=== block 1 ===
Figure 1. Register map, names as in the netlist (block 1).
The bar under the picture is 100 um long. Other sequential cells in the stronger grey, the rest of the logic in the fainter grey.
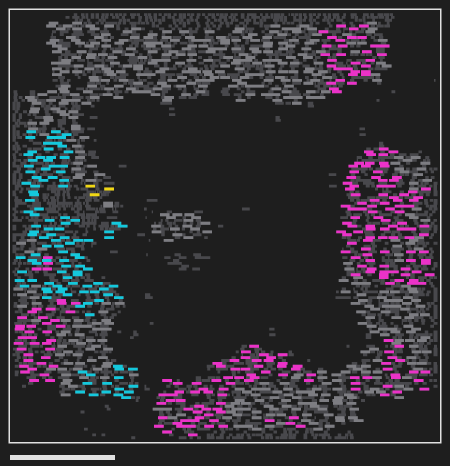
Figure 2. Metal layers overlaid (block 1).
The bar under the picture is 100 um long. Two of the layers only.
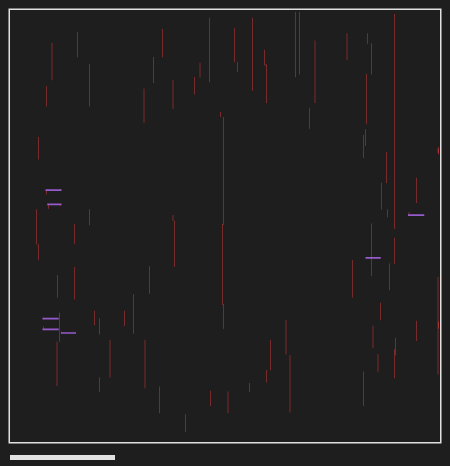
$ cat src/rtl/umi_regif_buf.sv
// -----------------------------------------------------------------------------
// umi_regif_buf
// Buffered UMI-to-register bridge. Each accepted UMI request becomes a
// single-cycle register strobe, and its response is queued in a DEPTH-entry
// FIFO so that back-pressure on the response channel never loses data.
//
// Optional feature macro: UMI_REGIF_ATOMIC_EN (enables single-cycle atomics).
//
// Ports:
//   clk, nreset                      clock, async active-low reset
//   udev_req_*                       UMI request channel (in)
//   udev_resp_*                      UMI response channel (out), FIFO head
//   reg_addr/read/write              register access strobes (combinational)
//   reg_size/len/atype               request command fields
//   reg_wrdata                       write data (atomic result for atomics)
//   reg_rddata                       combinational read data from register file
// -----------------------------------------------------------------------------
module umi_regif_buf #(
  parameter int AW        = 64,
  parameter int CW        = 32,
  parameter int DW        = 256,
  parameter int RW        = 64,
  parameter int GRPOFFSET = 24,
  parameter int GRPAW     = 4,
  parameter int GRPID     = 0,
  parameter int DEPTH     = 4
) (
  input  logic          clk,
  input  logic          nreset,
  // request channel
  input  logic          udev_req_valid,
  output logic          udev_req_ready,
  input  logic [CW-1:0] udev_req_cmd,
  input  logic [AW-1:0] udev_req_dstaddr,
  input  logic [AW-1:0] udev_req_srcaddr,
  input  logic [DW-1:0] udev_req_data,
  // response channel
  output logic          udev_resp_valid,
  input  logic          udev_resp_ready,
  output logic [CW-1:0] udev_resp_cmd,
  output logic [AW-1:0] udev_resp_dstaddr,
  output logic [AW-1:0] udev_resp_srcaddr,
  output logic [DW-1:0] udev_resp_data,
  // register interface
  output logic [AW-1:0] reg_addr,
  output logic          reg_read,
  output logic          reg_write,
  output logic [2:0]    reg_size,
  output logic [7:0]    reg_len,
  output logic [7:0]    reg_atype,
  output logic [RW-1:0] reg_wrdata,
  input  logic [RW-1:0] reg_rddata
);

  localparam int unsigned PW    = $clog2(DEPTH);
  localparam int unsigned NCOPY = DW / RW;
  localparam int unsigned RBYTE = RW / 8;

  localparam logic [4:0] REQ_READ    = 5'h01;
  localparam logic [4:0] REQ_WRITE   = 5'h03;
  localparam logic [4:0] REQ_POSTED  = 5'h05;
  localparam logic [4:0] REQ_ATOMIC  = 5'h09;
  localparam logic [4:0] RESP_READ   = 5'h02;
  localparam logic [4:0] RESP_WRITE  = 5'h04;

  localparam logic [1:0] ERR_OK  = 2'b00;
  localparam logic [1:0] ERR_SLV = 2'b10;
  localparam logic [1:0] ERR_DEC = 2'b11;

  // FIFO state
  logic [PW:0]   r_count;
  logic [PW-1:0] r_wr_ptr;
  logic [PW-1:0] r_rd_ptr;
  logic [CW-1:0] r_cmd  [DEPTH];
  logic [AW-1:0] r_dst  [DEPTH];
  logic [AW-1:0] r_src  [DEPTH];
  logic [RW-1:0] r_data [DEPTH];

  logic          w_accept;
  logic          w_pop;
  logic          w_push;
  logic [4:0]    w_opcode;
  logic [2:0]    w_size;
  logic [7:0]    w_len;
  logic [7:0]    w_eff_len;
  logic [16:0]   w_need;
  logic          w_hit;
  logic          w_fits;
  logic          w_rd;
  logic          w_wr;
  logic [4:0]    w_resp_op;
  logic [1:0]    w_err;
  logic [RW-1:0] w_push_data;
  logic [CW-1:0] w_resp_cmd;
  logic [RW-1:0] w_op_b;
  logic          w_amo_ok;
  logic [RW-1:0] w_amo_res;

  assign w_accept = udev_req_valid & udev_req_ready;
  assign w_pop    = udev_resp_valid & udev_resp_ready;

  assign udev_req_ready  = (r_count != (PW+1)'(DEPTH));
  assign udev_resp_valid = (r_count != '0);

  assign w_opcode = udev_req_cmd[4:0];
  assign w_size   = udev_req_cmd[7:5];
  assign w_len    = udev_req_cmd[15:8];
  assign w_op_b   = udev_req_data[RW-1:0];

  assign w_hit = (udev_req_dstaddr[GRPOFFSET +: GRPAW] == GRPAW'(GRPID));

  // Atomics carry atype in the len field and always touch a single word.
  assign w_eff_len = (w_opcode == REQ_ATOMIC) ? 8'd0 : w_len;
  assign w_need    = 17'((17'(w_eff_len) + 17'd1) << w_size);
  assign w_fits    = (w_need <= 17'(RBYTE));

`ifdef UMI_REGIF_ATOMIC_EN
  // Atomic ALU; signed comparisons are at full register width.
  always_comb begin
    w_amo_ok  = 1'b1;
    w_amo_res = w_op_b;
    case (w_len)
      8'h00: w_amo_res = reg_rddata + w_op_b;
      8'h01: w_amo_res = reg_rddata & w_op_b;
      8'h02: w_amo_res = reg_rddata | w_op_b;
      8'h03: w_amo_res = reg_rddata ^ w_op_b;
      8'h04: w_amo_res = ($signed(reg_rddata) > $signed(w_op_b)) ? reg_rddata : w_op_b;
      8'h05: w_amo_res = ($signed(reg_rddata) < $signed(w_op_b)) ? reg_rddata : w_op_b;
      8'h06: w_amo_res = (reg_rddata > w_op_b) ? reg_rddata : w_op_b;
      8'h07: w_amo_res = (reg_rddata < w_op_b) ? reg_rddata : w_op_b;
      8'h08: w_amo_res = w_op_b;
      default: w_amo_ok = 1'b0;
    endcase
  end
  assign reg_wrdata = (w_opcode == REQ_ATOMIC) ? w_amo_res : w_op_b;
`else
  assign w_amo_ok   = 1'b0;
  assign w_amo_res  = w_op_b;
  assign reg_wrdata = w_op_b;
`endif

  // Request decode: strobes and response to push for the accepted request.
  always_comb begin
    w_rd        = 1'b0;
    w_wr        = 1'b0;
    w_push      = 1'b0;
    w_resp_op   = RESP_WRITE;
    w_err       = ERR_OK;
    w_push_data = '0;
    // Response-class (and invalid) commands have opcode[0]=0 and are dropped.
    if (w_accept && w_opcode[0]) begin
      case (w_opcode)
        REQ_READ: begin
          w_push    = 1'b1;
          w_resp_op = RESP_READ;
          if (!w_hit)       w_err = ERR_DEC;
          else if (!w_fits) w_err = ERR_SLV;
          else begin
            w_rd        = 1'b1;
            w_push_data = reg_rddata;
          end
        end
        REQ_WRITE: begin
          w_push = 1'b1;
          if (!w_hit)       w_err = ERR_DEC;
          else if (!w_fits) w_err = ERR_SLV;
          else              w_wr  = 1'b1;
        end
        REQ_POSTED: begin
          // Misses are silently dropped; an oversized hit still reports SLVERR.
          if (w_hit && w_fits) w_wr = 1'b1;
          else if (w_hit) begin
            w_push = 1'b1;
            w_err  = ERR_SLV;
          end
        end
        REQ_ATOMIC: begin
          w_push    = 1'b1;
          w_resp_op = RESP_READ;
          if (!w_hit) w_err = ERR_DEC;
          else if (w_fits && w_amo_ok) begin
            w_rd        = 1'b1;
            w_wr        = 1'b1;
            w_push_data = reg_rddata;
          end
          else w_err = ERR_SLV;
        end
        default: begin
          w_push = 1'b1;
          w_err  = ERR_SLV;
        end
      endcase
    end
  end

  // Response command: request command with opcode and err fields replaced.
  always_comb begin
    w_resp_cmd        = udev_req_cmd;
    w_resp_cmd[4:0]   = w_resp_op;
    w_resp_cmd[26:25] = w_err;
  end

  assign reg_addr  = udev_req_dstaddr;
  assign reg_read  = w_rd;
  assign reg_write = w_wr;
  assign reg_size  = w_size;
  assign reg_len   = w_len;
  assign reg_atype = w_len;

  // FIFO pointers and occupancy.
  always_ff @(posedge clk or negedge nreset) begin
    if (!nreset) begin
      r_count  <= '0;
      r_wr_ptr <= '0;
      r_rd_ptr <= '0;
    end
    else begin
      if (w_push) r_wr_ptr <= r_wr_ptr + PW'(1);
      if (w_pop)  r_rd_ptr <= r_rd_ptr + PW'(1);
      if (w_push && !w_pop)      r_count <= r_count + (PW+1)'(1);
      else if (w_pop && !w_push) r_count <= r_count - (PW+1)'(1);
    end
  end

  // FIFO storage; cleared on reset so the idle response channel reads zero.
  always_ff @(posedge clk or negedge nreset) begin
    if (!nreset) begin
      for (int i = 0; i < DEPTH; i++) begin
        r_cmd[i]  <= '0;
        r_dst[i]  <= '0;
        r_src[i]  <= '0;
        r_data[i] <= '0;
      end
    end
    else if (w_push) begin
      r_cmd[r_wr_ptr]  <= w_resp_cmd;
      r_dst[r_wr_ptr]  <= udev_req_srcaddr;
      r_src[r_wr_ptr]  <= udev_req_dstaddr;
      r_data[r_wr_ptr] <= w_push_data;
    end
  end

  assign udev_resp_cmd     = r_cmd[r_rd_ptr];
  assign udev_resp_dstaddr = r_dst[r_rd_ptr];
  assign udev_resp_srcaddr = r_src[r_rd_ptr];
  assign udev_resp_data    = {NCOPY{r_data[r_rd_ptr]}};

endmodule

$ cat config.mk
export PLATFORM = sky130hd
export DESIGN_NAME = umi_regif_buf
export DESIGN_NICKNAME = d
export VERILOG_FILES = /design/src/rtl/umi_regif_buf.sv
export SDC_FILE = /design/constraint.sdc
export NUM_CORES = 2
export LEC_CHECK = 0
export CAP_MARGIN = 40
export CORE_AREA = 2 2 407 409
export CTS_BUF_LIST = sky130_fd_sc_hd__clkbuf_8
export CTS_CLUSTER_SIZE = 20
export DETAILED_ROUTE_END_ITERATION = 12
export DIE_AREA = 0 0 409 411
export HOLD_SLACK_MARGIN = 0.03
export SLEW_MARGIN = 20
export SYNTH_ARGS = -nofsm -noshare
export SYNTH_HDL_FRONTEND = slang
export SYNTH_SLANG_ARGS = --single-unit
$ cat constraint.sdc
create_clock -name clk -period 3.5 [get_ports clk]
set_input_delay 0.35 -clock clk [delete_from_list [all_inputs] [get_ports clk]]
set_output_delay 0.35 -clock clk [all_outputs]
set_load 0.05 [all_outputs]
==> qor.txt <==
CP endpoint kind: output port
Final Hold Viols: 0
Number of global-route vias before repair: 27200
Yosys warnings: 0
Aoi share: 0.0689
Seq pwr share: 0.330
Routing usage on met3: 0.0422
Biggest regs: r_data x256, r_dst x256, r_src x256
Chip Width: 409 um
Critical Path Start: udev_req_cmd[3]
Max cap viols: 0
Gpl congestion: 0.777
Resized cells post-CTS: 323
Cells after Synth: 2659
DP HPWL: 87000 um
Adder-Cell Fraction of Synth Area: 0.00230
Status: finished clean
Placed insts: 5275
Commonest flop: dfrtp_1
Number of enable flip-flop cells: 0
First-pass GRT wire length: 182000 um
GR Util met2: 0.215
Critical Path RT: 3.15 ns
Met1 Usage GRT: 0.198
About Figure 1:
- yellow: r_count (sequential cells 3)
- cyan: r_cmd (sequential cells 116)
- magenta: r_dst (sequential cells 256; where spread over the die)
- not coloured: 516

About Figure 2:
- red: metal 4 (wire length 2430 um)
- purple: metal 5 (wire length 92.9 um)
WL final: 123000 um
routed vias: 25900
WL/cell: 22.0 um
Global Route Usage Sum: 0.142

==> layout make-up <==
type                    instances  area, um2
clock buffers                 195       2680
multi-input cells            1212      15400
well taps                    2189       2740
flip-flops and latches        891      22300
inverters                      11       41.3
diodes                          9       22.5
repair buffers                984       9720
fillers                     16100     110000
clock inverters                87        499
==> critical path, cell delays in order <==
cell	delay, ns
clkdlybuf4s50_1	0.56
nand2_2	0.09
and2_4	0.16
ha_4	0.18
a2111oi_4	0.34
o21ai_1	0.11
a311oi_2	0.33
buf_4	0.19
nand3_4	0.10
nor4_4	0.30
buf_12	0.16
buf_12	0.13
==> through the flow <==
| stage | instance area (um2) | setup TNS (ns) |
|---|---|---|
| finish | 53400 | 0 |
| detailed placement | 50500 | -383.98 |
| CTS | 53400 | 0 |
| floorplan | 41500 | -0.208 |
| global route | 53400 | -0.0105 |
| global placement | 50500 | -384.83 |
==> power by group through the flow <==
stage	Clock [mW]	Sequential [mW]	Combinational, mW
after floorplan	0	15.2	16.2
after global placement	0	15.8	23.5
after detailed placement	0	15.9	23.6
after CTS	10.1	15.8	22.7
after global routing	10.6	16.2	23.5
final	9.71	15.8	22.3

=== block 2 ===
File: src/rtl/uart_rx_frame_parser_pkg.sv
// Shared types and defaults for the UART receive frame parser.
package uart_rx_frame_parser_pkg;

  typedef enum logic [1:0] {
    HUNT,
    LEN,
    PAYLOAD,
    CSUM
  } parser_state_e;

  typedef enum logic [2:0] {
    ST_OK       = 3'd0,
    ST_CSUM_ERR = 3'd1,
    ST_LEN_ERR  = 3'd2,
    ST_TIMEOUT  = 3'd3,
    ST_RX_ERR   = 3'd4
  } status_e;

  localparam logic [7:0] SYNC_BYTE_DEFAULT      = 8'hA5;
  localparam int         MAX_LEN_DEFAULT        = 64;
  localparam int         TIMEOUT_CYCLES_DEFAULT = 48000;

  // A length byte is usable only when it names at least one payload byte
  // and no more than the largest frame the parser accepts.
  function automatic logic lenIsLegal(input logic [7:0] len, input logic [7:0] maxLen);
    return (len != 8'd0) && (len <= maxLen);
  endfunction

endpackage

File: src/rtl/uart_rx_frame_parser_if.sv
// Bundles the RX FIFO side, the receiver error strobe, the payload stream
// and the status report of the frame parser.
interface uart_rx_frame_parser_if;

  logic [7:0] i_fifo_data;
  logic       i_fifo_empty;
  logic       i_rx_err;
  logic       o_fifo_rd_en;
  logic [7:0] o_data;
  logic       o_valid;
  logic       i_ready;
  logic       o_sop;
  logic       o_eop;
  logic       o_status_vld;
  logic [2:0] o_status;

  // The parser itself.
  modport master (
    input  i_fifo_data, i_fifo_empty, i_rx_err, i_ready,
    output o_fifo_rd_en, o_data, o_valid, o_sop, o_eop, o_status_vld, o_status
  );

  // The surroundings: FIFO, receiver and payload consumer.
  modport slave (
    output i_fifo_data, i_fifo_empty, i_rx_err, i_ready,
    input  o_fifo_rd_en, o_data, o_valid, o_sop, o_eop, o_status_vld, o_status
  );

endinterface

File: src/rtl/uart_rx_frame_parser_timer.sv
// Inter-byte idle timer. Counts cycles while running and not held, and
// pulses expired_o on the cycle the count sits at its last value. A clear
// always beats an expiry in the same cycle.
module uart_frame_timer #(
  parameter int TIMEOUT_CYCLES = 48000
) (
  input  logic clk,
  input  logic rst_n,
  input  logic clr_i,
  input  logic run_i,
  input  logic hold_i,
  output logic expired_o
);

  localparam int W = $clog2(TIMEOUT_CYCLES);
  localparam logic [W-1:0] LAST = W'(TIMEOUT_CYCLES - 1);

  logic [W-1:0] count_q;
  logic [W-1:0] count_d;

  // Next count and expiry decision; clear has priority over everything.
  always_comb begin
    count_d   = count_q;
    expired_o = 1'b0;
    if (clr_i) begin
      count_d = '0;
    end else if (run_i && !hold_i) begin
      if (count_q == LAST) begin
        expired_o = 1'b1;
        count_d   = '0;
      end else begin
        count_d = count_q + W'(1);
      end
    end
  end

  // Count register.
  always_ff @(posedge clk) begin
    if (!rst_n) count_q <= '0;
    else        count_q <= count_d;
  end

endmodule

File: src/rtl/uart_rx_frame_parser.sv
// Drains the RX FIFO, hunts for SYNC, checks LEN, streams PAYLOAD bytes with
// sop/eop and verifies the XOR checksum. Every frame end and every abort
// produces a one-cycle status pulse.
module uart_rx_frame_parser
  import uart_rx_frame_parser_pkg::*;
#(
  parameter logic [7:0] SYNC_BYTE      = SYNC_BYTE_DEFAULT,
  parameter int         MAX_LEN        = MAX_LEN_DEFAULT,
  parameter int         TIMEOUT_CYCLES = TIMEOUT_CYCLES_DEFAULT
) (
  input logic                    clk,
  input logic                    rst_n,
  uart_rx_frame_parser_if.master bus
);

  localparam logic [7:0] MAX_LEN_B = 8'(MAX_LEN);

  parser_state_e state_q, state_d;
  logic          rdPend_q, rdPend_d;
  logic [7:0]    remain_q, remain_d;
  logic [7:0]    chk_q, chk_d;
  logic          first_q, first_d;
  logic [7:0]    dataOut_q, dataOut_d;
  logic          valid_q, valid_d;
  logic          sop_q, sop_d;
  logic          eop_q, eop_d;
  logic          statusVld_q, statusVld_d;
  status_e       status_q, status_d;

  logic       capture;
  logic [7:0] capByte;
  logic       outStall;
  logic       needByte;
  logic       fetch;
  logic       abort;
  logic       timerRun;
  logic       timerClr;
  logic       timerExpired;

  // A byte arrives the cycle after its read strobe. A pending payload byte
  // that is not being accepted stalls both fetching and the idle timer.
  // Nothing is fetched on an abort cycle so no byte is left in flight.
  always_comb begin
    capture  = rdPend_q;
    capByte  = bus.i_fifo_data;
    outStall = valid_q && !bus.i_ready;
    timerRun = (state_q != HUNT);
    timerClr = capture || (state_q == HUNT);
    abort    = (state_q != HUNT) && (bus.i_rx_err || timerExpired);
    needByte = (state_q != PAYLOAD) || !outStall;
    fetch    = rst_n && needByte && !rdPend_q && !bus.i_fifo_empty && !abort;
  end

  uart_frame_timer #(
    .TIMEOUT_CYCLES(TIMEOUT_CYCLES)
  ) u_timer (
    .clk      (clk),
    .rst_n    (rst_n),
    .clr_i    (timerClr),
    .run_i    (timerRun),
    .hold_i   (outStall),
    .expired_o(timerExpired)
  );

  // Frame FSM, checksum, remaining count and output register; an abort
  // overrides any byte captured in the same cycle.
  always_comb begin
    state_d     = state_q;
    rdPend_d    = fetch;
    remain_d    = remain_q;
    chk_d       = chk_q;
    first_d     = first_q;
    dataOut_d   = dataOut_q;
    valid_d     = valid_q;
    sop_d       = sop_q;
    eop_d       = eop_q;
    statusVld_d = 1'b0;
    status_d    = status_q;

    if (valid_q && bus.i_ready) begin
      valid_d = 1'b0;
      sop_d   = 1'b0;
      eop_d   = 1'b0;
    end

    if (abort) begin
      state_d     = HUNT;
      valid_d     = 1'b0;
      sop_d       = 1'b0;
      eop_d       = 1'b0;
      statusVld_d = 1'b1;
      status_d    = bus.i_rx_err ? ST_RX_ERR : ST_TIMEOUT;
    end else if (capture) begin
      case (state_q)
        HUNT: begin
          if (capByte == SYNC_BYTE) state_d = LEN;
        end
        LEN: begin
          if (lenIsLegal(capByte, MAX_LEN_B)) begin
            remain_d = capByte;
            chk_d    = capByte;
            first_d  = 1'b1;
            state_d  = PAYLOAD;
          end else begin
            statusVld_d = 1'b1;
            status_d    = ST_LEN_ERR;
            state_d     = HUNT;
          end
        end
        PAYLOAD: begin
          dataOut_d = capByte;
          valid_d   = 1'b1;
          sop_d     = first_q;
          eop_d     = (remain_q == 8'd1);
          first_d   = 1'b0;
          chk_d     = chk_q ^ capByte;
          remain_d  = remain_q - 8'd1;
          if (remain_q == 8'd1) state_d = CSUM;
        end
        CSUM: begin
          statusVld_d = 1'b1;
          status_d    = (capByte == chk_q) ? ST_OK : ST_CSUM_ERR;
          state_d     = HUNT;
        end
        default: state_d = HUNT;
      endcase
    end
  end

  // State and output registers with synchronous active-low reset.
  always_ff @(posedge clk) begin
    if (!rst_n) begin
      state_q     <= HUNT;
      rdPend_q    <= 1'b0;
      remain_q    <= 8'd0;
      chk_q       <= 8'd0;
      first_q     <= 1'b0;
      dataOut_q   <= 8'd0;
      valid_q     <= 1'b0;
      sop_q       <= 1'b0;
      eop_q       <= 1'b0;
      statusVld_q <= 1'b0;
      status_q    <= ST_OK;
    end else begin
      state_q     <= state_d;
      rdPend_q    <= rdPend_d;
      remain_q    <= remain_d;
      chk_q       <= chk_d;
      first_q     <= first_d;
      dataOut_q   <= dataOut_d;
      valid_q     <= valid_d;
      sop_q       <= sop_d;
      eop_q       <= eop_d;
      statusVld_q <= statusVld_d;
      status_q    <= status_d;
    end
  end

  assign bus.o_fifo_rd_en = fetch;
  assign bus.o_data       = dataOut_q;
  assign bus.o_valid      = valid_q;
  assign bus.o_sop        = sop_q;
  assign bus.o_eop        = eop_q;
  assign bus.o_status_vld = statusVld_q;
  assign bus.o_status     = status_q;

endmodule
File: src/flat_wrapper.sv
// flat-port wrapper written by rule: the top's interface ports become plain ports
module uart_rx_frame_parser_flat import uart_rx_frame_parser_pkg::*;
#(
  parameter logic [7:0] SYNC_BYTE      = SYNC_BYTE_DEFAULT,
  parameter int         MAX_LEN        = MAX_LEN_DEFAULT,
  parameter int         TIMEOUT_CYCLES = TIMEOUT_CYCLES_DEFAULT
)
  (clk, rst_n, bus_i_fifo_data, bus_i_fifo_empty, bus_i_rx_err, bus_i_ready, bus_o_fifo_rd_en, bus_o_data, bus_o_valid, bus_o_sop, bus_o_eop, bus_o_status_vld, bus_o_status);
  uart_rx_frame_parser_if bus_i ();
  input logic clk;
  input logic rst_n;
  input wire logic [$bits(bus_i.i_fifo_data)-1:0] bus_i_fifo_data;
  input wire logic [$bits(bus_i.i_fifo_empty)-1:0] bus_i_fifo_empty;
  input wire logic [$bits(bus_i.i_rx_err)-1:0] bus_i_rx_err;
  input wire logic [$bits(bus_i.i_ready)-1:0] bus_i_ready;
  output wire logic [$bits(bus_i.o_fifo_rd_en)-1:0] bus_o_fifo_rd_en;
  output wire logic [$bits(bus_i.o_data)-1:0] bus_o_data;
  output wire logic [$bits(bus_i.o_valid)-1:0] bus_o_valid;
  output wire logic [$bits(bus_i.o_sop)-1:0] bus_o_sop;
  output wire logic [$bits(bus_i.o_eop)-1:0] bus_o_eop;
  output wire logic [$bits(bus_i.o_status_vld)-1:0] bus_o_status_vld;
  output wire logic [$bits(bus_i.o_status)-1:0] bus_o_status;
  assign bus_i.i_fifo_data = bus_i_fifo_data;
  assign bus_i.i_fifo_empty = bus_i_fifo_empty;
  assign bus_i.i_rx_err = bus_i_rx_err;
  assign bus_i.i_ready = bus_i_ready;
  assign bus_o_fifo_rd_en = bus_i.o_fifo_rd_en;
  assign bus_o_data = bus_i.o_data;
  assign bus_o_valid = bus_i.o_valid;
  assign bus_o_sop = bus_i.o_sop;
  assign bus_o_eop = bus_i.o_eop;
  assign bus_o_status_vld = bus_i.o_status_vld;
  assign bus_o_status = bus_i.o_status;
  uart_rx_frame_parser #(.SYNC_BYTE(SYNC_BYTE), .MAX_LEN(MAX_LEN), .TIMEOUT_CYCLES(TIMEOUT_CYCLES)) u_core (.clk(clk), .rst_n(rst_n), .bus(bus_i));
endmodule
File: config.mk
export PLATFORM = sky130hd
export DESIGN_NAME = uart_rx_frame_parser_flat
export DESIGN_NICKNAME = d
export VERILOG_FILES = /design/src/rtl/uart_rx_frame_parser_pkg.sv /design/src/rtl/uart_rx_frame_parser_if.sv /design/src/rtl/uart_rx_frame_parser_timer.sv /design/src/rtl/uart_rx_frame_parser.sv /design/src/flat_wrapper.sv
export SDC_FILE = /design/constraint.sdc
export NUM_CORES = 1
export LEC_CHECK = 0
export CORE_MARGIN = 2
export CORE_UTILIZATION = 35
export CTS_BUF_LIST = sky130_fd_sc_hd__clkbuf_4 sky130_fd_sc_hd__clkbuf_8 sky130_fd_sc_hd__clkbuf_16
export CTS_CLUSTER_DIAMETER = 60
export CTS_CLUSTER_SIZE = 8
export DETAILED_ROUTE_END_ITERATION = 16
export HOLD_SLACK_MARGIN = 0.05
export PLACE_DENSITY = 0.52
export REMOVE_ABC_BUFFERS = 1
export SLEW_MARGIN = 0
export SYNTH_ARGS = -nofsm -noshare
export SYNTH_HDL_FRONTEND = slang
export SYNTH_SLANG_ARGS = --single-unit
File: constraint.sdc
create_clock -name clk -period 2.4 [get_ports clk]
set_input_delay 0.36 -clock clk [delete_from_list [all_inputs] [get_ports clk]]
set_output_delay 0.36 -clock clk [all_outputs]
set_load 0.03 [all_outputs]
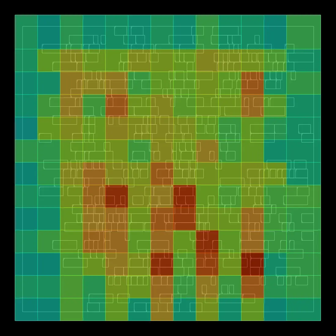
Figure 3: block 2, congestion heat map.
routing usage on met3: 0.0298
GR Util met2: 0.262
Global Route Usage Sum: 0.169

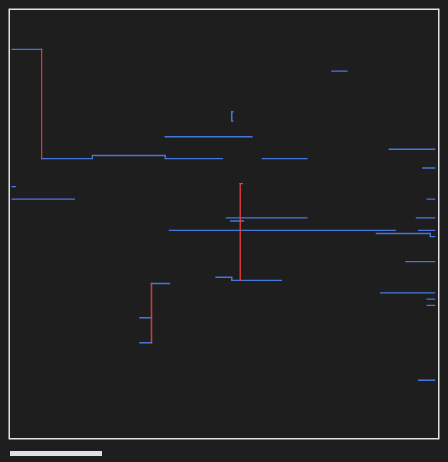
Figure 4: block 2, metal layers overlaid.
The bar under the picture is 20 um long. Two of the layers only.
- red: metal 4 (wire length 57.8 um)
- blue: metal 3 (wire length 249 um)
WL/cell: 14.4 um
WL final: 6990 um

==> qor.txt <==
Fmax: 0.420 GHz
Status: finished clean
P_seq: 0.850 mW
Largest net degree at the start of global routing: 20
Pwr dens: 428 mW/mm2
DP Worst Slack: -0.0182 ns
Initial antenna violation count: 0
Clk Latency, worst-skew pair: 0.30 ns
Int Pwr: 1.12 mW
First-pass GRT wire length: 11600 um
Clock share of power: 0.345
Met1 Usage GRT: 0.243
Top cells excl fill/tap: dfxtp_1 (46), buf_4 (40), nand2_1 (37)
Placed insts: 475
Setup tns final: 0 ns
Critical Path RT: 2.04 ns
Hold buffer count at cts: 0
Clock buffer count: 6
DR WL met2: 3030 um
Layout cells sized above 1: 0.224
Final Max Slew Viols: 0
Flop share of the area: 0.298
Non-clock inverter count: 16
Filler cell count: 777
CTS Buffer Depth: 2
CP arrival: 2.02 ns
Remaining routing DRC violations: 0
ANT nets after route: 0
Initial DRC count: 140
Register Area: 0.00103 mm2
Max cap viols: 0
RSZ-0062 raised after global routing: yes
Seq pwr share: 0.577
Cell with the most instances after synthesis: dfxtp_1
ANT cells: 0
Die H: 93.2 um
Startpoint types: flip-flop
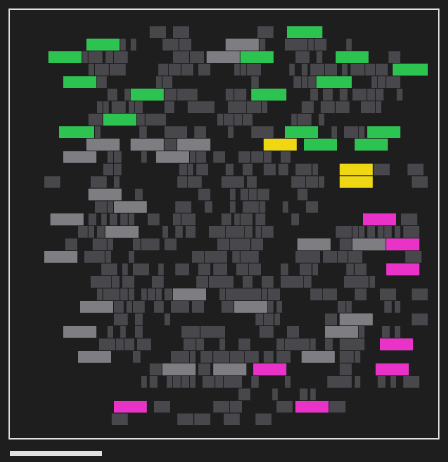
Figure 5: block 2, register map, names as in the netlist.
The bar under the picture is 20 um long. Other sequential cells in the stronger grey, the rest of the logic in the fainter grey.
- yellow: u_core.bus.o_status (sequential cells 3)
- green: u_core.u_timer.count_q (sequential cells 16)
- magenta: u_core.bus.o_data (sequential cells 8)

## final timing paths
| path | startpoint | end | slack (ns) | cells past startpoint |
|---|---|---|---|---|
| max | u_core.u_timer.count_q[13]$_SDFFE_PP0P_ | bus_o_fifo_rd_en | 0.02 | 6 |
| min | u_core.bus.o_data[3]$_SDFFE_PN0P_ | u_core.bus.o_data[3]$_SDFFE_PN0P_ | 0.46 | 2 |
| max reg2reg | u_core.remain_q[0]$_SDFFE_PN0P_ | u_core.remain_q[6]$_SDFFE_PN0P_ | 0.35 | 7 |
| min reg2reg | u_core.bus.o_data[3]$_SDFFE_PN0P_ | u_core.bus.o_data[3]$_SDFFE_PN0P_ | 0.46 | 2 |
## worst max-delay path, delay by kind of cell (launching register included)
kind,cells,cell delay (ns)
flops,1,0.34
compound gates,3,0.60
buf+inv,1,0.19
simple gates,2,0.58
## cell families (layout without fill, tap and decap cells)
logic type                 after synthesis  count (layout)  synth area share
AOI/OAI and AO/OA                       68              68             0.189
xor gates and xnor gates                23              23            0.0723
adders and majority gates                3               3            0.0135
buffers and inverters                   32              91            0.0727
DFF                                     51              51             0.366
muxes                                    2               2           0.00718
and+or+nand+nor                        146             146             0.279

=== block 3 ===
### src/rtl/core_ctl_pkg.sv
// Shared types and constants for the per-core run-state controller.
package core_ctl_pkg;
  localparam int PC_W    = 16;
  localparam int STALL_W = 3;
  localparam int PC_STEP = 2;

  typedef enum logic [2:0] {
    ASLEEP,
    RUN,
    STALL,
    PAUSED,
    HALTED
  } run_state_t;
endpackage

### src/rtl/core_run_ctl_if.sv
// Control bundle between the top-level wake/pause/stall broadcast and one core's fetch side.
interface core_run_ctl_if #(
  parameter int PC_W    = 16,
  parameter int STALL_W = 3
);
  import core_ctl_pkg::*;

  // pc_passed[PC_W] is a valid qualifier sampled every posedge with no ready/back-pressure:
  // the controller consumes it only when asleep or paused, otherwise it is dropped.
  logic [PC_W:0]      pc_passed;
  logic [STALL_W-1:0] stall_num;
  logic               run_en;
  logic               halt_req;
  logic               redirect_valid;
  logic [PC_W-1:0]    redirect_pc;

  logic               awake;
  logic               halted;
  logic               fetch_valid;
  logic [PC_W-1:0]    fetch_pc;
  logic               stalled;
  logic [STALL_W-1:0] stall_left;
  run_state_t         dbg_state;
  logic [7:0]         dbg_core_id;

  modport master (
    output pc_passed, stall_num, run_en, halt_req, redirect_valid, redirect_pc,
    input  awake, halted, fetch_valid, fetch_pc, stalled, stall_left, dbg_state, dbg_core_id
  );

  modport slave (
    input  pc_passed, stall_num, run_en, halt_req, redirect_valid, redirect_pc,
    output awake, halted, fetch_valid, fetch_pc, stalled, stall_left, dbg_state, dbg_core_id
  );
endinterface

### src/rtl/stall_timer.sv
// Stall countdown: load, decrement to zero, clear; done marks the last stall cycle.
module stall_timer #(
  parameter int W = 3
) (
  input  logic         clk,
  input  logic         rst_n,
  input  logic         load,
  input  logic         clear,
  input  logic [W-1:0] load_val,
  output logic [W-1:0] count,
  output logic         done
);
  logic [W-1:0] cnt;

  always_ff @(posedge clk or negedge rst_n) begin
    if (!rst_n) begin
      cnt <= '0;
    end else if (clear) begin
      cnt <= '0;
    end else if (load) begin
      cnt <= load_val;
    end else if (cnt != '0) begin
      cnt <= cnt - W'(1);
    end
  end

  assign count = cnt;
  assign done  = (cnt == W'(1));
endmodule

### src/rtl/core_run_ctl.sv
// Per-core run-state controller: turns wake/pause/stall broadcasts into fetch PC/valid and status.
module core_run_ctl #(
  parameter int PC_W    = 16,
  parameter int STALL_W = 3,
  parameter int CORE_ID = 0
) (
  input logic           clk,
  input logic           rst_n,
  core_run_ctl_if.slave bus
);
  import core_ctl_pkg::*;

  run_state_t         state, state_nx;
  logic [PC_W-1:0]    pc_q, pc_nx, seq_pc, wake_pc;
  logic               awake_q, awake_nx;
  logic               fetch_valid_q, halted_q, stalled_q;
  logic               wake, stall_req;
  logic               timer_load, timer_clear, timer_done;
  logic [STALL_W-1:0] timer_count;

  assign wake      = bus.pc_passed[PC_W];
  assign wake_pc   = bus.pc_passed[PC_W-1:0];
  assign stall_req = (bus.stall_num != '0);
  assign seq_pc    = bus.redirect_valid ? bus.redirect_pc : pc_q + PC_W'(PC_STEP);

  // Conditions are written so an X input falls into the "0" branch (paused / no stall / no halt).
  always_comb begin
    state_nx    = state;
    pc_nx       = pc_q;
    awake_nx    = awake_q;
    timer_load  = 1'b0;
    timer_clear = 1'b0;
    case (state)
      ASLEEP: begin
        if (wake) begin
          pc_nx    = wake_pc;
          awake_nx = 1'b1;
          if (bus.run_en) state_nx = RUN;
          else            state_nx = PAUSED;
        end
      end
      RUN: begin
        if (bus.halt_req) begin
          state_nx = HALTED;
        end else if (bus.run_en) begin
          if (stall_req) begin
            state_nx   = STALL;
            timer_load = 1'b1;
          end else begin
            pc_nx = seq_pc;
          end
        end else begin
          state_nx = PAUSED;
          pc_nx    = seq_pc;
        end
      end
      STALL: begin
        if (bus.run_en) begin
          if (timer_done) begin
            if (stall_req) timer_load = 1'b1;
            else           state_nx   = RUN;
          end
        end else begin
          state_nx    = PAUSED;
          timer_clear = 1'b1;
        end
      end
      PAUSED: begin
        if (wake)       pc_nx    = wake_pc;
        if (bus.run_en) state_nx = RUN;
      end
      HALTED:  state_nx = HALTED;
      default: state_nx = ASLEEP;
    endcase
  end

  always_ff @(posedge clk or negedge rst_n) begin
    if (!rst_n) begin
      state         <= ASLEEP;
      pc_q          <= '0;
      awake_q       <= 1'b0;
      fetch_valid_q <= 1'b0;
      halted_q      <= 1'b0;
      stalled_q     <= 1'b0;
    end else begin
      state         <= state_nx;
      pc_q          <= pc_nx;
      awake_q       <= awake_nx;
      fetch_valid_q <= (state_nx == RUN);
      halted_q      <= (state_nx == HALTED);
      stalled_q     <= (state_nx == STALL);
    end
  end

  stall_timer #(.W(STALL_W)) u_stall_timer (
    .clk      (clk),
    .rst_n    (rst_n),
    .load     (timer_load),
    .clear    (timer_clear),
    .load_val (bus.stall_num),
    .count    (timer_count),
    .done     (timer_done)
  );

  assign bus.awake       = awake_q;
  assign bus.halted      = halted_q;
  assign bus.fetch_valid = fetch_valid_q;
  assign bus.fetch_pc    = pc_q;
  assign bus.stalled     = stalled_q;
  assign bus.stall_left  = timer_count;
  assign bus.dbg_state   = state;
  assign bus.dbg_core_id = 8'(CORE_ID);
endmodule

### src/flat_wrapper.sv
// flat-port wrapper written by rule: the top's interface ports become plain ports
module core_run_ctl_flat import core_ctl_pkg::*;
#(
  parameter int PC_W    = 16,
  parameter int STALL_W = 3,
  parameter int CORE_ID = 0
)
  (clk, rst_n, bus_pc_passed, bus_stall_num, bus_run_en, bus_halt_req, bus_redirect_valid, bus_redirect_pc, bus_awake, bus_halted, bus_fetch_valid, bus_fetch_pc, bus_stalled, bus_stall_left, bus_dbg_state, bus_dbg_core_id);
  core_run_ctl_if #(.PC_W(PC_W), .STALL_W(STALL_W)) bus_i ();
  input logic clk;
  input logic rst_n;
  input wire logic [$bits(bus_i.pc_passed)-1:0] bus_pc_passed;
  input wire logic [$bits(bus_i.stall_num)-1:0] bus_stall_num;
  input wire logic [$bits(bus_i.run_en)-1:0] bus_run_en;
  input wire logic [$bits(bus_i.halt_req)-1:0] bus_halt_req;
  input wire logic [$bits(bus_i.redirect_valid)-1:0] bus_redirect_valid;
  input wire logic [$bits(bus_i.redirect_pc)-1:0] bus_redirect_pc;
  output wire logic [$bits(bus_i.awake)-1:0] bus_awake;
  output wire logic [$bits(bus_i.halted)-1:0] bus_halted;
  output wire logic [$bits(bus_i.fetch_valid)-1:0] bus_fetch_valid;
  output wire logic [$bits(bus_i.fetch_pc)-1:0] bus_fetch_pc;
  output wire logic [$bits(bus_i.stalled)-1:0] bus_stalled;
  output wire logic [$bits(bus_i.stall_left)-1:0] bus_stall_left;
  output wire logic [$bits(bus_i.dbg_state)-1:0] bus_dbg_state;
  output wire logic [$bits(bus_i.dbg_core_id)-1:0] bus_dbg_core_id;
  assign bus_i.pc_passed = bus_pc_passed;
  assign bus_i.stall_num = bus_stall_num;
  assign bus_i.run_en = bus_run_en;
  assign bus_i.halt_req = bus_halt_req;
  assign bus_i.redirect_valid = bus_redirect_valid;
  assign bus_i.redirect_pc = bus_redirect_pc;
  assign bus_awake = bus_i.awake;
  assign bus_halted = bus_i.halted;
  assign bus_fetch_valid = bus_i.fetch_valid;
  assign bus_fetch_pc = bus_i.fetch_pc;
  assign bus_stalled = bus_i.stalled;
  assign bus_stall_left = bus_i.stall_left;
  assign bus_dbg_state = bus_i.dbg_state;
  assign bus_dbg_core_id = bus_i.dbg_core_id;
  core_run_ctl #(.PC_W(PC_W), .STALL_W(STALL_W), .CORE_ID(CORE_ID)) u_core (.clk(clk), .rst_n(rst_n), .bus(bus_i));
endmodule
### config.mk
export PLATFORM = sky130hd
export DESIGN_NAME = core_run_ctl_flat
export DESIGN_NICKNAME = d
export VERILOG_FILES = /design/src/rtl/core_ctl_pkg.sv /design/src/rtl/core_run_ctl_if.sv /design/src/rtl/stall_timer.sv /design/src/rtl/core_run_ctl.sv /design/src/flat_wrapper.sv
export SDC_FILE = /design/constraint.sdc
export NUM_CORES = 1
export LEC_CHECK = 0
export CORE_MARGIN = 8
export CORE_UTILIZATION = 43
export DETAILED_ROUTE_END_ITERATION = 6
export PLACE_DENSITY = 0.8
export SLEW_MARGIN = 20
export SYNTH_ARGS = -nofsm -noshare
export SYNTH_HDL_FRONTEND = slang
export SYNTH_SLANG_ARGS = --single-unit
### constraint.sdc
create_clock -name clk -period 1.9 [get_ports clk]
set_clock_uncertainty 0.05 [all_clocks]
set_input_delay 0.19 -clock clk [delete_from_list [all_inputs] [get_ports clk]]
set_output_delay 0.19 -clock clk [all_outputs]
set_load 0.02 [all_outputs]
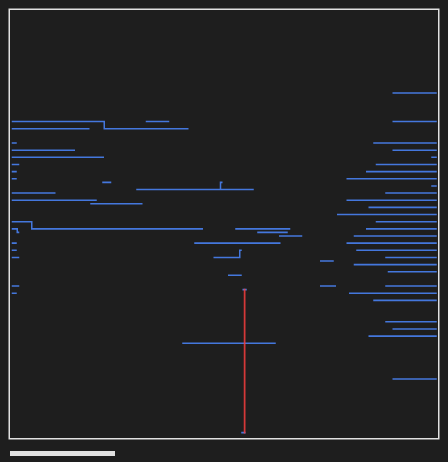
Figure 6: block 3, metal layers overlaid.
The bar under the picture is 20 um long. Two of the layers only.
- red: metal 4 (wire length 27.2 um)
- blue: metal 3 (wire length 574 um)

==> qor.txt <==
Status: finished clean
Die H: 81.4 um
Lkg Pwr: 1.18 nW
Fmax: 0.549 GHz
Worst path max stage delay: 0.53 ns
Number of enable flip-flop cells: 0
Hold Path Class: input port to async pin
Final Setup Violations: 0
CTS clk-pin slew, worst paths: 0.09 ns
Placed insts: 360
Core Box Area: 0.00406 mm2
Stages on the worst setup path: 5
Top cells, area: dfrtp_1 (35%), nor2_1 (7.3%), a21oi_1 (6.0%), nand2_1 (4.1%), o21ai_0 (3.8%)
Int Pwr: 2.73 mW
Worst r2r src: u_core.bus.dbg_state[0]$_DFF_PN0_
Seq/Total Area, Yosys: 0.354
Crit-path slowest cell: or4_1
Top cells excl fill/tap: clkdlybuf4s50_1 (65), nor2_1 (35), buf_4 (27)
Layout area overhead: 51.2%
Resized cells post-CTS: 1
CP top delay family: simple AND/OR/NAND/NOR gates
Clock share of power: 0.092
Htree depth: 1
Buf/Inv on CP: 1
Tmin final: 1.82 ns
Sw Ratio: 0.454
Final Hold Viols: 0
Global route overflow: 0
Nets: 360
Setup ws final: 0.0789 ns
Startpoint types: flip-flop
Period utilization: 0.958
Cell with the most instances after synthesis: nor2_1
Max cap viols: 0
Gpl congestion: 0.877
Final Max Slew Viols: 0
Fraction of registers with async set/reset: 1.00
Placed Area: 0.00270 mm2
Most frequent logic cell in the layout: clkdlybuf4s50_1
Adder-Cell Fraction of Synth Area: 0.0272
CTS Buf Count: 3
Hold buffer count at cts: 0
Distinct cells, synth: 48
[power groups by stage]
stage / sequential (mW) / combinational (mW) / clock [mW]
2_1_floorplan: 1.43 / 1.78 / 0
3_3_place_gp: 1.15 / 3.30 / 0
3_5_place_dp: 1.15 / 3.38 / 0
4_1_cts: 1.15 / 3.40 / 0.474
5_1_grt: 1.19 / 3.71 / 0.488
6_report: 1.15 / 3.39 / 0.462
[cell type report]
type,count,area [um2],area share
Clock buffer,3,41.3,0.0149
Clock inverter,1,30.0,0.0108
Inverter,5,18.8,0.00675
Multi-Input combinational cell,185,1090,0.392
Sequential cell,26,652,0.234
Tap cell,50,62.6,0.0225
Timing Repair Buffer,94,886,0.319
[registers in the layout, indices dropped and copies added (netlist names)]
name and count:
u_core.bus.fetch_pc 16, u_core.bus.dbg_state 3, u_core.bus.awake 1, u_core.bus.halted 1
u_core.bus.stalled 1, u_core.bus.fetch_valid 1, u_core.u_stall_timer.count 3
[routing by layer]
layer | global-route usage | part of all wire
met1 | 0.187 | 0.40
met2 | 0.290 | 0.49
met3 | 0.0563 | 0.10
met4 | 0.0196 | 0.0049
met5 | 0 | 0

=== block 4 ===
**config.mk**
```make
export PLATFORM = sky130hd
export DESIGN_NAME = bcd_timer_ud_n_flat
export DESIGN_NICKNAME = d
export VERILOG_FILES = /design/src/rtl/bcd_timer_ud_n_if.sv /design/src/rtl/bcd_timer_ud_n.sv /design/src/flat_wrapper.sv
export SDC_FILE = /design/constraint.sdc
export NUM_CORES = 1
export LEC_CHECK = 0
export CAP_MARGIN = 20
export CORE_MARGIN = 3
export CORE_UTILIZATION = 30
export DETAILED_ROUTE_END_ITERATION = 6
export PLACE_DENSITY = 0.57
export SYNTH_ARGS = -nofsm -noshare
export SYNTH_HDL_FRONTEND = slang
export SYNTH_SLANG_ARGS = --single-unit
```
**constraint.sdc**
```tcl
create_clock -name clk -period 2.2 [get_ports clk]
set_clock_uncertainty 0.15 [all_clocks]
set_input_delay 0.44 -clock clk [delete_from_list [all_inputs] [get_ports clk]]
set_output_delay 0.44 -clock clk [all_outputs]
set_load 0.01 [all_outputs]
```
**src/rtl/bcd_timer_ud_n_if.sv**
```systemverilog
// Control and count bus of the BCD timer core.
// master: the mode logic that drives the timer; slave: the timer itself.
interface bcd_timer_ud_n_if #(
    parameter int unsigned DIGITS = 4
);
    logic                  tick;
    logic                  run;
    logic                  dir;
    logic                  load;
    logic [4*DIGITS-1:0]   load_value;
    logic                  inc;
    logic                  dec;
    logic [4*DIGITS-1:0]   digits;
    logic                  ovf;
    logic                  udf;
    logic                  done;

    modport master (
        output tick, run, dir, load, load_value, inc, dec,
        input  digits, ovf, udf, done
    );

    modport slave (
        input  tick, run, dir, load, load_value, inc, dec,
        output digits, ovf, udf, done
    );
endinterface

```
**src/rtl/bcd_timer_ud_n.sv**
```systemverilog
// Multi-digit loadable up/down BCD counter with per-digit modulus (6 or 10).
// Steps come from the time base (run=1) or from manual inc/dec (run=0);
// limits either wrap or saturate, with ovf/udf pulses and a done level.
module bcd_timer_ud_n #(
    parameter int unsigned       DIGITS   = 4,
    parameter logic [DIGITS-1:0] SEX_MASK = 4'b1010,
    parameter bit                WRAP     = 1'b1
) (
    input logic             clk,
    input logic             reset_p,
    bcd_timer_ud_n_if.slave bus
);

    logic [4*DIGITS-1:0] cnt_q, cnt_d;
    logic                ovf_q, ovf_d;
    logic                udf_q, udf_d;
    logic                done_q, done_d;

    logic [4*DIGITS-1:0] up_val, dn_val, ld_val;
    logic                carry, borrow;
    logic                man_step, tick_step, step, step_up;

    // Ripple +1 / -1 through the digit chain and clamp the load value per digit.
    always_comb begin
        up_val = '0;
        dn_val = '0;
        ld_val = '0;
        carry  = 1'b1;
        borrow = 1'b1;
        for (int unsigned i = 0; i < DIGITS; i++) begin
            logic [3:0] cur, top, lv;
            cur = cnt_q[4*i +: 4];
            top = SEX_MASK[i] ? 4'd5 : 4'd9;
            lv  = bus.load_value[4*i +: 4];

            if (!carry) begin
                up_val[4*i +: 4] = cur;
            end else if (cur == top) begin
                up_val[4*i +: 4] = 4'd0;
            end else begin
                up_val[4*i +: 4] = cur + 4'd1;
                carry            = 1'b0;
            end

            if (!borrow) begin
                dn_val[4*i +: 4] = cur;
            end else if (cur == 4'd0) begin
                dn_val[4*i +: 4] = top;
            end else begin
                dn_val[4*i +: 4] = cur - 4'd1;
                borrow           = 1'b0;
            end

            ld_val[4*i +: 4] = (lv > top) ? top : lv;
        end
    end

    // Select the step source: load beats manual adjust, which beats the time base.
    always_comb begin
        man_step  = !bus.run && (bus.inc ^ bus.dec);
        tick_step = bus.run && bus.tick;
        step      = !bus.load && (man_step || tick_step);
        step_up   = man_step ? bus.inc : bus.dir;
    end

    // Next count and flags. A carry/borrow out of the top digit leaves the
    // ripple result at all-zero/all-max, which is exactly the wrap result.
    always_comb begin
        cnt_d  = cnt_q;
        ovf_d  = 1'b0;
        udf_d  = 1'b0;
        done_d = done_q;
        if (bus.load) begin
            cnt_d  = ld_val;
            done_d = 1'b0;
        end else if (step) begin
            if (step_up) begin
                ovf_d  = carry;
                cnt_d  = (carry && !WRAP) ? cnt_q : up_val;
                done_d = 1'b0;
            end else begin
                udf_d = borrow;
                cnt_d = (borrow && !WRAP) ? cnt_q : dn_val;
                if (dn_val == '0 && cnt_q != '0) begin
                    done_d = 1'b1;
                end
            end
        end
    end

    // Count and flag registers.
    always_ff @(posedge clk or posedge reset_p) begin
        if (reset_p) begin
            cnt_q  <= '0;
            ovf_q  <= 1'b0;
            udf_q  <= 1'b0;
            done_q <= 1'b0;
        end else begin
            cnt_q  <= cnt_d;
            ovf_q  <= ovf_d;
            udf_q  <= udf_d;
            done_q <= done_d;
        end
    end

    assign bus.digits = cnt_q;
    assign bus.ovf    = ovf_q;
    assign bus.udf    = udf_q;
    assign bus.done   = done_q;

endmodule

```
**src/flat_wrapper.sv**
```systemverilog
// flat-port wrapper written by rule: the top's interface ports become plain ports
module bcd_timer_ud_n_flat 
#(
    parameter int unsigned       DIGITS   = 4,
    parameter logic [DIGITS-1:0] SEX_MASK = 4'b1010,
    parameter bit                WRAP     = 1'b1
)
  (clk, reset_p, bus_tick, bus_run, bus_dir, bus_load, bus_load_value, bus_inc, bus_dec, bus_digits, bus_ovf, bus_udf, bus_done);
  bcd_timer_ud_n_if #(.DIGITS(DIGITS)) bus_i ();
  input logic clk;
  input logic reset_p;
  input wire logic [$bits(bus_i.tick)-1:0] bus_tick;
  input wire logic [$bits(bus_i.run)-1:0] bus_run;
  input wire logic [$bits(bus_i.dir)-1:0] bus_dir;
  input wire logic [$bits(bus_i.load)-1:0] bus_load;
  input wire logic [$bits(bus_i.load_value)-1:0] bus_load_value;
  input wire logic [$bits(bus_i.inc)-1:0] bus_inc;
  input wire logic [$bits(bus_i.dec)-1:0] bus_dec;
  output wire logic [$bits(bus_i.digits)-1:0] bus_digits;
  output wire logic [$bits(bus_i.ovf)-1:0] bus_ovf;
  output wire logic [$bits(bus_i.udf)-1:0] bus_udf;
  output wire logic [$bits(bus_i.done)-1:0] bus_done;
  assign bus_i.tick = bus_tick;
  assign bus_i.run = bus_run;
  assign bus_i.dir = bus_dir;
  assign bus_i.load = bus_load;
  assign bus_i.load_value = bus_load_value;
  assign bus_i.inc = bus_inc;
  assign bus_i.dec = bus_dec;
  assign bus_digits = bus_i.digits;
  assign bus_ovf = bus_i.ovf;
  assign bus_udf = bus_i.udf;
  assign bus_done = bus_i.done;
  bcd_timer_ud_n #(.DIGITS(DIGITS), .SEX_MASK(SEX_MASK), .WRAP(WRAP)) u_core (.clk(clk), .reset_p(reset_p), .bus(bus_i));
endmodule
```
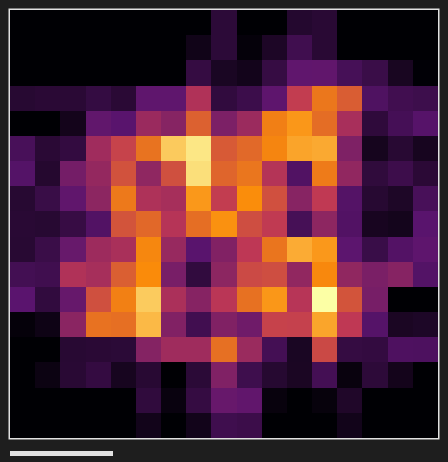
Figure 7: block 4, signal metal coverage by tile.
The bar under the picture is 20 um long. The die is cut into 17 by 17 equal tiles; black is low, pale yellow is high, scaled to the fullest tile. Values are wire area over tile area, all layers added.
- mean over tiles: 0.14
- tiles over half the peak: 21%
- emptiest ninth of the die: top left
- nearly empty tiles: 23%

==> qor.txt <==
Hold buffer count at cts: 0
Main logic family after synthesis: AND-OR/OR-AND gates
Startpoint types: flip-flop
ANT nets after route: 0
Top cells, area: dfrtp_1 (27%), o21ai_0 (5.9%), a21oi_1 (4.8%), nand2_1 (4.7%), nor2_1 (3.6%)
Worst-path cell chain: buf_4 -> clkdlybuf4s50_1
Stages on the worst setup path: 2
CTS Buf Count: 3
Final core occ: 0.482
Avg Vias per Cell: 5.49
Period utilization: 0.966
Cell with the most instances after synthesis: nand2_1
Signal buffers share of area: 0.305
CP endpoint kind: output port
Hold Path Class: input port to async pin
Rel. slew slack: 0.768
Distinct cells, synth: 57
Root Buffer: clkbuf_8
Placed Area: 0.00258 mm2
Setup Fix Bufs, Post-CTS: 0
Status: finished clean
Peak VDD IR: 0.000370 V
Die H: 82.8 um
Buf/Inv on CP: 2
WL/cell: 15.6 um
Initial Util: 0.316
Critical Path RT: 1.61 ns
Register Area: 477 um2
Worst hold margin: 0.351 ns
Cell Rows: 27
Tmin final: 2.13 ns
-- metal layers --
metal | vias up | GRT usage
met4 | 0 | 0.0535
met3 | 12 | 0.0397
met2 | 68 | 0.273
li1 | 1043 | -
met1 | 990 | 0.235
met5 | - | 0
-- placed cells by master, fill, tap and decap left out, drive strengths merged, types with 5 or more instances in the layout --
cell type	synthesis	layout
a211oi	5	5
a21oi	17	17
a31oi	7	7
buf	5	52
clkdlybuf4s50	0	38
dfrtp	19	19
inv	10	10
nand2	22	22
nand3	7	7
nor2	17	17
nor3	10	10
nor4	6	6
o21ai	21	21
xnor2	7	7
-- power by group --
| group | leakage (nW) | total [mW] | switching (mW) | internal (mW) |
|---|---|---|---|---|
| sequential | 0.231 | 0.467 | 0.0760 | 0.391 |
| clock | 0.0228 | 0.264 | 0.135 | 0.129 |
| combinational | 0.817 | 0.726 | 0.355 | 0.371 |
| total | 1.07 | 1.46 | 0.566 | 0.891 |
-- sequential cells by signal (all words and copies together), names as in the netlist --
| signal | cells |
|---|---|
| u_core.bus.udf | 1 |
| u_core.bus.digits | 16 |
| u_core.bus.done | 1 |
| u_core.bus.ovf | 1 |

=== block 5 ===
Figure 8. Cells coloured by class (block 5).
The bar under the picture is 20 um long.
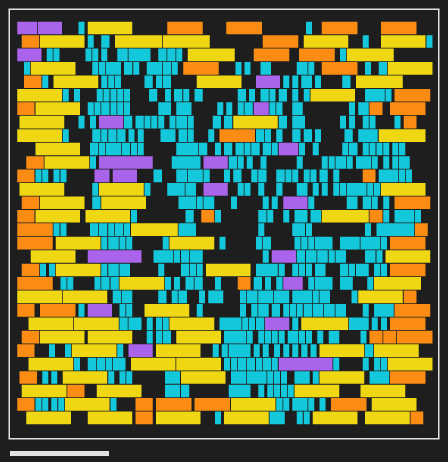
Figure 9. Register map, names as in the netlist (block 5).
The bar under the picture is 20 um long. Other sequential cells in the stronger grey, the rest of the logic in the fainter grey.
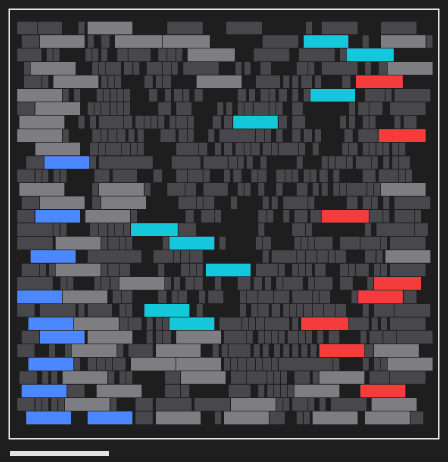
===== src/rtl/lcd_cursor_editor.sv =====
// HD44780-class 8-bit line editor: power-up init, then keypad digits, cursor moves,
// backspace and clear, with the cursor tracked as (row, col) and re-addressed on every move.
module lcd_cursor_editor #(
  parameter int COLS      = 16,
  parameter int ROWS      = 2,
  parameter int WRAP_MODE = 0,
  parameter int INIT_DLY  = 70,
  parameter int CMD_DLY   = 30,
  parameter int ADDR_DLY  = 100,
  parameter int CLR_DLY   = 100,
  parameter int STROBE_AT = 20
) (
  input  logic       clk,
  input  logic       rst,
  input  logic [9:0] number_btn,
  input  logic [3:0] control_btn,
  input  logic [1:0] SW,
  output logic       LCD_E,
  output logic       LCD_RS,
  output logic       LCD_RW,
  output logic [7:0] LCD_DATA,
  output logic [7:0] LED_out,
  output logic       cur_row,
  output logic [5:0] cur_col,
  output logic       busy
);
  localparam int MAX_A = (INIT_DLY > ADDR_DLY) ? INIT_DLY : ADDR_DLY;
  localparam int MAX_B = (CLR_DLY > 3*CMD_DLY) ? CLR_DLY : 3*CMD_DLY;
  localparam int MAX_D = (MAX_A > MAX_B) ? MAX_A : MAX_B;
  localparam int CW    = $clog2(MAX_D + 1);
  typedef logic [CW-1:0] cnt_t;

  localparam cnt_t INIT_END = cnt_t'(INIT_DLY);
  localparam cnt_t SLOT_END = cnt_t'(CMD_DLY - 1);
  localparam cnt_t BKSP_END = cnt_t'(3*CMD_DLY - 1);
  localparam cnt_t ADDR_END = cnt_t'(ADDR_DLY);
  localparam cnt_t CLR_END  = cnt_t'(CLR_DLY);
  localparam cnt_t STB0     = cnt_t'(STROBE_AT);
  localparam cnt_t STB1     = cnt_t'(CMD_DLY + STROBE_AT);
  localparam cnt_t STB2     = cnt_t'(2*CMD_DLY + STROBE_AT);
  localparam logic [5:0] LAST_COL = 6'(COLS - 1);
  localparam bit ROW_WRAP = (WRAP_MODE == 1) && (ROWS == 2);
  localparam logic [8:0] IDLE_W = 9'h00F;

  // State codes double as the LED pattern shown for that state.
  typedef enum logic [7:0] {
    S_DELAY = 8'h80, S_FUNC  = 8'h40, S_DISP   = 8'h20, S_ENTRY = 8'h10,
    S_SETA  = 8'h08, S_IDLE  = 8'h04, S_WRITE  = 8'h02, S_CURSOR = 8'h01,
    S_BKSP  = 8'h03, S_CLEAR = 8'h0C
  } state_t;

  state_t     state, state_n;
  cnt_t       cnt, cnt_n;
  logic [8:0] word, word_n;          // {RS, DATA}
  logic       row, row_n, r_row, l_row, seed_row, sw_clr, sw_pend;
  logic [5:0] col, col_n, r_col, l_col;
  logic [3:0] digit, digit_n, ctl_q, ctl_p;
  logic [9:0] num_q, num_p;
  logic [1:0] sw_q;

  function automatic logic [3:0] enc(input logic [9:0] v);
    enc = 4'd0;
    for (int k = 1; k < 10; k++)
      if (v[k]) enc = 4'(10 - k);
  endfunction

  assign seed_row = (ROWS == 2) ? SW[1] : 1'b0;

  always_comb begin
    r_col = (col == LAST_COL) ? 6'd0 : col + 6'd1;
    l_col = (col == 6'd0) ? LAST_COL : col - 6'd1;
    r_row = (ROW_WRAP && col == LAST_COL) ? ~row : row;
    l_row = (ROW_WRAP && col == 6'd0) ? ~row : row;
  end

  always_comb begin
    state_n = state;
    cnt_n   = cnt + cnt_t'(1);
    word_n  = IDLE_W;
    row_n   = row;
    col_n   = col;
    digit_n = digit;
    sw_clr  = 1'b0;
    case (state)
      S_DELAY: begin
        word_n = word;
        if (cnt == INIT_END) begin state_n = S_FUNC; cnt_n = '0; end
      end
      S_FUNC: begin
        if (cnt == STB0) word_n = 9'h038;
        if (cnt == SLOT_END) begin state_n = S_DISP; cnt_n = '0; end
      end
      S_DISP: begin
        if (cnt == STB0) word_n = 9'h00F;
        if (cnt == SLOT_END) begin state_n = S_ENTRY; cnt_n = '0; end
      end
      S_ENTRY: begin
        if (cnt == STB0) word_n = 9'h006;
        if (cnt == SLOT_END) begin state_n = S_SETA; cnt_n = '0; sw_clr = 1'b1; end
      end
      S_SETA: begin
        if (cnt == STB0) begin
          word_n = {2'b01, seed_row, 6'd0};
          row_n  = seed_row;
          col_n  = 6'd0;
        end
        if (cnt == ADDR_END) begin state_n = S_IDLE; cnt_n = '0; end
      end
      S_IDLE: begin
        cnt_n = '0;
        if (|num_p) begin
          state_n = S_WRITE;
          digit_n = enc(num_p);
        end else if (ctl_p[3]) state_n = S_CLEAR;
        else if (ctl_p[2]) begin state_n = S_BKSP;   row_n = l_row; col_n = l_col; end
        else if (ctl_p[1]) begin state_n = S_CURSOR; row_n = l_row; col_n = l_col; end
        else if (ctl_p[0]) begin state_n = S_CURSOR; row_n = r_row; col_n = r_col; end
        else if (sw_pend)  begin state_n = S_SETA;   sw_clr = 1'b1; end
      end
      S_WRITE: begin
        if (cnt == STB0) begin
          word_n = {1'b1, 8'h30 + {4'd0, digit}};
          row_n  = r_row;
          col_n  = r_col;
        end
        // Re-address after the write so the cursor position never depends on LCD auto-increment.
        if (cnt == SLOT_END) begin
          word_n  = {2'b01, row, col};
          state_n = S_IDLE;
          cnt_n   = '0;
        end
      end
      S_CURSOR: begin
        if (cnt == STB0) word_n = {2'b01, row, col};
        if (cnt == SLOT_END) begin state_n = S_IDLE; cnt_n = '0; end
      end
      S_BKSP: begin
        if (cnt == STB0 || cnt == STB2) word_n = {2'b01, row, col};
        if (cnt == STB1) word_n = 9'h120;
        if (cnt == BKSP_END) begin state_n = S_IDLE; cnt_n = '0; end
      end
      S_CLEAR: begin
        if (cnt == STB0) word_n = 9'h001;
        if (cnt == CLR_END) begin state_n = S_SETA; cnt_n = '0; sw_clr = 1'b1; end
      end
      default: begin
        state_n = S_DELAY;
        cnt_n   = '0;
      end
    endcase
  end

  always_ff @(posedge clk or negedge rst) begin
    if (!rst) begin
      state   <= S_DELAY;
      cnt     <= '0;
      word    <= 9'h101;
      LED_out <= 8'h00;
      row     <= 1'b0;
      col     <= 6'd0;
      digit   <= 4'd0;
      num_q   <= '0;
      num_p   <= '0;
      ctl_q   <= '0;
      ctl_p   <= '0;
      sw_q    <= '0;
      sw_pend <= 1'b0;
    end else begin
      state   <= state_n;
      cnt     <= cnt_n;
      word    <= word_n;
      LED_out <= 8'(state);
      row     <= row_n;
      col     <= col_n;
      digit   <= digit_n;
      num_q   <= number_btn;
      num_p   <= number_btn & ~num_q;
      ctl_q   <= control_btn;
      ctl_p   <= control_btn & ~ctl_q;
      sw_q    <= SW;
      // A change in the same cycle as the clear still counts, so a late flip is never lost.
      sw_pend <= (sw_pend & ~sw_clr) | (SW != sw_q);
    end
  end

  assign LCD_E    = clk;
  assign LCD_RS   = word[8];
  assign LCD_RW   = 1'b0;
  assign LCD_DATA = word[7:0];
  assign cur_row  = row;
  assign cur_col  = col;
  assign busy     = (state != S_IDLE);
endmodule

===== config.mk =====
export PLATFORM = sky130hd
export DESIGN_NAME = lcd_cursor_editor
export DESIGN_NICKNAME = d
export VERILOG_FILES = /design/src/rtl/lcd_cursor_editor.sv
export SDC_FILE = /design/constraint.sdc
export NUM_CORES = 1
export LEC_CHECK = 0
export ABC_AREA = 1
export CAP_MARGIN = 20
export CORE_UTILIZATION = 56
export DETAILED_ROUTE_END_ITERATION = 8
export PLACE_DENSITY = 0.78
export SLEW_MARGIN = 20
export SYNTH_ARGS = -nofsm -noshare
export SYNTH_HDL_FRONTEND = slang
export SYNTH_SLANG_ARGS = --single-unit

===== constraint.sdc =====
create_clock -name clk -period 2.06 [get_ports clk]
set_input_delay 0.618 -clock clk [delete_from_list [all_inputs] [get_ports clk]]
set_output_delay 0.618 -clock clk [all_outputs]
set_load 0.1 [all_outputs]

==> qor.txt <==
Largest net degree at the start of global routing: 49
Chip Width: 86.6 um
WL/cell: 14.4 um
Initial Util: 0.584
Sw power: 0.889 mW
Fin Clk Skew: 0.0101 ns
Hold Path Class: input port to async pin
R2r setup slk: 0.22 ns
Worst-path cell chain: clkbuf_8 -> clkbuf_8 -> buf_6
Peak VDD IR: 0.00129 V
Hold buffer count at cts: 0
Chip area: 0.00750 mm2
Worst-path fanout max: 2
Top cells excl fill/tap: nand2_1 (119), nor2_1 (74), inv_1 (71)
Final Setup Violations: 0
Placed Area: 0.00480 mm2
Port bufs: 43
CTS tree: done
CP top delay family: buffers and inverters
Nets: 592
Worst r2r src: cnt[0]$_DFF_PN0_
Avg Inst Size Synth: 7.91 um2
Layout cells sized above 1: 0.190
Tool warnings: 31
Critical Path Start: clk
Setup ws final: 0.00979 ns
Clk Latency, worst-skew pair: 0.46 ns
CP endpoint kind: output port
Top cell type by total area after synthesis: dfrtp_1
Area share, top type: 0.443
Worst hold margin: 0.0583 ns
GR Util met2: 0.470
Seq pwr share: 0.438
Status: finished clean
Reg2reg end: word[4]$_DFFE_PN0N_
## Picture notes: Figure 8
- purple: clock drivers and dummy loads (cells 20)
- yellow: sequential cells (cells 74)
- cyan: combinational and other logic (cells 426)
- orange: remaining buffers and delay cells (cells 53)
final core occ: 0.752
Final Cell Area: 0.00516 mm2
Cell Rows: 30
flop share of the area: 0.361

## Picture notes: Figure 9
- blue: num_q (sequential cells 10)
- red: state (sequential cells 8)
- cyan: word (sequential cells 9)
P_seq: 1.50 mW
Register Area: 0.00186 mm2

-- power groups by stage --
| stage | Sequential [mW] | Combinational, mW | Clock (mW) |
|---|---|---|---|
| 5_1_grt | 1.50 | 0.139 | 1.88 |
| 3_5_place_dp | 1.52 | 0.124 | 0.191 |
| 2_1_floorplan | 1.52 | 0.0468 | 0.183 |
| 4_1_cts | 1.50 | 0.125 | 1.81 |
| 6_report | 1.50 | 0.121 | 1.80 |
| 3_3_place_gp | 1.52 | 0.120 | 0.191 |
-- cells by family after synthesis --
family	count (synthesis)	synth area share
simple gates	291	0.347
buf+inv	80	0.0815
flops	74	0.463
compound gates	43	0.0630
xor+xnor	12	0.0262
fa+ha+maj	6	0.0187
other cells	1	0.000935
-- layout make-up --
cell class              instances  area (um2)
multi-input cells             353        1830
fillers                       503        1710
well taps                      96         120
clock inverters                 7         130
inverters                      73         279
repair buffers                 53         763
flip-flops and latches         74        1860
clock buffers                  13         176
-- per-layer routing --
layer / routed length [um] / vias to the layer above
li1: - / 1719
met1: 4060 / 1685
met2: 4730 / 139
met3: 558 / 32
met4: 282 / 0
met5: 0 / -
-- what timing repair did --
item	in CTS	in global routing
pin swaps	3	0
gates resized	10	3
setup buffers	4	4
setup endpoints to repair	2	9

=== block 6 ===
Figure 10. Gate-type map (block 6).
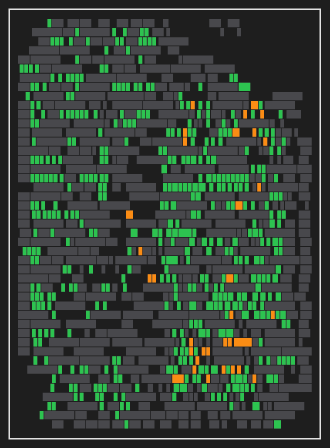
`config.mk`:
```
export PLATFORM = sky130hd
export DESIGN_NAME = jtkiwi_rom_arb
export DESIGN_NICKNAME = d
export VERILOG_FILES = /design/src/rtl/jtkiwi_rom_arb.sv
export SDC_FILE = /design/constraint.sdc
export NUM_CORES = 1
export LEC_CHECK = 0
export ABC_AREA = 1
export ABC_CLOCK_PERIOD_IN_PS = 2200
export CAP_MARGIN = 20
export CORE_ASPECT_RATIO = 1.4
export CORE_MARGIN = 2
export CORE_UTILIZATION = 52
export DETAILED_ROUTE_END_ITERATION = 10
export GPL_ROUTABILITY_DRIVEN = 0
export GPL_TIMING_DRIVEN = 0
export PLACE_DENSITY = 0.95
export SYNTH_ARGS = -nofsm -noshare
export SYNTH_HDL_FRONTEND = slang
export SYNTH_SLANG_ARGS = --single-unit
export TNS_END_PERCENT = 30
```
`constraint.sdc`:
```
create_clock -name clk -period 2.2 [get_ports clk]
set_input_delay 0.44 -clock clk [delete_from_list [all_inputs] [get_ports clk]]
set_output_delay 0.44 -clock clk [all_outputs]
set_load 0.005 [all_outputs]
```
`src/rtl/jtkiwi_rom_arb.sv`:
```
// jtkiwi_rom_arb
// Arbitrates two ROM requesters onto one memory port. The two requesters are
// the tilemap draw engine (0) and the sprite draw engine (1). Each requester
// has a one-entry cache (tag/data/valid). A hit is reported combinationally.
// A miss starts one memory transaction. When both requesters miss, the one
// that was not served last is granted.
//
// Ports
//   clk, rst_n            system clock, async active-low reset
//   i_inv                 one-cycle pulse, invalidates both caches
//   i_req_cs[1:0]         per-requester chip select
//   i_req_addr0/1         per-requester word address (AW bits)
//   o_req_ok[1:0]         per-requester data valid (combinational hit)
//   o_req_data0/1         per-requester cached data
//   o_mem_cs, o_mem_addr  memory request and address
//   i_mem_ok, i_mem_data  memory data valid and data
//
// state   | meaning
// --------+-----------------------------------------------------------
// IDLE    | no transaction; arbitrate misses, latch grant and address
// SERVE   | o_mem_cs high, waiting for i_mem_ok; fill cache on i_mem_ok
// RELEASE | one cycle of o_mem_cs low before arbitrating again
module jtkiwi_rom_arb #(
    parameter int AW = 18,
    parameter int DW = 32
) (
    input  logic          clk,
    input  logic          rst_n,
    input  logic          i_inv,
    input  logic [1:0]    i_req_cs,
    input  logic [AW-1:0] i_req_addr0,
    input  logic [AW-1:0] i_req_addr1,
    output logic [1:0]    o_req_ok,
    output logic [DW-1:0] o_req_data0,
    output logic [DW-1:0] o_req_data1,
    output logic          o_mem_cs,
    output logic [AW-1:0] o_mem_addr,
    input  logic          i_mem_ok,
    input  logic [DW-1:0] i_mem_data
);

    typedef enum logic [1:0] {
        ST_IDLE    = 2'd0,
        ST_SERVE   = 2'd1,
        ST_RELEASE = 2'd2
    } state_t;

    state_t        r_state;
    state_t        w_state_nxt;

    logic [AW-1:0] r_tag0;
    logic [AW-1:0] r_tag1;
    logic [DW-1:0] r_data0;
    logic [DW-1:0] r_data1;
    logic [1:0]    r_valid;
    logic          r_ptr;       // requester granted most recently
    logic          r_gnt;       // requester owning the current transaction
    logic [AW-1:0] r_mem_addr;

    logic [1:0]    w_hit;
    logic [1:0]    w_miss;
    logic          w_gnt_nxt;
    logic          w_start;
    logic          w_fill;

    assign w_hit[0] = i_req_cs[0] & r_valid[0] & (i_req_addr0 == r_tag0);
    assign w_hit[1] = i_req_cs[1] & r_valid[1] & (i_req_addr1 == r_tag1);
    assign w_miss   = i_req_cs & ~w_hit;

    // On a tie the requester not served last wins; otherwise the sole misser.
    always_comb begin
        w_gnt_nxt = 1'b0;
        if (w_miss == 2'b11) begin
            w_gnt_nxt = ~r_ptr;
        end else begin
            w_gnt_nxt = w_miss[1];
        end
    end

    assign w_start = (r_state == ST_IDLE) && (w_miss != 2'b00);
    assign w_fill  = (r_state == ST_SERVE) && i_mem_ok;

    // State register
    always_ff @(posedge clk or negedge rst_n) begin
        if (!rst_n) begin
            r_state <= ST_IDLE;
        end else begin
            r_state <= w_state_nxt;
        end
    end

    // Next-state logic
    always_comb begin
        w_state_nxt = r_state;
        case (r_state)
            ST_IDLE:    if (w_start) w_state_nxt = ST_SERVE;
            ST_SERVE:   if (i_mem_ok) w_state_nxt = ST_RELEASE;
            ST_RELEASE: w_state_nxt = ST_IDLE;
            default:    w_state_nxt = ST_IDLE;
        endcase
    end

    // Outputs. o_mem_cs decodes the state so async reset drops it at once.
    always_comb begin
        o_mem_cs    = (r_state == ST_SERVE);
        o_mem_addr  = r_mem_addr;
        o_req_ok    = w_hit;
        o_req_data0 = r_data0;
        o_req_data1 = r_data1;
    end

    // Grant/address latch and cache fill
    always_ff @(posedge clk or negedge rst_n) begin
        if (!rst_n) begin
            r_gnt      <= 1'b0;
            r_ptr      <= 1'b1;
            r_mem_addr <= '0;
            r_tag0     <= '0;
            r_tag1     <= '0;
            r_data0    <= '0;
            r_data1    <= '0;
            r_valid    <= 2'b00;
        end else begin
            if (w_start) begin
                r_gnt      <= w_gnt_nxt;
                r_mem_addr <= w_gnt_nxt ? i_req_addr1 : i_req_addr0;
            end
            // The fill uses the latched address, whatever the requester shows now.
            if (w_fill) begin
                r_ptr <= r_gnt;
                if (r_gnt) begin
                    r_tag1  <= r_mem_addr;
                    r_data1 <= i_mem_data;
                end else begin
                    r_tag0  <= r_mem_addr;
                    r_data0 <= i_mem_data;
                end
            end
            // Invalidate wins over a fill on the same edge.
            if (i_inv) begin
                r_valid <= 2'b00;
            end else if (w_fill) begin
                r_valid[r_gnt] <= 1'b1;
            end
        end
    end

endmodule
```
==> qor.txt <==
Layout cells sized above 1: 0.0986
Final Setup Violations: 1
Rel. slew slack: 0.592
Met1 Usage GRT: 0.353
Fraction of power consumed by combinational cells: 0.377
Clk Latency, worst-skew pair: 0.43 ns
Final core occ: 0.755
Worst-path cell chain: nand2_2 -> nand4_1 -> or4_1 -> nor2_1 -> buf_2
Tool warnings: 30
Most frequent logic cell in the layout: nand2_1
Routing usage on met3: 0.0852
Hold Path Class: input port to flip-flop
Max cap viols: 0
Initial DRC count: 510
Placed insts: 1048
Sw power: 4.07 mW
DRT met1 WL: 6310 um
Flip-flops: 124
ANT cells: 0
Non-Clock Buffer Count: 189
Yosys Chip Area: 0.00568 mm2
Initial Util: 0.528
Root Buffer: clkbuf_16
Yosys warnings: 0
Met3 WL post-DR: 1550 um
Period utilization: 1.05
CP top delay family: simple AND/OR/NAND/NOR gates
RSZ-0062 raised after global routing: yes
Critical Path RT: 1.76 ns
Htree depth: 4
Aoi share: 0.0438
Largest net degree at the start of global routing: 101
Failing checks: negative setup slack
GR peak layer: met2
Reg2reg end: o_mem_addr[9]$_DFFE_PN0P_
Cells after Synth: 748
Final Max Slew Viols: 0
IO Count: 159
Top cells excl fill/tap: nand2_1 (383), clkdlybuf4s50_1 (130), dfrtp_1 (123)
Routed vias: 5842
Status: finished, violations left
CP arrival: 1.86 ns
Hold Path Sink: o_mem_addr[1]$_DFFE_PN0P_
Clock buf/inv share: 0.0728
Peak VDD IR: 0.000796 V
WL final: 18100 um
Lkg Pwr: 4.22 nW
Worst-path fanout max: 2
CTS Buf Count: 17
Kind of critical path: flip-flop to output port
Layout Cells excl Fill: 1084
P_seq: 4.18 mW
DP HPWL: 12300 um
Nets: 1004
Chip Width: 92.3 um
Setup ws final: -0.102 ns
Filler cell count: 768
Xor+xnor area frac: 0.00308
Startpoint types: flip-flop
Uppermost layer routed: met4
## Picture notes: Figure 10
- green: nand cells (cells 443; where spread over the die)
- orange: nor cells (cells 33)

==> synth_stat cells <==
master	count
nand2_1	392
nand3_2	2
xnor2_1	1
nand4_1	5
inv_2	2
inv_1	72
a21oi_1	3
dfstp_2	1
nor2_1	30
o2111ai_1	2
o211ai_1	1
o21ai_0	36
buf_2	4
nand2_4	1
o21ai_1	1
dfrtp_1	123
clkbuf_1	13
a21oi_4	1
buf_4	8
or4_1	1
nor2_2	1
nor4b_1	1
nand2_2	2
buf_6	1
o31ai_1	1
xor2_1	1
nand3_1	41
nor3_1	1
==> worst max path at each step <==
stage                           startpoint                          end  slack, ns  depth (start not counted)
global placement                     rst_n  o_req_data1[11]$_DFFE_PN0P_      -4.09                          1
finish               r_tag1[0]$_DFFE_PN0P_                  o_req_ok[1]      -0.10                          5
detailed placement          i_req_addr1[4]                  o_req_ok[1]      -0.57                          7
floorplan                   i_req_addr1[5]                  o_req_ok[1]       0.55                          5
CTS                 r_tag1[13]$_DFFE_PN0P_                  o_req_ok[1]      -0.01                          6
global route         r_tag1[0]$_DFFE_PN0P_                  o_req_ok[1]      -0.05                          5

=== block 7 ===
Figure 11. Gate-type map (block 7).
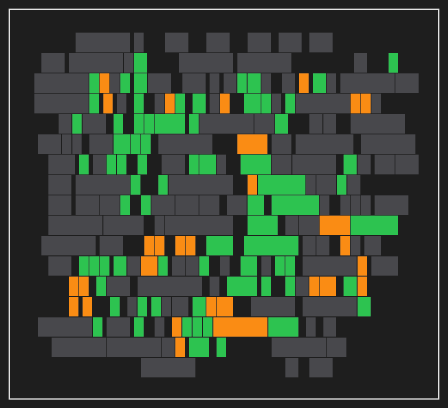
Figure 12. Cells coloured by class (block 7).
The bar under the picture is 20 um long.
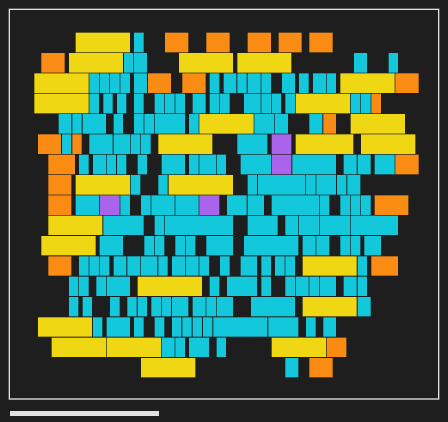
## src/rtl/cell_probe_pkg.sv

```systemverilog
`default_nettype none
// +--------------------------------------------------------------------+
// | cell_probe_pkg : shared state encoding and default counter width     |
// | Revision 1.0                                                         |
// +--------------------------------------------------------------------+
package cell_probe_pkg;

  localparam int CNTW_DEFAULT = 6;

  typedef enum logic [2:0] {
    S_IDLE = 3'd0,
    S_PREP = 3'd1,
    S_RISE = 3'd2,
    S_FALL = 3'd3,
    S_DONE = 3'd4
  } state_t;

endpackage
`default_nettype wire

```

## src/rtl/sat_counter.sv

```systemverilog
`default_nettype none
// +--------------------------------------------------------------------+
// | sat_counter : clear/increment counter that sticks at all-ones        |
// | Revision 1.0                                                         |
// +--------------------------------------------------------------------+
module sat_counter #(
  parameter int CNTW = 6
) (
  input  logic            clk,
  input  logic            rst,
  input  logic            clr,
  input  logic            inc,
  output logic [CNTW-1:0] count,
  output logic            last
);

  localparam logic [CNTW-1:0] CNT_MAX = {CNTW{1'b1}};
  localparam logic [CNTW-1:0] CNT_ONE = {{(CNTW-1){1'b0}}, 1'b1};

  always_ff @(posedge clk) begin
    if (rst) begin
      count <= '0;
    end else if (clr) begin
      count <= '0;
    end else if (inc && (count != CNT_MAX)) begin
      count <= count + CNT_ONE;
    end
  end

  // High on the edge whose increment would reach the saturation value.
  assign last = (count == (CNT_MAX - CNT_ONE));

endmodule
`default_nettype wire

```

## src/rtl/cell_delay_probe.sv

```systemverilog
`default_nettype none
// +--------------------------------------------------------------------+
// | cell_delay_probe : drives one cell's D and times its _Q edges        |
// | Revision 1.0                                                         |
// +--------------------------------------------------------------------+
module cell_delay_probe
  import cell_probe_pkg::*;
#(
  parameter int CNTW = CNTW_DEFAULT
) (
  input  logic            U,
  input  logic            RESET,
  input  logic            start,
  output logic            cell_D,
  input  logic            cell_Q,
  output logic            busy,
  output logic            done,
  output logic [CNTW-1:0] tphl_cnt,
  output logic [CNTW-1:0] tplh_cnt,
  output logic            timeout
);

  localparam logic [CNTW-1:0] CNT_MAX = {CNTW{1'b1}};
  localparam logic [CNTW-1:0] CNT_ONE = {{(CNTW-1){1'b0}}, 1'b1};

  state_t          state;
  logic            q_hit;
  logic            cnt_clr;
  logic            cnt_inc;
  logic            cnt_last;
  logic [CNTW-1:0] cnt;

  // q_hit: _Q is at the level that ends the current phase (low only in RISE).
  always_comb begin
    q_hit   = (state == S_RISE) ? ~cell_Q : cell_Q;
    cnt_clr = 1'b0;
    cnt_inc = 1'b0;
    case (state)
      S_IDLE:                 cnt_clr = start;
      S_PREP, S_RISE, S_FALL: begin
        if (q_hit) cnt_clr = 1'b1;
        else       cnt_inc = 1'b1;
      end
      default: ;
    endcase
  end

  sat_counter #(.CNTW(CNTW)) u_phase_cnt (
    .clk   (U),
    .rst   (RESET),
    .clr   (cnt_clr),
    .inc   (cnt_inc),
    .count (cnt),
    .last  (cnt_last)
  );

  always_ff @(posedge U) begin
    if (RESET) begin
      state    <= S_IDLE;
      cell_D   <= 1'b0;
      busy     <= 1'b0;
      done     <= 1'b0;
      timeout  <= 1'b0;
      tphl_cnt <= '0;
      tplh_cnt <= '0;
    end else begin
      done <= 1'b0;
      case (state)
        S_IDLE: begin
          if (start) begin
            state    <= S_PREP;
            busy     <= 1'b1;
            timeout  <= 1'b0;
            tphl_cnt <= '0;
            tplh_cnt <= '0;
          end
        end
        S_PREP: begin
          if (q_hit) begin
            state  <= S_RISE;
            cell_D <= 1'b1;
          end else if (cnt_last) begin
            state   <= S_DONE;
            timeout <= 1'b1;
          end
        end
        S_RISE: begin
          if (q_hit) begin
            tphl_cnt <= cnt + CNT_ONE;
            cell_D   <= 1'b0;
            state    <= S_FALL;
          end else if (cnt_last) begin
            tphl_cnt <= CNT_MAX;
            timeout  <= 1'b1;
            cell_D   <= 1'b0;
            state    <= S_DONE;
          end
        end
        S_FALL: begin
          if (q_hit) begin
            tplh_cnt <= cnt + CNT_ONE;
            state    <= S_DONE;
          end else if (cnt_last) begin
            tplh_cnt <= CNT_MAX;
            timeout  <= 1'b1;
            state    <= S_DONE;
          end
        end
        S_DONE: begin
          done   <= 1'b1;
          busy   <= 1'b0;
          cell_D <= 1'b0;
          state  <= S_IDLE;
        end
        default: state <= S_IDLE;
      endcase
    end
  end

endmodule
`default_nettype wire

```

## config.mk

```make
export PLATFORM = sky130hd
export DESIGN_NAME = cell_delay_probe
export DESIGN_NICKNAME = d
export VERILOG_FILES = /design/src/rtl/cell_probe_pkg.sv /design/src/rtl/sat_counter.sv /design/src/rtl/cell_delay_probe.sv
export SDC_FILE = /design/constraint.sdc
export NUM_CORES = 1
export LEC_CHECK = 0
export ABC_AREA = 1
export CAP_MARGIN = 20
export CORE_ASPECT_RATIO = 0.9
export CORE_MARGIN = 2
export CORE_UTILIZATION = 53
export DETAILED_ROUTE_END_ITERATION = 6
export GPL_TIMING_DRIVEN = 0
export PLACE_DENSITY = 0.8
export RECOVER_POWER = 25
export SLEW_MARGIN = 15
export SYNTH_ARGS = -nofsm -noshare
export SYNTH_HDL_FRONTEND = slang
export SYNTH_SLANG_ARGS = --single-unit
```

## constraint.sdc

```tcl
create_clock -name U -period 1.5 [get_ports U]
set_input_delay 0.225 -clock U [delete_from_list [all_inputs] [get_ports U]]
set_output_delay 0.225 -clock U [all_outputs]
set_load 0.02 [all_outputs]
```

==> qor.txt <==
Status: finished clean
Aoi share: 0.141
Root Buffer: clkbuf_4
Worst Setup EP: tplh_cnt[1]$_SDFFE_PP0P_
Simple share: 0.373
Buf/Inv on CP: 1
Rel. slew slack: 0.628
Hold Path Class: flip-flop to flip-flop
Hold path depth: 2
Area share, top type: 0.370
Htree depth: 1
Remaining routing DRC violations: 0
Chip area: 0.00298 mm2
Critical Path Start: state[1]$_SDFFE_PP0P_
Worst-path cell chain: nor2_1 -> nand3_1 -> clkbuf_2 -> a21oi_1 -> nor2_1
Final Cell Area: 0.00170 mm2
Cells after Synth: 191
Initial antenna violation count: 0
CTS Buffer Depth: 2
Lkg Pwr: 0.775 nW
Max cap viols: 0
Min-delay src: timeout$_SDFFE_PP0P_
Fin Clk Skew: 0.00564 ns
Tool warnings: 27
Yosys Chip Area: 0.00135 mm2
Setup ws final: 0.0415 ns
Final core occ: 0.694
Clock sinks: 25
FF-to-FF path depth: 5
DP HPWL: 2190 um
Top cell type by total area after synthesis: dfxtp_1
Yosys warnings: 0
Layout area overhead: 25.3%
Nets: 223
CP arrival: 1.69 ns
Crit-path slowest cell: dfxtp_1
ANT nets after route: 0
Top cells, area: dfxtp_1 (37%), nand2_1 (14%), nor2_1 (6.9%), inv_1 (5.5%), a21oi_1 (5.2%)
Initial Util: 0.553
Layout cells sized above 1: 0.227
Resized cells post-CTS: 19
## Picture notes: Figure 11
- green: nand cells (cells 72)
- orange: nor cells (cells 29)
combinational share of cell area: 0.488
most frequent logic cell in the layout: nand2_1
Layout Cells excl Fill: 244

## Picture notes: Figure 12
- yellow: sequential cells (cells 25)
- orange: remaining buffers and delay cells (cells 22)
- cyan: combinational and other logic (cells 165)
- purple: clock drivers and dummy loads (cells 4)
Core Box Area: 0.00245 mm2
flop share of the area: 0.300
Cell Rows: 17

[layout make-up]
class                      count  area share
buffer                         2     0.00516
clock buffer                   3      0.0133
clock inverter                 1     0.00442
inverter                      28      0.0649
multi-input combinational    137       0.488
sequential                    25       0.300
tap                           28      0.0206
timing repair buffer          20       0.103
[power by group]
group          internal (mW)  switching, mW  total, mW
clock network          0.102          0.213      0.315
logic                  0.116          0.219      0.335
registers              0.700         0.0298      0.730
[registers in the layout, summed over array words and instances, names as in the netlist]
name / count
done: 1
u_phase_cnt.count: 6
timeout: 1
tphl_cnt: 6
busy: 1
cell_D: 1
state: 3
tplh_cnt: 6
[per-layer routing]
layer / routed length [um] / part of all wire / vias to the layer above / track usage
met5: 0 / 0 / - / 0
met4: 55 / 0.018 / 0 / 0.0659
met3: 139 / 0.046 / 8 / 0.0547
met2: 1470 / 0.49 / 32 / 0.345
met1: 1350 / 0.45 / 608 / 0.265
li1: - / - / 661 / -
[cells in the mapped netlist, drive strengths merged]
master and n:
nand4 1, xor2 1, dfxtp 25, nand2 54, xnor2 1, a211oi 3, a21oi 17, ha 2
o211ai 2, buf 1, nand3b 1, clkbuf 1, o21ai 10, nand3 15, inv 28, nor2 29

=== block 8 ===
Figure 13. Register map, names as in the netlist (block 8).
The bar under the picture is 20 um long. Other sequential cells in the stronger grey, the rest of the logic in the fainter grey.
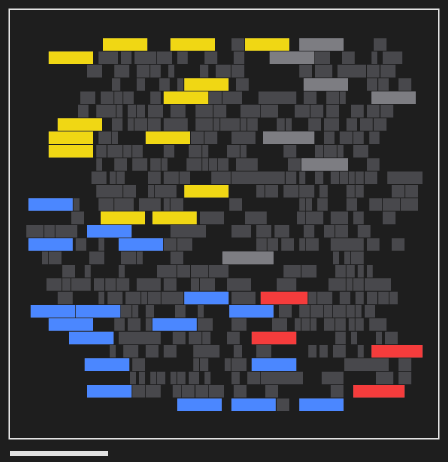
## config.mk

```make
export PLATFORM = sky130hd
export DESIGN_NAME = turntable_motor_sequencer
export DESIGN_NICKNAME = d
export VERILOG_FILES = /design/src/rtl/motor_seq_pkg.sv /design/src/rtl/turntable_motor_sequencer_tick_prescaler.sv /design/src/rtl/turntable_motor_sequencer.sv
export SDC_FILE = /design/constraint.sdc
export NUM_CORES = 1
export LEC_CHECK = 0
export CAP_MARGIN = 25
export CORE_MARGIN = 3
export CORE_UTILIZATION = 40
export DETAILED_ROUTE_END_ITERATION = 6
export PLACE_DENSITY_LB_ADDON = 0.08
export SYNTH_ARGS = -nofsm -noshare
export SYNTH_HDL_FRONTEND = slang
export SYNTH_SLANG_ARGS = --single-unit
```

## constraint.sdc

```tcl
create_clock -name clk -period 2 [get_ports clk]
set_input_delay 0.2 -clock clk [delete_from_list [all_inputs] [get_ports clk]]
set_output_delay 0.2 -clock clk [all_outputs]
set_load 0.1 [all_outputs]
```

## src/rtl/motor_seq_pkg.sv

```systemverilog
// Shared state codes, H-bridge codes and helpers for the turntable motor sequencer.
// Latency: n/a (types and constants only).
// Backpressure: n/a.
package motor_seq_pkg;

    typedef enum logic [2:0] {
        S_IDLE      = 3'd0,
        S_RAMP_UP   = 3'd1,
        S_RUN       = 3'd2,
        S_RAMP_DOWN = 3'd3,
        S_BRAKE     = 3'd4
    } state_t;

    typedef enum logic [1:0] {
        BR_COAST = 2'b00,
        BR_FWD   = 2'b01,
        BR_REV   = 2'b10,
        BR_BRK   = 2'b11
    } bridge_t;

    localparam int PWM_PERIOD = 10;

    function automatic int max3(input int a, input int b, input int c);
        int m;
        m = (a > b) ? a : b;
        return (m > c) ? m : c;
    endfunction

    // Bridge code that drives the motor in the given direction (0 forward, 1 reverse).
    function automatic bridge_t drive_code(input logic d);
        return d ? BR_REV : BR_FWD;
    endfunction

endpackage

```

## src/rtl/turntable_motor_sequencer_tick_prescaler.sv

```systemverilog
// Free-running divider producing a one-cycle tick every TICK_DIV clocks.
// Latency: tick is a decode of the registered count (asserted while count = TICK_DIV-1).
// Backpressure: none; never stalls and is not restarted by the consumer.
module tick_prescaler #(
    parameter int TICK_DIV = 100000
) (
    input  logic clk,
    input  logic reset,
    output logic tick_o
);

    localparam int CW = (TICK_DIV > 1) ? $clog2(TICK_DIV) : 1;
    localparam logic [CW-1:0] LAST = CW'(TICK_DIV - 1);

    logic [CW-1:0] cnt_q;
    logic [CW-1:0] cnt_d;

    // Wrap at TICK_DIV-1, otherwise count up.
    always_comb begin
        cnt_d = (cnt_q == LAST) ? '0 : cnt_q + CW'(1);
    end

    // Count register.
    always_ff @(posedge clk or posedge reset) begin
        if (reset) begin
            cnt_q <= '0;
        end else begin
            cnt_q <= cnt_d;
        end
    end

    assign tick_o = (cnt_q == LAST);

endmodule

```

## src/rtl/turntable_motor_sequencer.sv

```systemverilog
// Turntable DC motor sequencer: soft-start ramp, run, periodic reversal, soft stop, timed brake.
// Latency: every transition and output change lands on the clock edge after its condition.
// Backpressure: none; level inputs are sampled every cycle, door_open overrides all motion.
module turntable_motor_sequencer
    import motor_seq_pkg::*;
#(
    parameter int TICK_DIV   = 100000,
    parameter int STEP_MS    = 50,
    parameter int DUTY_MAX   = 7,
    parameter int REV_MS     = 5000,
    parameter int BRAKE_MS   = 200,
    parameter bit REVERSE_EN = 1'b1
) (
    input  logic       clk,
    input  logic       reset,
    input  logic       run_req,
    input  logic       door_open,
    output logic [3:0] duty,
    output logic [1:0] in1_in2,
    output logic       dir,
    output logic       running,
    output logic [2:0] state_o
);

    // Run duty clamped into 1..PWM_PERIOD so the 4-bit duty can never exceed 10.
    localparam int DMAX = (DUTY_MAX > PWM_PERIOD) ? PWM_PERIOD : ((DUTY_MAX < 1) ? 1 : DUTY_MAX);
    localparam logic [3:0] DMAX4 = 4'(DMAX);

    // One shared timer serves step, reversal and brake intervals; states never overlap.
    localparam int TMAX = max3(STEP_MS, REV_MS, BRAKE_MS);
    localparam int TW   = (TMAX > 1) ? $clog2(TMAX + 1) : 1;
    localparam logic [TW-1:0] STEP_LAST  = TW'(STEP_MS - 1);
    localparam logic [TW-1:0] REV_LAST   = TW'(REV_MS - 1);
    localparam logic [TW-1:0] BRAKE_LAST = TW'(BRAKE_MS - 1);

    logic tick;

    state_t        state_q, state_d;
    logic [3:0]    duty_q, duty_d;
    bridge_t       br_q, br_d;
    logic          dir_q, dir_d;
    logic          rp_q, rp_d;
    logic [TW-1:0] tmr_q, tmr_d;

    logic       step_exp, rev_exp, brake_exp;
    logic [3:0] duty_up, duty_dn;

    tick_prescaler #(
        .TICK_DIV (TICK_DIV)
    ) u_tick (
        .clk    (clk),
        .reset  (reset),
        .tick_o (tick)
    );

    assign step_exp  = tick && (tmr_q == STEP_LAST);
    assign rev_exp   = tick && (tmr_q == REV_LAST);
    assign brake_exp = tick && (tmr_q == BRAKE_LAST);

    // Saturating duty steps keep the ramp inside 0..DMAX.
    assign duty_up = (duty_q >= DMAX4) ? DMAX4 : duty_q + 4'd1;
    assign duty_dn = (duty_q == 4'd0) ? 4'd0 : duty_q - 4'd1;

    // Next-state, timer and output-register decode.
    always_comb begin
        state_d = state_q;
        duty_d  = duty_q;
        br_d    = br_q;
        dir_d   = dir_q;
        rp_d    = rp_q;
        tmr_d   = tick ? tmr_q + TW'(1) : tmr_q;

        case (state_q)
            S_IDLE: begin
                duty_d = 4'd0;
                br_d   = BR_COAST;
                if (run_req && !door_open) begin
                    state_d = S_RAMP_UP;
                    duty_d  = 4'd1;
                    br_d    = drive_code(dir_q);
                    tmr_d   = '0;
                end
            end
            S_RAMP_UP: begin
                if (door_open) begin
                    state_d = S_BRAKE;
                    duty_d  = 4'd0;
                    br_d    = BR_BRK;
                    rp_d    = 1'b0;
                    tmr_d   = '0;
                end else if (!run_req) begin
                    state_d = S_RAMP_DOWN;
                    rp_d    = 1'b0;
                    tmr_d   = '0;
                end else if (step_exp) begin
                    duty_d = duty_up;
                    tmr_d  = '0;
                    if (duty_up == DMAX4) begin
                        state_d = S_RUN;
                    end
                end
            end
            S_RUN: begin
                duty_d = DMAX4;
                if (door_open) begin
                    state_d = S_BRAKE;
                    duty_d  = 4'd0;
                    br_d    = BR_BRK;
                    rp_d    = 1'b0;
                    tmr_d   = '0;
                end else if (!run_req) begin
                    state_d = S_RAMP_DOWN;
                    rp_d    = 1'b0;
                    tmr_d   = '0;
                end else if (REVERSE_EN && rev_exp) begin
                    state_d = S_RAMP_DOWN;
                    rp_d    = 1'b1;
                    tmr_d   = '0;
                end
            end
            S_RAMP_DOWN: begin
                if (door_open) begin
                    state_d = S_BRAKE;
                    duty_d  = 4'd0;
                    br_d    = BR_BRK;
                    rp_d    = 1'b0;
                    tmr_d   = '0;
                end else if (!rp_q && run_req) begin
                    // A stop ramp can be resumed; a reversal ramp must reach BRAKE.
                    state_d = S_RAMP_UP;
                    tmr_d   = '0;
                end else if (step_exp) begin
                    duty_d = duty_dn;
                    tmr_d  = '0;
                    if (duty_dn == 4'd0) begin
                        state_d = S_BRAKE;
                        br_d    = BR_BRK;
                    end
                end
            end
            S_BRAKE: begin
                duty_d = 4'd0;
                br_d   = BR_BRK;
                if (door_open) begin
                    rp_d = 1'b0;
                end
                if (brake_exp) begin
                    rp_d  = 1'b0;
                    tmr_d = '0;
                    if (rp_q && run_req && !door_open) begin
                        state_d = S_RAMP_UP;
                        dir_d   = ~dir_q;
                        duty_d  = 4'd1;
                        br_d    = drive_code(~dir_q);
                    end else begin
                        state_d = S_IDLE;
                        br_d    = BR_COAST;
                    end
                end
            end
            default: begin
                state_d = S_IDLE;
                duty_d  = 4'd0;
                br_d    = BR_COAST;
                rp_d    = 1'b0;
                tmr_d   = '0;
            end
        endcase
    end

    // State, timer and registered motor outputs.
    always_ff @(posedge clk or posedge reset) begin
        if (reset) begin
            state_q <= S_IDLE;
            duty_q  <= 4'd0;
            br_q    <= BR_COAST;
            dir_q   <= 1'b0;
            rp_q    <= 1'b0;
            tmr_q   <= '0;
        end else begin
            state_q <= state_d;
            duty_q  <= duty_d;
            br_q    <= br_d;
            dir_q   <= dir_d;
            rp_q    <= rp_d;
            tmr_q   <= tmr_d;
        end
    end

    assign duty    = duty_q;
    assign in1_in2 = br_q;
    assign dir     = dir_q;
    assign running = (state_q != S_IDLE);
    assign state_o = state_q;

endmodule
```

==> qor.txt <==
Status: finished, violations left
Failing checks: negative setup slack
GR peak layer: met2
Core Box Area: 0.00617 mm2
Xor+xnor area frac: 0.0862
ANT nets after route: 0
Top cells excl fill/tap: buf_4 (68), dfrtp_1 (35), nor2_1 (28)
Worst-path fanout max: 2
Cells after Synth: 292
First-pass GRT wire length: 10600 um
Gpl congestion: 0.824
Critical Path RT: 2.18 ns
Non-clock inverter count: 12
Kind of critical path: flip-flop to flip-flop
Final Max Slew Viols: 0
Aoi share: 0.149
Peak VDD IR: 0.00174 V
Flop share of the area: 0.295
CTS tree: done
Yosys Chip Area: 0.00264 mm2
Design Power: 3.95 mW
Worst-path cell chain: or4_4 -> or4_4 -> o31ai_4 -> o21ai_2 -> o22a_1
N_taps: 75
Commonest flop: dfrtp_1
Cell Rows: 28
ANT cells: 0
Met1 Usage GRT: 0.252
Period utilization: 1.01
RSZ-0062 raised after global routing: yes
Lkg Pwr: 1.51 nW
DP Worst Slack: -0.0722 ns
GR Util met2: 0.266
Final Setup Violations: 1
Htree depth: 2
Setup ws final: -0.0214 ns
CP arrival: 2.20 ns
Distinct cells, synth: 62
Top cells, area: dfrtp_1 (39%), xnor2_1 (6.6%), nor2_1 (5.5%), nand3_1 (2.7%), ha_1 (2.4%)
Placed Area: 0.00324 mm2
Startpoint types: flip-flop
Number of global-route vias before repair: 2226
Buf/Inv on CP: 0
CP top delay family: simple AND/OR/NAND/NOR gates
Port bufs: 14
CTS clk-pin slew, worst paths: 0.08 ns
Area share, top type: 0.388
## Picture notes: Figure 13
- blue: u_tick.cnt_q (sequential cells 17)
- red: duty (sequential cells 4; where bottom right)
- yellow: tmr_q (sequential cells 13)
final core occ: 0.574
P_seq: 1.08 mW

-- routing by layer --
metal  up-vias  part of all wire
met5         -                 0
met4         0             0.012
met3         6             0.030
met2        34              0.46
met1      1119              0.50
li1       1195                 -
-- cell usage after synthesis (5+ instances only) --
| master | number |
|---|---|
| dfrtp_1 | 41 |
| nor2_1 | 39 |
| xnor2_1 | 20 |
| nand2_1 | 15 |
| nand3_1 | 14 |
| inv_1 | 12 |
| nor3_1 | 11 |
| a21oi_1 | 10 |
| clkbuf_1 | 7 |
| nand4_1 | 7 |
| nor4_1 | 6 |
| o21ai_0 | 6 |
| xor2_1 | 6 |
| a31oi_1 | 5 |
| buf_2 | 5 |
| ha_1 | 5 |
| nor2b_1 | 5 |
-- sequential cells by signal, summed over array words and instances (netlist names) --
name and cells:
in1_in2 2, tmr_q 13, state_o 3, u_tick.cnt_q 17, duty 4, dir 1, rp_q 1
-- power breakdown --
| part | switching (mW) | internal, mW |
|---|---|---|
| sequential | 0.139 | 0.936 |
| combinational | 1.38 | 0.792 |
| clock | 0.295 | 0.407 |

=== block 9 ===
[src/rtl/gf_event_merger.sv]
// gf_event_merger
//   Merges the word streams of N_CH formatter channels into one output FIFO,
//   one event at a time. Channels are drained in fixed order ch0..ch(N_CH-1),
//   each through its end-event (EE) word. Only the last channel's EE word is
//   forwarded, so downstream sees exactly one merged event per EE.
//
//   Word format: {ee[W-1], ep[W-2], data[W-3:0]}
//
//   Optional feature macro: GF_MERGE_TAG_CHECK_EN
//     When defined, data[7:0] of ch0's EE is stored as the event tag. Every
//     later channel's EE tag is compared against it. A mismatch sets the sticky
//     err_o and marks the forwarded final EE with data[20]=1.
//     When undefined, err_o is tied 0 and the final EE is forwarded unmodified.
//
// Ports
//   clock_i     system clock, rising edge
//   reset_ni    synchronous active-low reset
//   in_data_i   channel words, ch k on [k*W +: W], first-word-fall-through
//   in_empty_i  channel FIFO empty flags
//   in_re_o     channel pop strobes (one-hot or zero)
//   out_o       merged word (registered)
//   out_we_o    write strobe for out_o
//   out_full_i  output FIFO programmable-full (>=2 free slots when asserted)
//   cur_ch_o    channel currently being drained
//   busy_o      high from the first pop of an event until its merged EE is written
//   evt_cnt_o   completed merged events, wraps
//   err_o       sticky EE tag mismatch flag
module gf_event_merger #(
    parameter int N_CH  = 4,
    parameter int W     = 23,
    parameter int CNT_W = 16
) (
    input  logic                clock_i,
    input  logic                reset_ni,
    input  logic [N_CH*W-1:0]   in_data_i,
    input  logic [N_CH-1:0]     in_empty_i,
    output logic [N_CH-1:0]     in_re_o,
    output logic [W-1:0]        out_o,
    output logic                out_we_o,
    input  logic                out_full_i,
    output logic [2:0]          cur_ch_o,
    output logic                busy_o,
    output logic [CNT_W-1:0]    evt_cnt_o,
    output logic                err_o
);

    localparam int          EE_BIT  = W - 1;
    localparam logic [2:0]  LAST_CH = 3'(N_CH - 1);

    logic [2:0]       cur_ch_q, cur_ch_d;
    logic [W-1:0]     out_q, out_d;
    logic             out_we_q, out_we_d;
    logic             busy_q, busy_d;
    logic [CNT_W-1:0] evt_cnt_q, evt_cnt_d;

    logic [W-1:0]     head;
    logic             head_empty;
    logic             head_ee;
    logic             at_last;
    logic             pop;
    logic [W-1:0]     fwd_word;

    // Select the head word and empty flag of the current channel.
    always_comb begin
        head       = '0;
        head_empty = 1'b1;
        for (int k = 0; k < N_CH; k++) begin
            if (cur_ch_q == 3'(k)) begin
                head       = in_data_i[k*W +: W];
                head_empty = in_empty_i[k];
            end
        end
    end

    assign head_ee = head[EE_BIT];
    assign at_last = (cur_ch_q == LAST_CH);
    // Gated by reset so nothing is popped (and lost) while held in reset.
    assign pop     = reset_ni && !head_empty && !out_full_i;

    generate
        for (genvar gi = 0; gi < N_CH; gi++) begin : g_re
            assign in_re_o[gi] = pop && (cur_ch_q == 3'(gi));
        end
    endgenerate

`ifdef GF_MERGE_TAG_CHECK_EN
    logic [7:0] tag_q, tag_d;
    logic       evt_err_q, evt_err_d;   // mismatch seen within the current event
    logic       err_q, err_d;
    logic       tag_miss;

    always_comb begin
        tag_d     = tag_q;
        evt_err_d = evt_err_q;
        err_d     = err_q;
        fwd_word  = head;
        tag_miss  = (head[7:0] != tag_q);
        if (pop && head_ee) begin
            if (cur_ch_q == 3'd0) begin
                tag_d     = head[7:0];
                evt_err_d = 1'b0;
            end else if (tag_miss) begin
                evt_err_d = 1'b1;
                err_d     = 1'b1;
            end
        end
        // Only the final EE is marked; ch0 is never the last channel.
        if (head_ee && at_last && (evt_err_q || tag_miss)) begin
            fwd_word[20] = 1'b1;
        end
    end

    always_ff @(posedge clock_i) begin
        if (!reset_ni) begin
            tag_q     <= '0;
            evt_err_q <= 1'b0;
            err_q     <= 1'b0;
        end else begin
            tag_q     <= tag_d;
            evt_err_q <= evt_err_d;
            err_q     <= err_d;
        end
    end

    assign err_o = err_q;
`else
    assign fwd_word = head;
    assign err_o    = 1'b0;
`endif

    always_comb begin
        cur_ch_d  = cur_ch_q;
        out_d     = out_q;
        out_we_d  = 1'b0;
        busy_d    = busy_q;
        evt_cnt_d = evt_cnt_q;
        if (pop) begin
            busy_d = 1'b1;
            if (!head_ee) begin
                out_d    = head;
                out_we_d = 1'b1;
            end else if (at_last) begin
                // Merged EE: write it, close the event, restart at ch0.
                out_d     = fwd_word;
                out_we_d  = 1'b1;
                cur_ch_d  = 3'd0;
                evt_cnt_d = evt_cnt_q + 1'b1;
                busy_d    = 1'b0;
            end else begin
                // Intermediate EE is swallowed; move to the next channel.
                cur_ch_d = cur_ch_q + 3'd1;
            end
        end
    end

    always_ff @(posedge clock_i) begin
        if (!reset_ni) begin
            cur_ch_q  <= '0;
            out_q     <= '0;
            out_we_q  <= 1'b0;
            busy_q    <= 1'b0;
            evt_cnt_q <= '0;
        end else begin
            cur_ch_q  <= cur_ch_d;
            out_q     <= out_d;
            out_we_q  <= out_we_d;
            busy_q    <= busy_d;
            evt_cnt_q <= evt_cnt_d;
        end
    end

    assign out_o     = out_q;
    assign out_we_o  = out_we_q;
    assign cur_ch_o  = cur_ch_q;
    assign busy_o    = busy_q;
    assign evt_cnt_o = evt_cnt_q;

endmodule

[config.mk]
export PLATFORM = sky130hd
export DESIGN_NAME = gf_event_merger
export DESIGN_NICKNAME = d
export VERILOG_FILES = /design/src/rtl/gf_event_merger.sv
export SDC_FILE = /design/constraint.sdc
export NUM_CORES = 1
export LEC_CHECK = 0
export ABC_AREA = 0
export CAP_MARGIN = 30
export CORE_MARGIN = 2
export CORE_UTILIZATION = 38
export DETAILED_ROUTE_END_ITERATION = 7
export PLACE_DENSITY = 0.81
export SYNTH_ARGS = -nofsm -noshare
export SYNTH_HDL_FRONTEND = slang
export SYNTH_SLANG_ARGS = --single-unit
[constraint.sdc]
create_clock -name clock_i -period 3.4 [get_ports clock_i]
set_clock_uncertainty 0.1 [all_clocks]
set_input_delay 0.34 -clock clock_i [delete_from_list [all_inputs] [get_ports clock_i]]
set_output_delay 0.34 -clock clock_i [all_outputs]
set_load 0.1 [all_outputs]
==> qor.txt <==
Cell with the most instances after synthesis: dfxtp_1
Seq pwr share: 0.423
Number of global-route vias before repair: 2829
Sw power: 0.404 mW
Placed Area: 0.00405 mm2
Status: finished clean
Commonest flop: dfxtp_1
CTS clk-pin slew, worst paths: 0.08 ns
Worst-path fanout max: 5
Number of enable flip-flop cells: 0
CP arrival: 2.54 ns
Initial antenna violation count: 0
Kind of critical path: flip-flop to output port
Pwr top: registers
Mapped cell area: 0.00247 mm2
Fraction of power consumed by combinational cells: 0.337
FF-to-FF path depth: 7
Hold path depth: 2
Final Hold Viols: 0
Final Max Slew Viols: 0
Gpl congestion: 0.768
Simple share: 0.243
Mux frac, synth: 0.101
Non-clock inverter count: 9
Lkg Pwr: 1.44 nW
Setup tns final: 0 ns
Htree depth: 2
Period utilization: 0.876
Aoi share: 0.218
Remaining routing DRC violations: 0
CTS tree: done
Worst Tran Pin Value: 1.02 ns
Flop share of the area: 0.213
Area share, top type: 0.356
Clock share of power: 0.241
Min-delay src: out_o[18]$_SDFFE_PN0P_
Final Cell Area: 0.00413 mm2
Tool warnings: 29
WL/cell: 15.2 um
Peak VDD IR: 0.000161 V
Cells in synth_stat.txt: 309
Cells after Synth: 309
Layout Cells excl Fill: 523
Yosys Chip Area: 0.00247 mm2
ANT cells: 0
Clock buf/inv share: 0.0188
Register Area: 881 um2
Sw Ratio: 0.318
CP endpoint kind: output port
Final core occ: 0.655
DP HPWL: 6110 um
Port bufs: 146
CTS Buf Count: 5
Placed insts: 516
Int Pwr: 0.866 mW
Power Clock: 0.306 mW
Die H: 84.7 um
Pwr dens: 307 mW/mm2
Logic area: 0.00149 mm2
Final Setup Violations: 0
Top cells, area: dfxtp_1 (36%), mux2i_1 (10%), a221oi_1 (8.1%), or3_1 (7.8%), o21ai_0 (6.3%)
Global Route Usage Sum: 0.221
Chip Width: 84.7 um
Area-dominant class: buffers
Initial DRC count: 103
Hold Path Sink: out_o[18]$_SDFFE_PN0P_
First-pass detailed-route iteration total: 4
what timing repair did:
item / in CTS / in global routing
buffers inserted: 0 / 0
resized: 0 / 1
setup endpoints to repair: 0 / 3
worst max-delay path: stages (launching register included):
cell	delay (ns)
dfxtp_1	0.42
inv_1	0.11
ha_1	0.25
nor3b_1	0.15
a2111oi_1	0.67
a211oi_1	0.23
and2_1	0.26
buf_12	0.17
layout by cell type, fill, tap and decap left out, types with 6 or more instances in the layout:
master and n:
mux2i_1 25, inv_1 8, clkdlybuf4s50_1 142, nor2_1 28, dfxtp_1 44, o31ai_1 6, o21ai_0 31, a221oi_1 23
nand3_1 8, or4_1 6, nand2_1 32, or3_1 31, a21oi_1 15
routing by layer:
metal | vias to the layer above | wire length, um | part of all wire | global-route usage
met5 | - | 0 | 0 | 0
met4 | 0 | 161 | 0.020 | 0.0750
met3 | 13 | 631 | 0.080 | 0.0619
met2 | 119 | 4090 | 0.52 | 0.412
met1 | 1308 | 3050 | 0.38 | 0.239
li1 | 1408 | - | - | -
state kept, by name, summed over array words and instances (netlist names):
signal	count
busy_o	1
cur_ch_o	3
evt_cnt_o	16
out_o	23
out_we_o	1
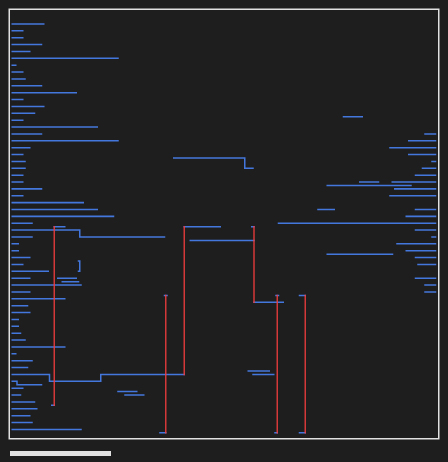
Figure 14: block 9, metal layers overlaid.
The bar under the picture is 20 um long. Two of the layers only.
- blue: metal 3 (wire length 632 um)
- red: metal 4 (wire length 161 um)


=== block 10 ===
Figure 15. Metal layers overlaid (block 10).
The bar under the picture is 50 um long. Two of the layers only.
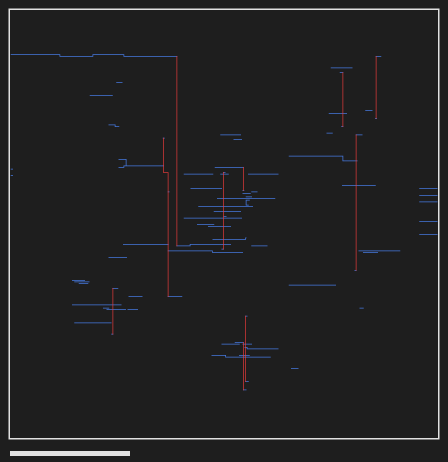
Figure 16. Register map, names as in the netlist (block 10).
The bar under the picture is 50 um long. Other sequential cells in the stronger grey, the rest of the logic in the fainter grey.
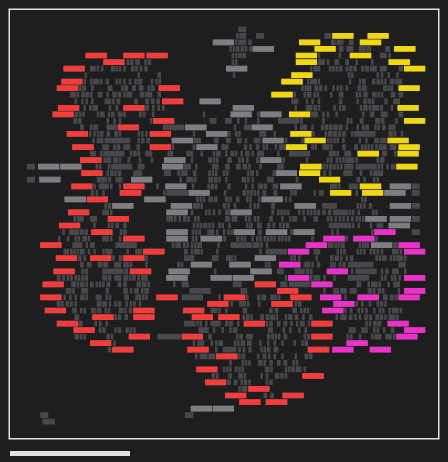
==> config.mk <==
export PLATFORM = sky130hd
export DESIGN_NAME = clock_ui_controller_flat
export DESIGN_NICKNAME = d
export VERILOG_FILES = /design/src/rtl/clock_ui_controller_if.sv /design/src/rtl/clock_ui_controller.sv /design/src/flat_wrapper.sv
export SDC_FILE = /design/constraint.sdc
export NUM_CORES = 1
export LEC_CHECK = 0
export ABC_AREA = 1
export CAP_MARGIN = 30
export CORE_MARGIN = 5
export CORE_UTILIZATION = 35
export DETAILED_ROUTE_END_ITERATION = 16
export GPL_TIMING_DRIVEN = 0
export HOLD_SLACK_MARGIN = 0.08
export SYNTH_ARGS = -nofsm -noshare
export SYNTH_HDL_FRONTEND = slang
export SYNTH_SLANG_ARGS = --single-unit
export TNS_END_PERCENT = 5
==> constraint.sdc <==
create_clock -name clk -period 2.5 [get_ports clk]
set_input_delay 0.375 -clock clk [delete_from_list [all_inputs] [get_ports clk]]
set_output_delay 0.375 -clock clk [all_outputs]
set_load 0.02 [all_outputs]
==> src/rtl/clock_ui_controller_if.sv <==
// Front-panel bus between the raw buttons and the clock UI controller.
// The board/button side drives the buttons; the controller drives the
// strobes and display hints back.
interface clock_ui_controller_if;
  logic       btn_mode;
  logic       btn_sel;
  logic       btn_inc;
  logic       adjust_mode;
  logic       timezone_mode;
  logic       sel;
  logic       inc;
  logic [2:0] field_idx;
  logic       blink;

  modport master (
    output btn_mode, btn_sel, btn_inc,
    input  adjust_mode, timezone_mode, sel, inc, field_idx, blink
  );

  modport slave (
    input  btn_mode, btn_sel, btn_inc,
    output adjust_mode, timezone_mode, sel, inc, field_idx, blink
  );
endinterface

==> src/rtl/clock_ui_controller.sv <==
// Clock UI controller: synchronises and debounces the three front-panel
// buttons, sequences RUN/ADJUST/TZ, and produces one-cycle sel/inc strobes
// (with inc auto-repeat), an inactivity timeout and a field blink hint.
module clock_ui_controller #(
  parameter int unsigned DEBOUNCE_CYCLES = 1000,
  parameter int unsigned REPEAT_DELAY    = 500000,
  parameter int unsigned REPEAT_RATE     = 100000,
  parameter int unsigned IDLE_TIMEOUT    = 10000000,
  parameter int unsigned BLINK_HALF      = 250000
) (
  input  logic                   clk,
  input  logic                   rst,
  clock_ui_controller_if.slave   bus
);

  typedef enum logic [1:0] {RUN, ADJUST, TZ} state_e;

  localparam int BTN_MODE = 0;
  localparam int BTN_SEL  = 1;
  localparam int BTN_INC  = 2;

  localparam logic [23:0] DEB_LIMIT   = 24'(DEBOUNCE_CYCLES);
  localparam logic [23:0] IDLE_LIMIT  = 24'(IDLE_TIMEOUT - 1);
  localparam logic [31:0] REP_FIRST   = 32'(REPEAT_DELAY - 1);
  localparam logic [31:0] REP_NEXT    = 32'(REPEAT_RATE - 1);
  localparam logic [31:0] BLINK_LIMIT = 32'(BLINK_HALF - 1);

  logic [2:0]  rawBtn;
  logic [2:0]  sync1_q, sync2_q;
  logic [2:0]  stable_q, stable_d, stableDly_q;
  logic [23:0] debCnt_q [3];
  logic [23:0] debCnt_d [3];
  logic [2:0]  press;

  state_e      state_q, state_d;
  logic [23:0] idle_q, idle_d;
  logic [31:0] repCnt_q, repCnt_d;
  logic        repeating_q, repeating_d;
  logic [31:0] blinkCnt_q, blinkCnt_d;
  logic        blink_q, blink_d;
  logic        adjust_q, adjust_d;
  logic        tz_q, tz_d;
  logic        sel_q, sel_d;
  logic        inc_q, inc_d;
  logic [2:0]  field_q, field_d;

  logic        active;
  logic        held;
  logic        repFire;
  logic        activity;
  logic        timeout;
  logic        stateChange;

  assign rawBtn = {bus.btn_inc, bus.btn_sel, bus.btn_mode};

  // Debounce: count cycles the synchronised level disagrees with the accepted
  // level; accept it once the disagreement has lasted DEBOUNCE_CYCLES counts.
  // A press is the accepted level rising, seen one cycle after it is taken.
  always_comb begin
    for (int b = 0; b < 3; b++) begin
      debCnt_d[b] = '0;
      stable_d[b] = stable_q[b];
      if (sync2_q[b] != stable_q[b]) begin
        if (debCnt_q[b] == DEB_LIMIT) begin
          stable_d[b] = sync2_q[b];
        end else begin
          debCnt_d[b] = debCnt_q[b] + 24'd1;
        end
      end
    end
    press = stable_q & ~stableDly_q;
  end

  // Mode sequencing, strobe arbitration (mode > sel > inc), auto-repeat,
  // inactivity timeout and blink timing, all computed as next-state values.
  always_comb begin
    active   = (state_q != RUN);
    held     = stable_q[BTN_INC];
    repFire  = active && held &&
               (repCnt_q == (repeating_q ? REP_NEXT : REP_FIRST));
    activity = active && ((|press) || repFire);
    timeout  = active && !activity && (idle_q == IDLE_LIMIT);

    state_d = state_q;
    if (press[BTN_MODE]) begin
      case (state_q)
        RUN:     state_d = ADJUST;
        ADJUST:  state_d = TZ;
        default: state_d = RUN;
      endcase
    end else if (timeout) begin
      state_d = RUN;
    end
    stateChange = press[BTN_MODE] || timeout;

    sel_d = active && !stateChange && press[BTN_SEL];
    inc_d = active && !stateChange && !press[BTN_SEL] &&
            (press[BTN_INC] || repFire);

    field_d = field_q;
    if (sel_d) begin
      field_d = (field_q == 3'd5) ? 3'd0 : field_q + 3'd1;
    end

    repCnt_d    = repCnt_q + 32'd1;
    repeating_d = repeating_q;
    if ((active && press[BTN_INC]) || !active || !held) begin
      repCnt_d    = '0;
      repeating_d = 1'b0;
    end else if (repFire) begin
      repCnt_d    = '0;
      repeating_d = 1'b1;
    end

    idle_d = idle_q + 24'd1;
    if (state_d == RUN || activity || press[BTN_MODE]) begin
      idle_d = '0;
    end

    blinkCnt_d = blinkCnt_q + 32'd1;
    blink_d    = blink_q;
    if (state_d == RUN) begin
      blinkCnt_d = '0;
      blink_d    = 1'b0;
    end else if (press[BTN_MODE]) begin
      blinkCnt_d = '0;
      blink_d    = 1'b1;
    end else if (blinkCnt_q == BLINK_LIMIT) begin
      blinkCnt_d = '0;
      blink_d    = ~blink_q;
    end

    adjust_d = (state_d == ADJUST);
    tz_d     = (state_d == TZ);
  end

  // All state and registered outputs; asynchronous active-low clear.
  always_ff @(posedge clk or negedge rst) begin
    if (!rst) begin
      sync1_q     <= '0;
      sync2_q     <= '0;
      stable_q    <= '0;
      stableDly_q <= '0;
      for (int b = 0; b < 3; b++) begin
        debCnt_q[b] <= '0;
      end
      state_q     <= RUN;
      idle_q      <= '0;
      repCnt_q    <= '0;
      repeating_q <= 1'b0;
      blinkCnt_q  <= '0;
      blink_q     <= 1'b0;
      adjust_q    <= 1'b0;
      tz_q        <= 1'b0;
      sel_q       <= 1'b0;
      inc_q       <= 1'b0;
      field_q     <= '0;
    end else begin
      sync1_q     <= rawBtn;
      sync2_q     <= sync1_q;
      stable_q    <= stable_d;
      stableDly_q <= stable_q;
      for (int b = 0; b < 3; b++) begin
        debCnt_q[b] <= debCnt_d[b];
      end
      state_q     <= state_d;
      idle_q      <= idle_d;
      repCnt_q    <= repCnt_d;
      repeating_q <= repeating_d;
      blinkCnt_q  <= blinkCnt_d;
      blink_q     <= blink_d;
      adjust_q    <= adjust_d;
      tz_q        <= tz_d;
      sel_q       <= sel_d;
      inc_q       <= inc_d;
      field_q     <= field_d;
    end
  end

  assign bus.adjust_mode   = adjust_q;
  assign bus.timezone_mode = tz_q;
  assign bus.sel           = sel_q;
  assign bus.inc           = inc_q;
  assign bus.field_idx     = field_q;
  assign bus.blink         = blink_q;

endmodule

==> src/flat_wrapper.sv <==
// flat-port wrapper written by rule: the top's interface ports become plain ports
module clock_ui_controller_flat 
#(
  parameter int unsigned DEBOUNCE_CYCLES = 1000,
  parameter int unsigned REPEAT_DELAY    = 500000,
  parameter int unsigned REPEAT_RATE     = 100000,
  parameter int unsigned IDLE_TIMEOUT    = 10000000,
  parameter int unsigned BLINK_HALF      = 250000
)
  (clk, rst, bus_btn_mode, bus_btn_sel, bus_btn_inc, bus_adjust_mode, bus_timezone_mode, bus_sel, bus_inc, bus_field_idx, bus_blink);
  clock_ui_controller_if bus_i ();
  input  logic clk;
  input  logic rst;
  input wire logic [$bits(bus_i.btn_mode)-1:0] bus_btn_mode;
  input wire logic [$bits(bus_i.btn_sel)-1:0] bus_btn_sel;
  input wire logic [$bits(bus_i.btn_inc)-1:0] bus_btn_inc;
  output wire logic [$bits(bus_i.adjust_mode)-1:0] bus_adjust_mode;
  output wire logic [$bits(bus_i.timezone_mode)-1:0] bus_timezone_mode;
  output wire logic [$bits(bus_i.sel)-1:0] bus_sel;
  output wire logic [$bits(bus_i.inc)-1:0] bus_inc;
  output wire logic [$bits(bus_i.field_idx)-1:0] bus_field_idx;
  output wire logic [$bits(bus_i.blink)-1:0] bus_blink;
  assign bus_i.btn_mode = bus_btn_mode;
  assign bus_i.btn_sel = bus_btn_sel;
  assign bus_i.btn_inc = bus_btn_inc;
  assign bus_adjust_mode = bus_i.adjust_mode;
  assign bus_timezone_mode = bus_i.timezone_mode;
  assign bus_sel = bus_i.sel;
  assign bus_inc = bus_i.inc;
  assign bus_field_idx = bus_i.field_idx;
  assign bus_blink = bus_i.blink;
  clock_ui_controller #(.DEBOUNCE_CYCLES(DEBOUNCE_CYCLES), .REPEAT_DELAY(REPEAT_DELAY), .REPEAT_RATE(REPEAT_RATE), .IDLE_TIMEOUT(IDLE_TIMEOUT), .BLINK_HALF(BLINK_HALF)) u_core (.clk(clk), .rst(rst), .bus(bus_i));
endmodule
==> qor.txt <==
Chip area: 0.0317 mm2
CP arrival: 2.51 ns
Cells after Synth: 1264
CP endpoint kind: flip-flop
Remaining routing DRC violations: 0
Logic Gate Count: 908
Placed insts: 1655
Avg Inst Size Synth: 7.82 um2
Largest net degree at the start of global routing: 106
Initial Util: 0.355
Resized cells post-CTS: 0
GR Util met2: 0.226
Status: finished clean
Seq/Total Area, Yosys: 0.463
Worst Tran Pin Value: 0.620 ns
Pwr dens: 526 mW/mm2
Fraction of registers with async set/reset: 1.00
Fmax: 0.456 GHz
About Figure 15:
- blue: metal 3 (wire length 685 um)
- red: metal 4 (wire length 359 um)
WL/cell: 12.6 um
WL final: 21300 um
Global Route Usage Sum: 0.143
routed vias: 8105

About Figure 16:
- yellow: u_core.blinkCnt_q (sequential cells 32; where top right)
- magenta: u_core.idle_q (sequential cells 24)
- red: u_core.debCnt_q (sequential cells 72)
- not coloured: 55
P_seq: 2.99 mW
flop share of the area: 0.412
final core occ: 0.399
Register Area: 0.00458 mm2

-- power breakdown --
group	internal, mW	total [mW]	switching [mW]
clock	1.52	2.72	1.20
combinational	0.0343	0.135	0.101
sequential	2.98	2.99	0.0153
-- worst max-delay path, stage by stage, from the launching register on --
cell	delay, ns
dfrtp_1	0.38
ha_1	0.20
nand2_1	0.10
nor2_1	0.27
nand2_1	0.11
nor2_2	0.15
nand2_2	0.12
nand3_4	0.11
nand3_4	0.09
nor2_2	0.33
inv_1	0.10
nand2_1	0.07
nand2_1	0.05
-- sequential cells by signal, indices dropped and copies added (netlist names) --
signal	cells
u_core.blinkCnt_q	32
u_core.bus.adjust_mode	1
u_core.bus.blink	1
u_core.bus.field_idx	3
u_core.bus.inc	1
u_core.bus.sel	1
u_core.bus.timezone_mode	1
u_core.debCnt_q	72
u_core.idle_q	24
u_core.repCnt_q	32
u_core.repeating_q	1
u_core.stableDly_q	3
u_core.stable_q	3
u_core.state_q	2
u_core.sync1_q	3
u_core.sync2_q	3
-- kinds of logic after synthesis --
logic type,after synthesis,share of synthesized area
xor+xnor,89,0.0789
flops,183,0.463
fa+ha+maj,9,0.0114
simple gates,754,0.343
compound gates,54,0.0322
mux,2,0.00228
buf+inv,173,0.0692


==> screenshots <==
Metal layers overlaid.
The bar under the picture is 20 um long. Two of the layers only.
(a)
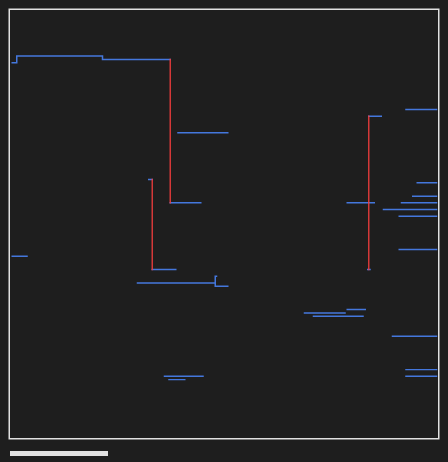
(b)
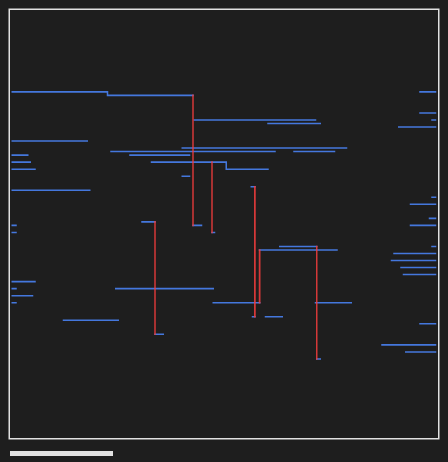
(c)
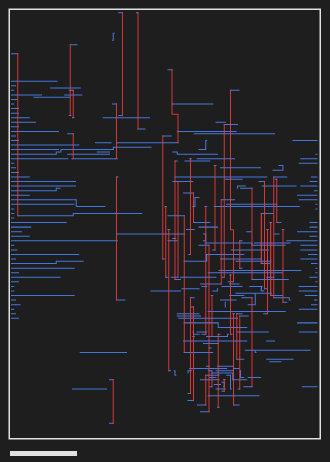
(d)
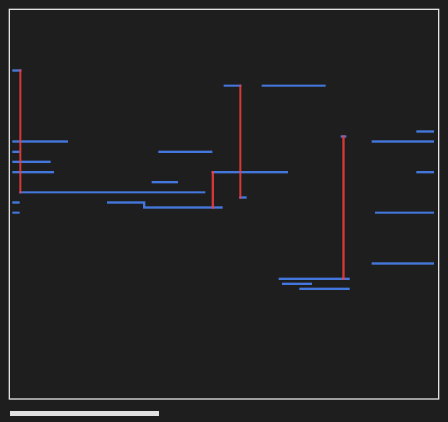
(e)
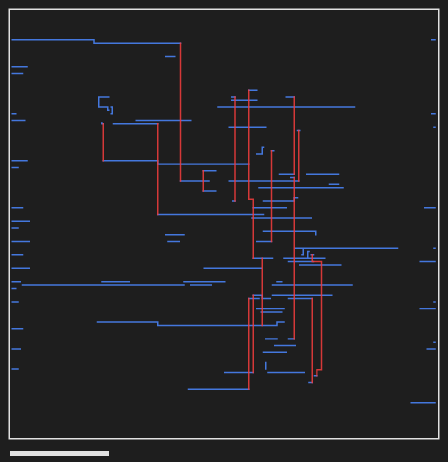
(e): block 5
(b): block 4
(a): block 8
(d): block 7
(c): block 6
- smallest die: (d)

Key to (d):
- red: metal 4 (wire length 55.1 um)
- blue: metal 3 (wire length 139 um)


==> notes/layouts.md <==
Pictures saved along the way, in no particular order.

Gate-type map.
Plate I
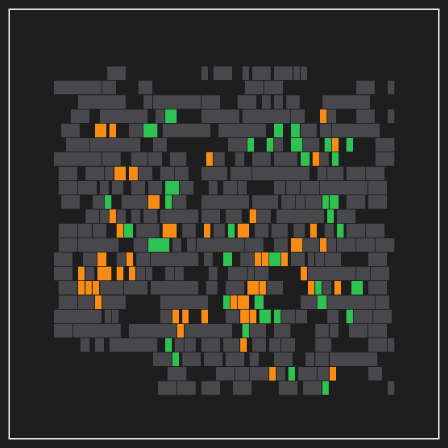
Plate II
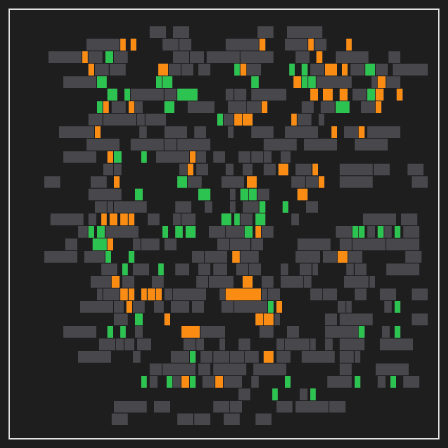
Plate III
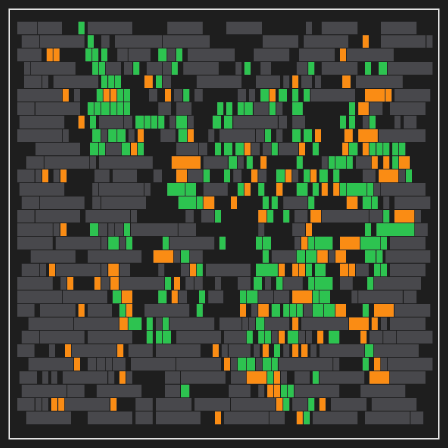
Plate IV
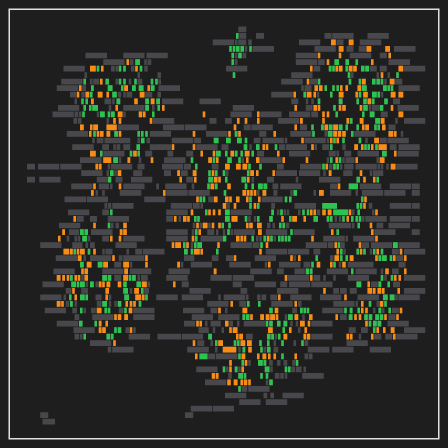
Plate V
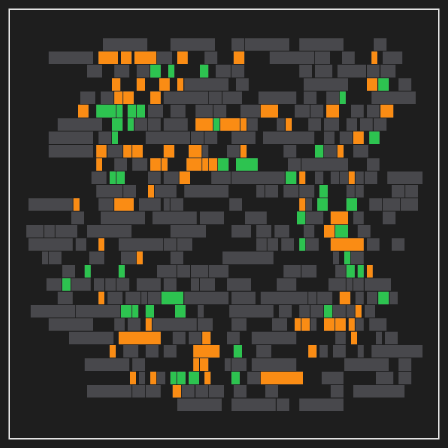
Plate VI
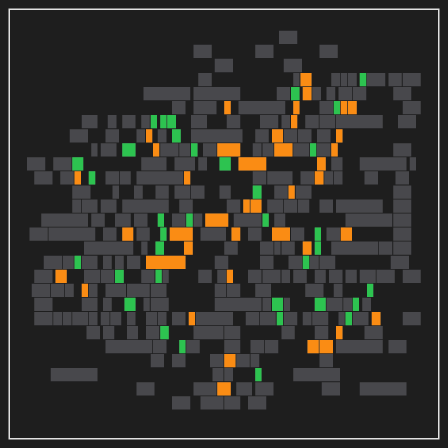
| from | picture |
|---|---|
| block 8 | Plate V |
| block 2 | Plate II |
| block 3 | Plate I |
| block 4 | Plate VI |
| block 5 | Plate III |
| block 10 | Plate IV |
Of these, most cells: Plate IV

Key to Plate VI:
- orange: nor cells (cells 41)
- green: nand cells (cells 35)

Power figures rest on the tool's default switching activity, not on a simulated workload.
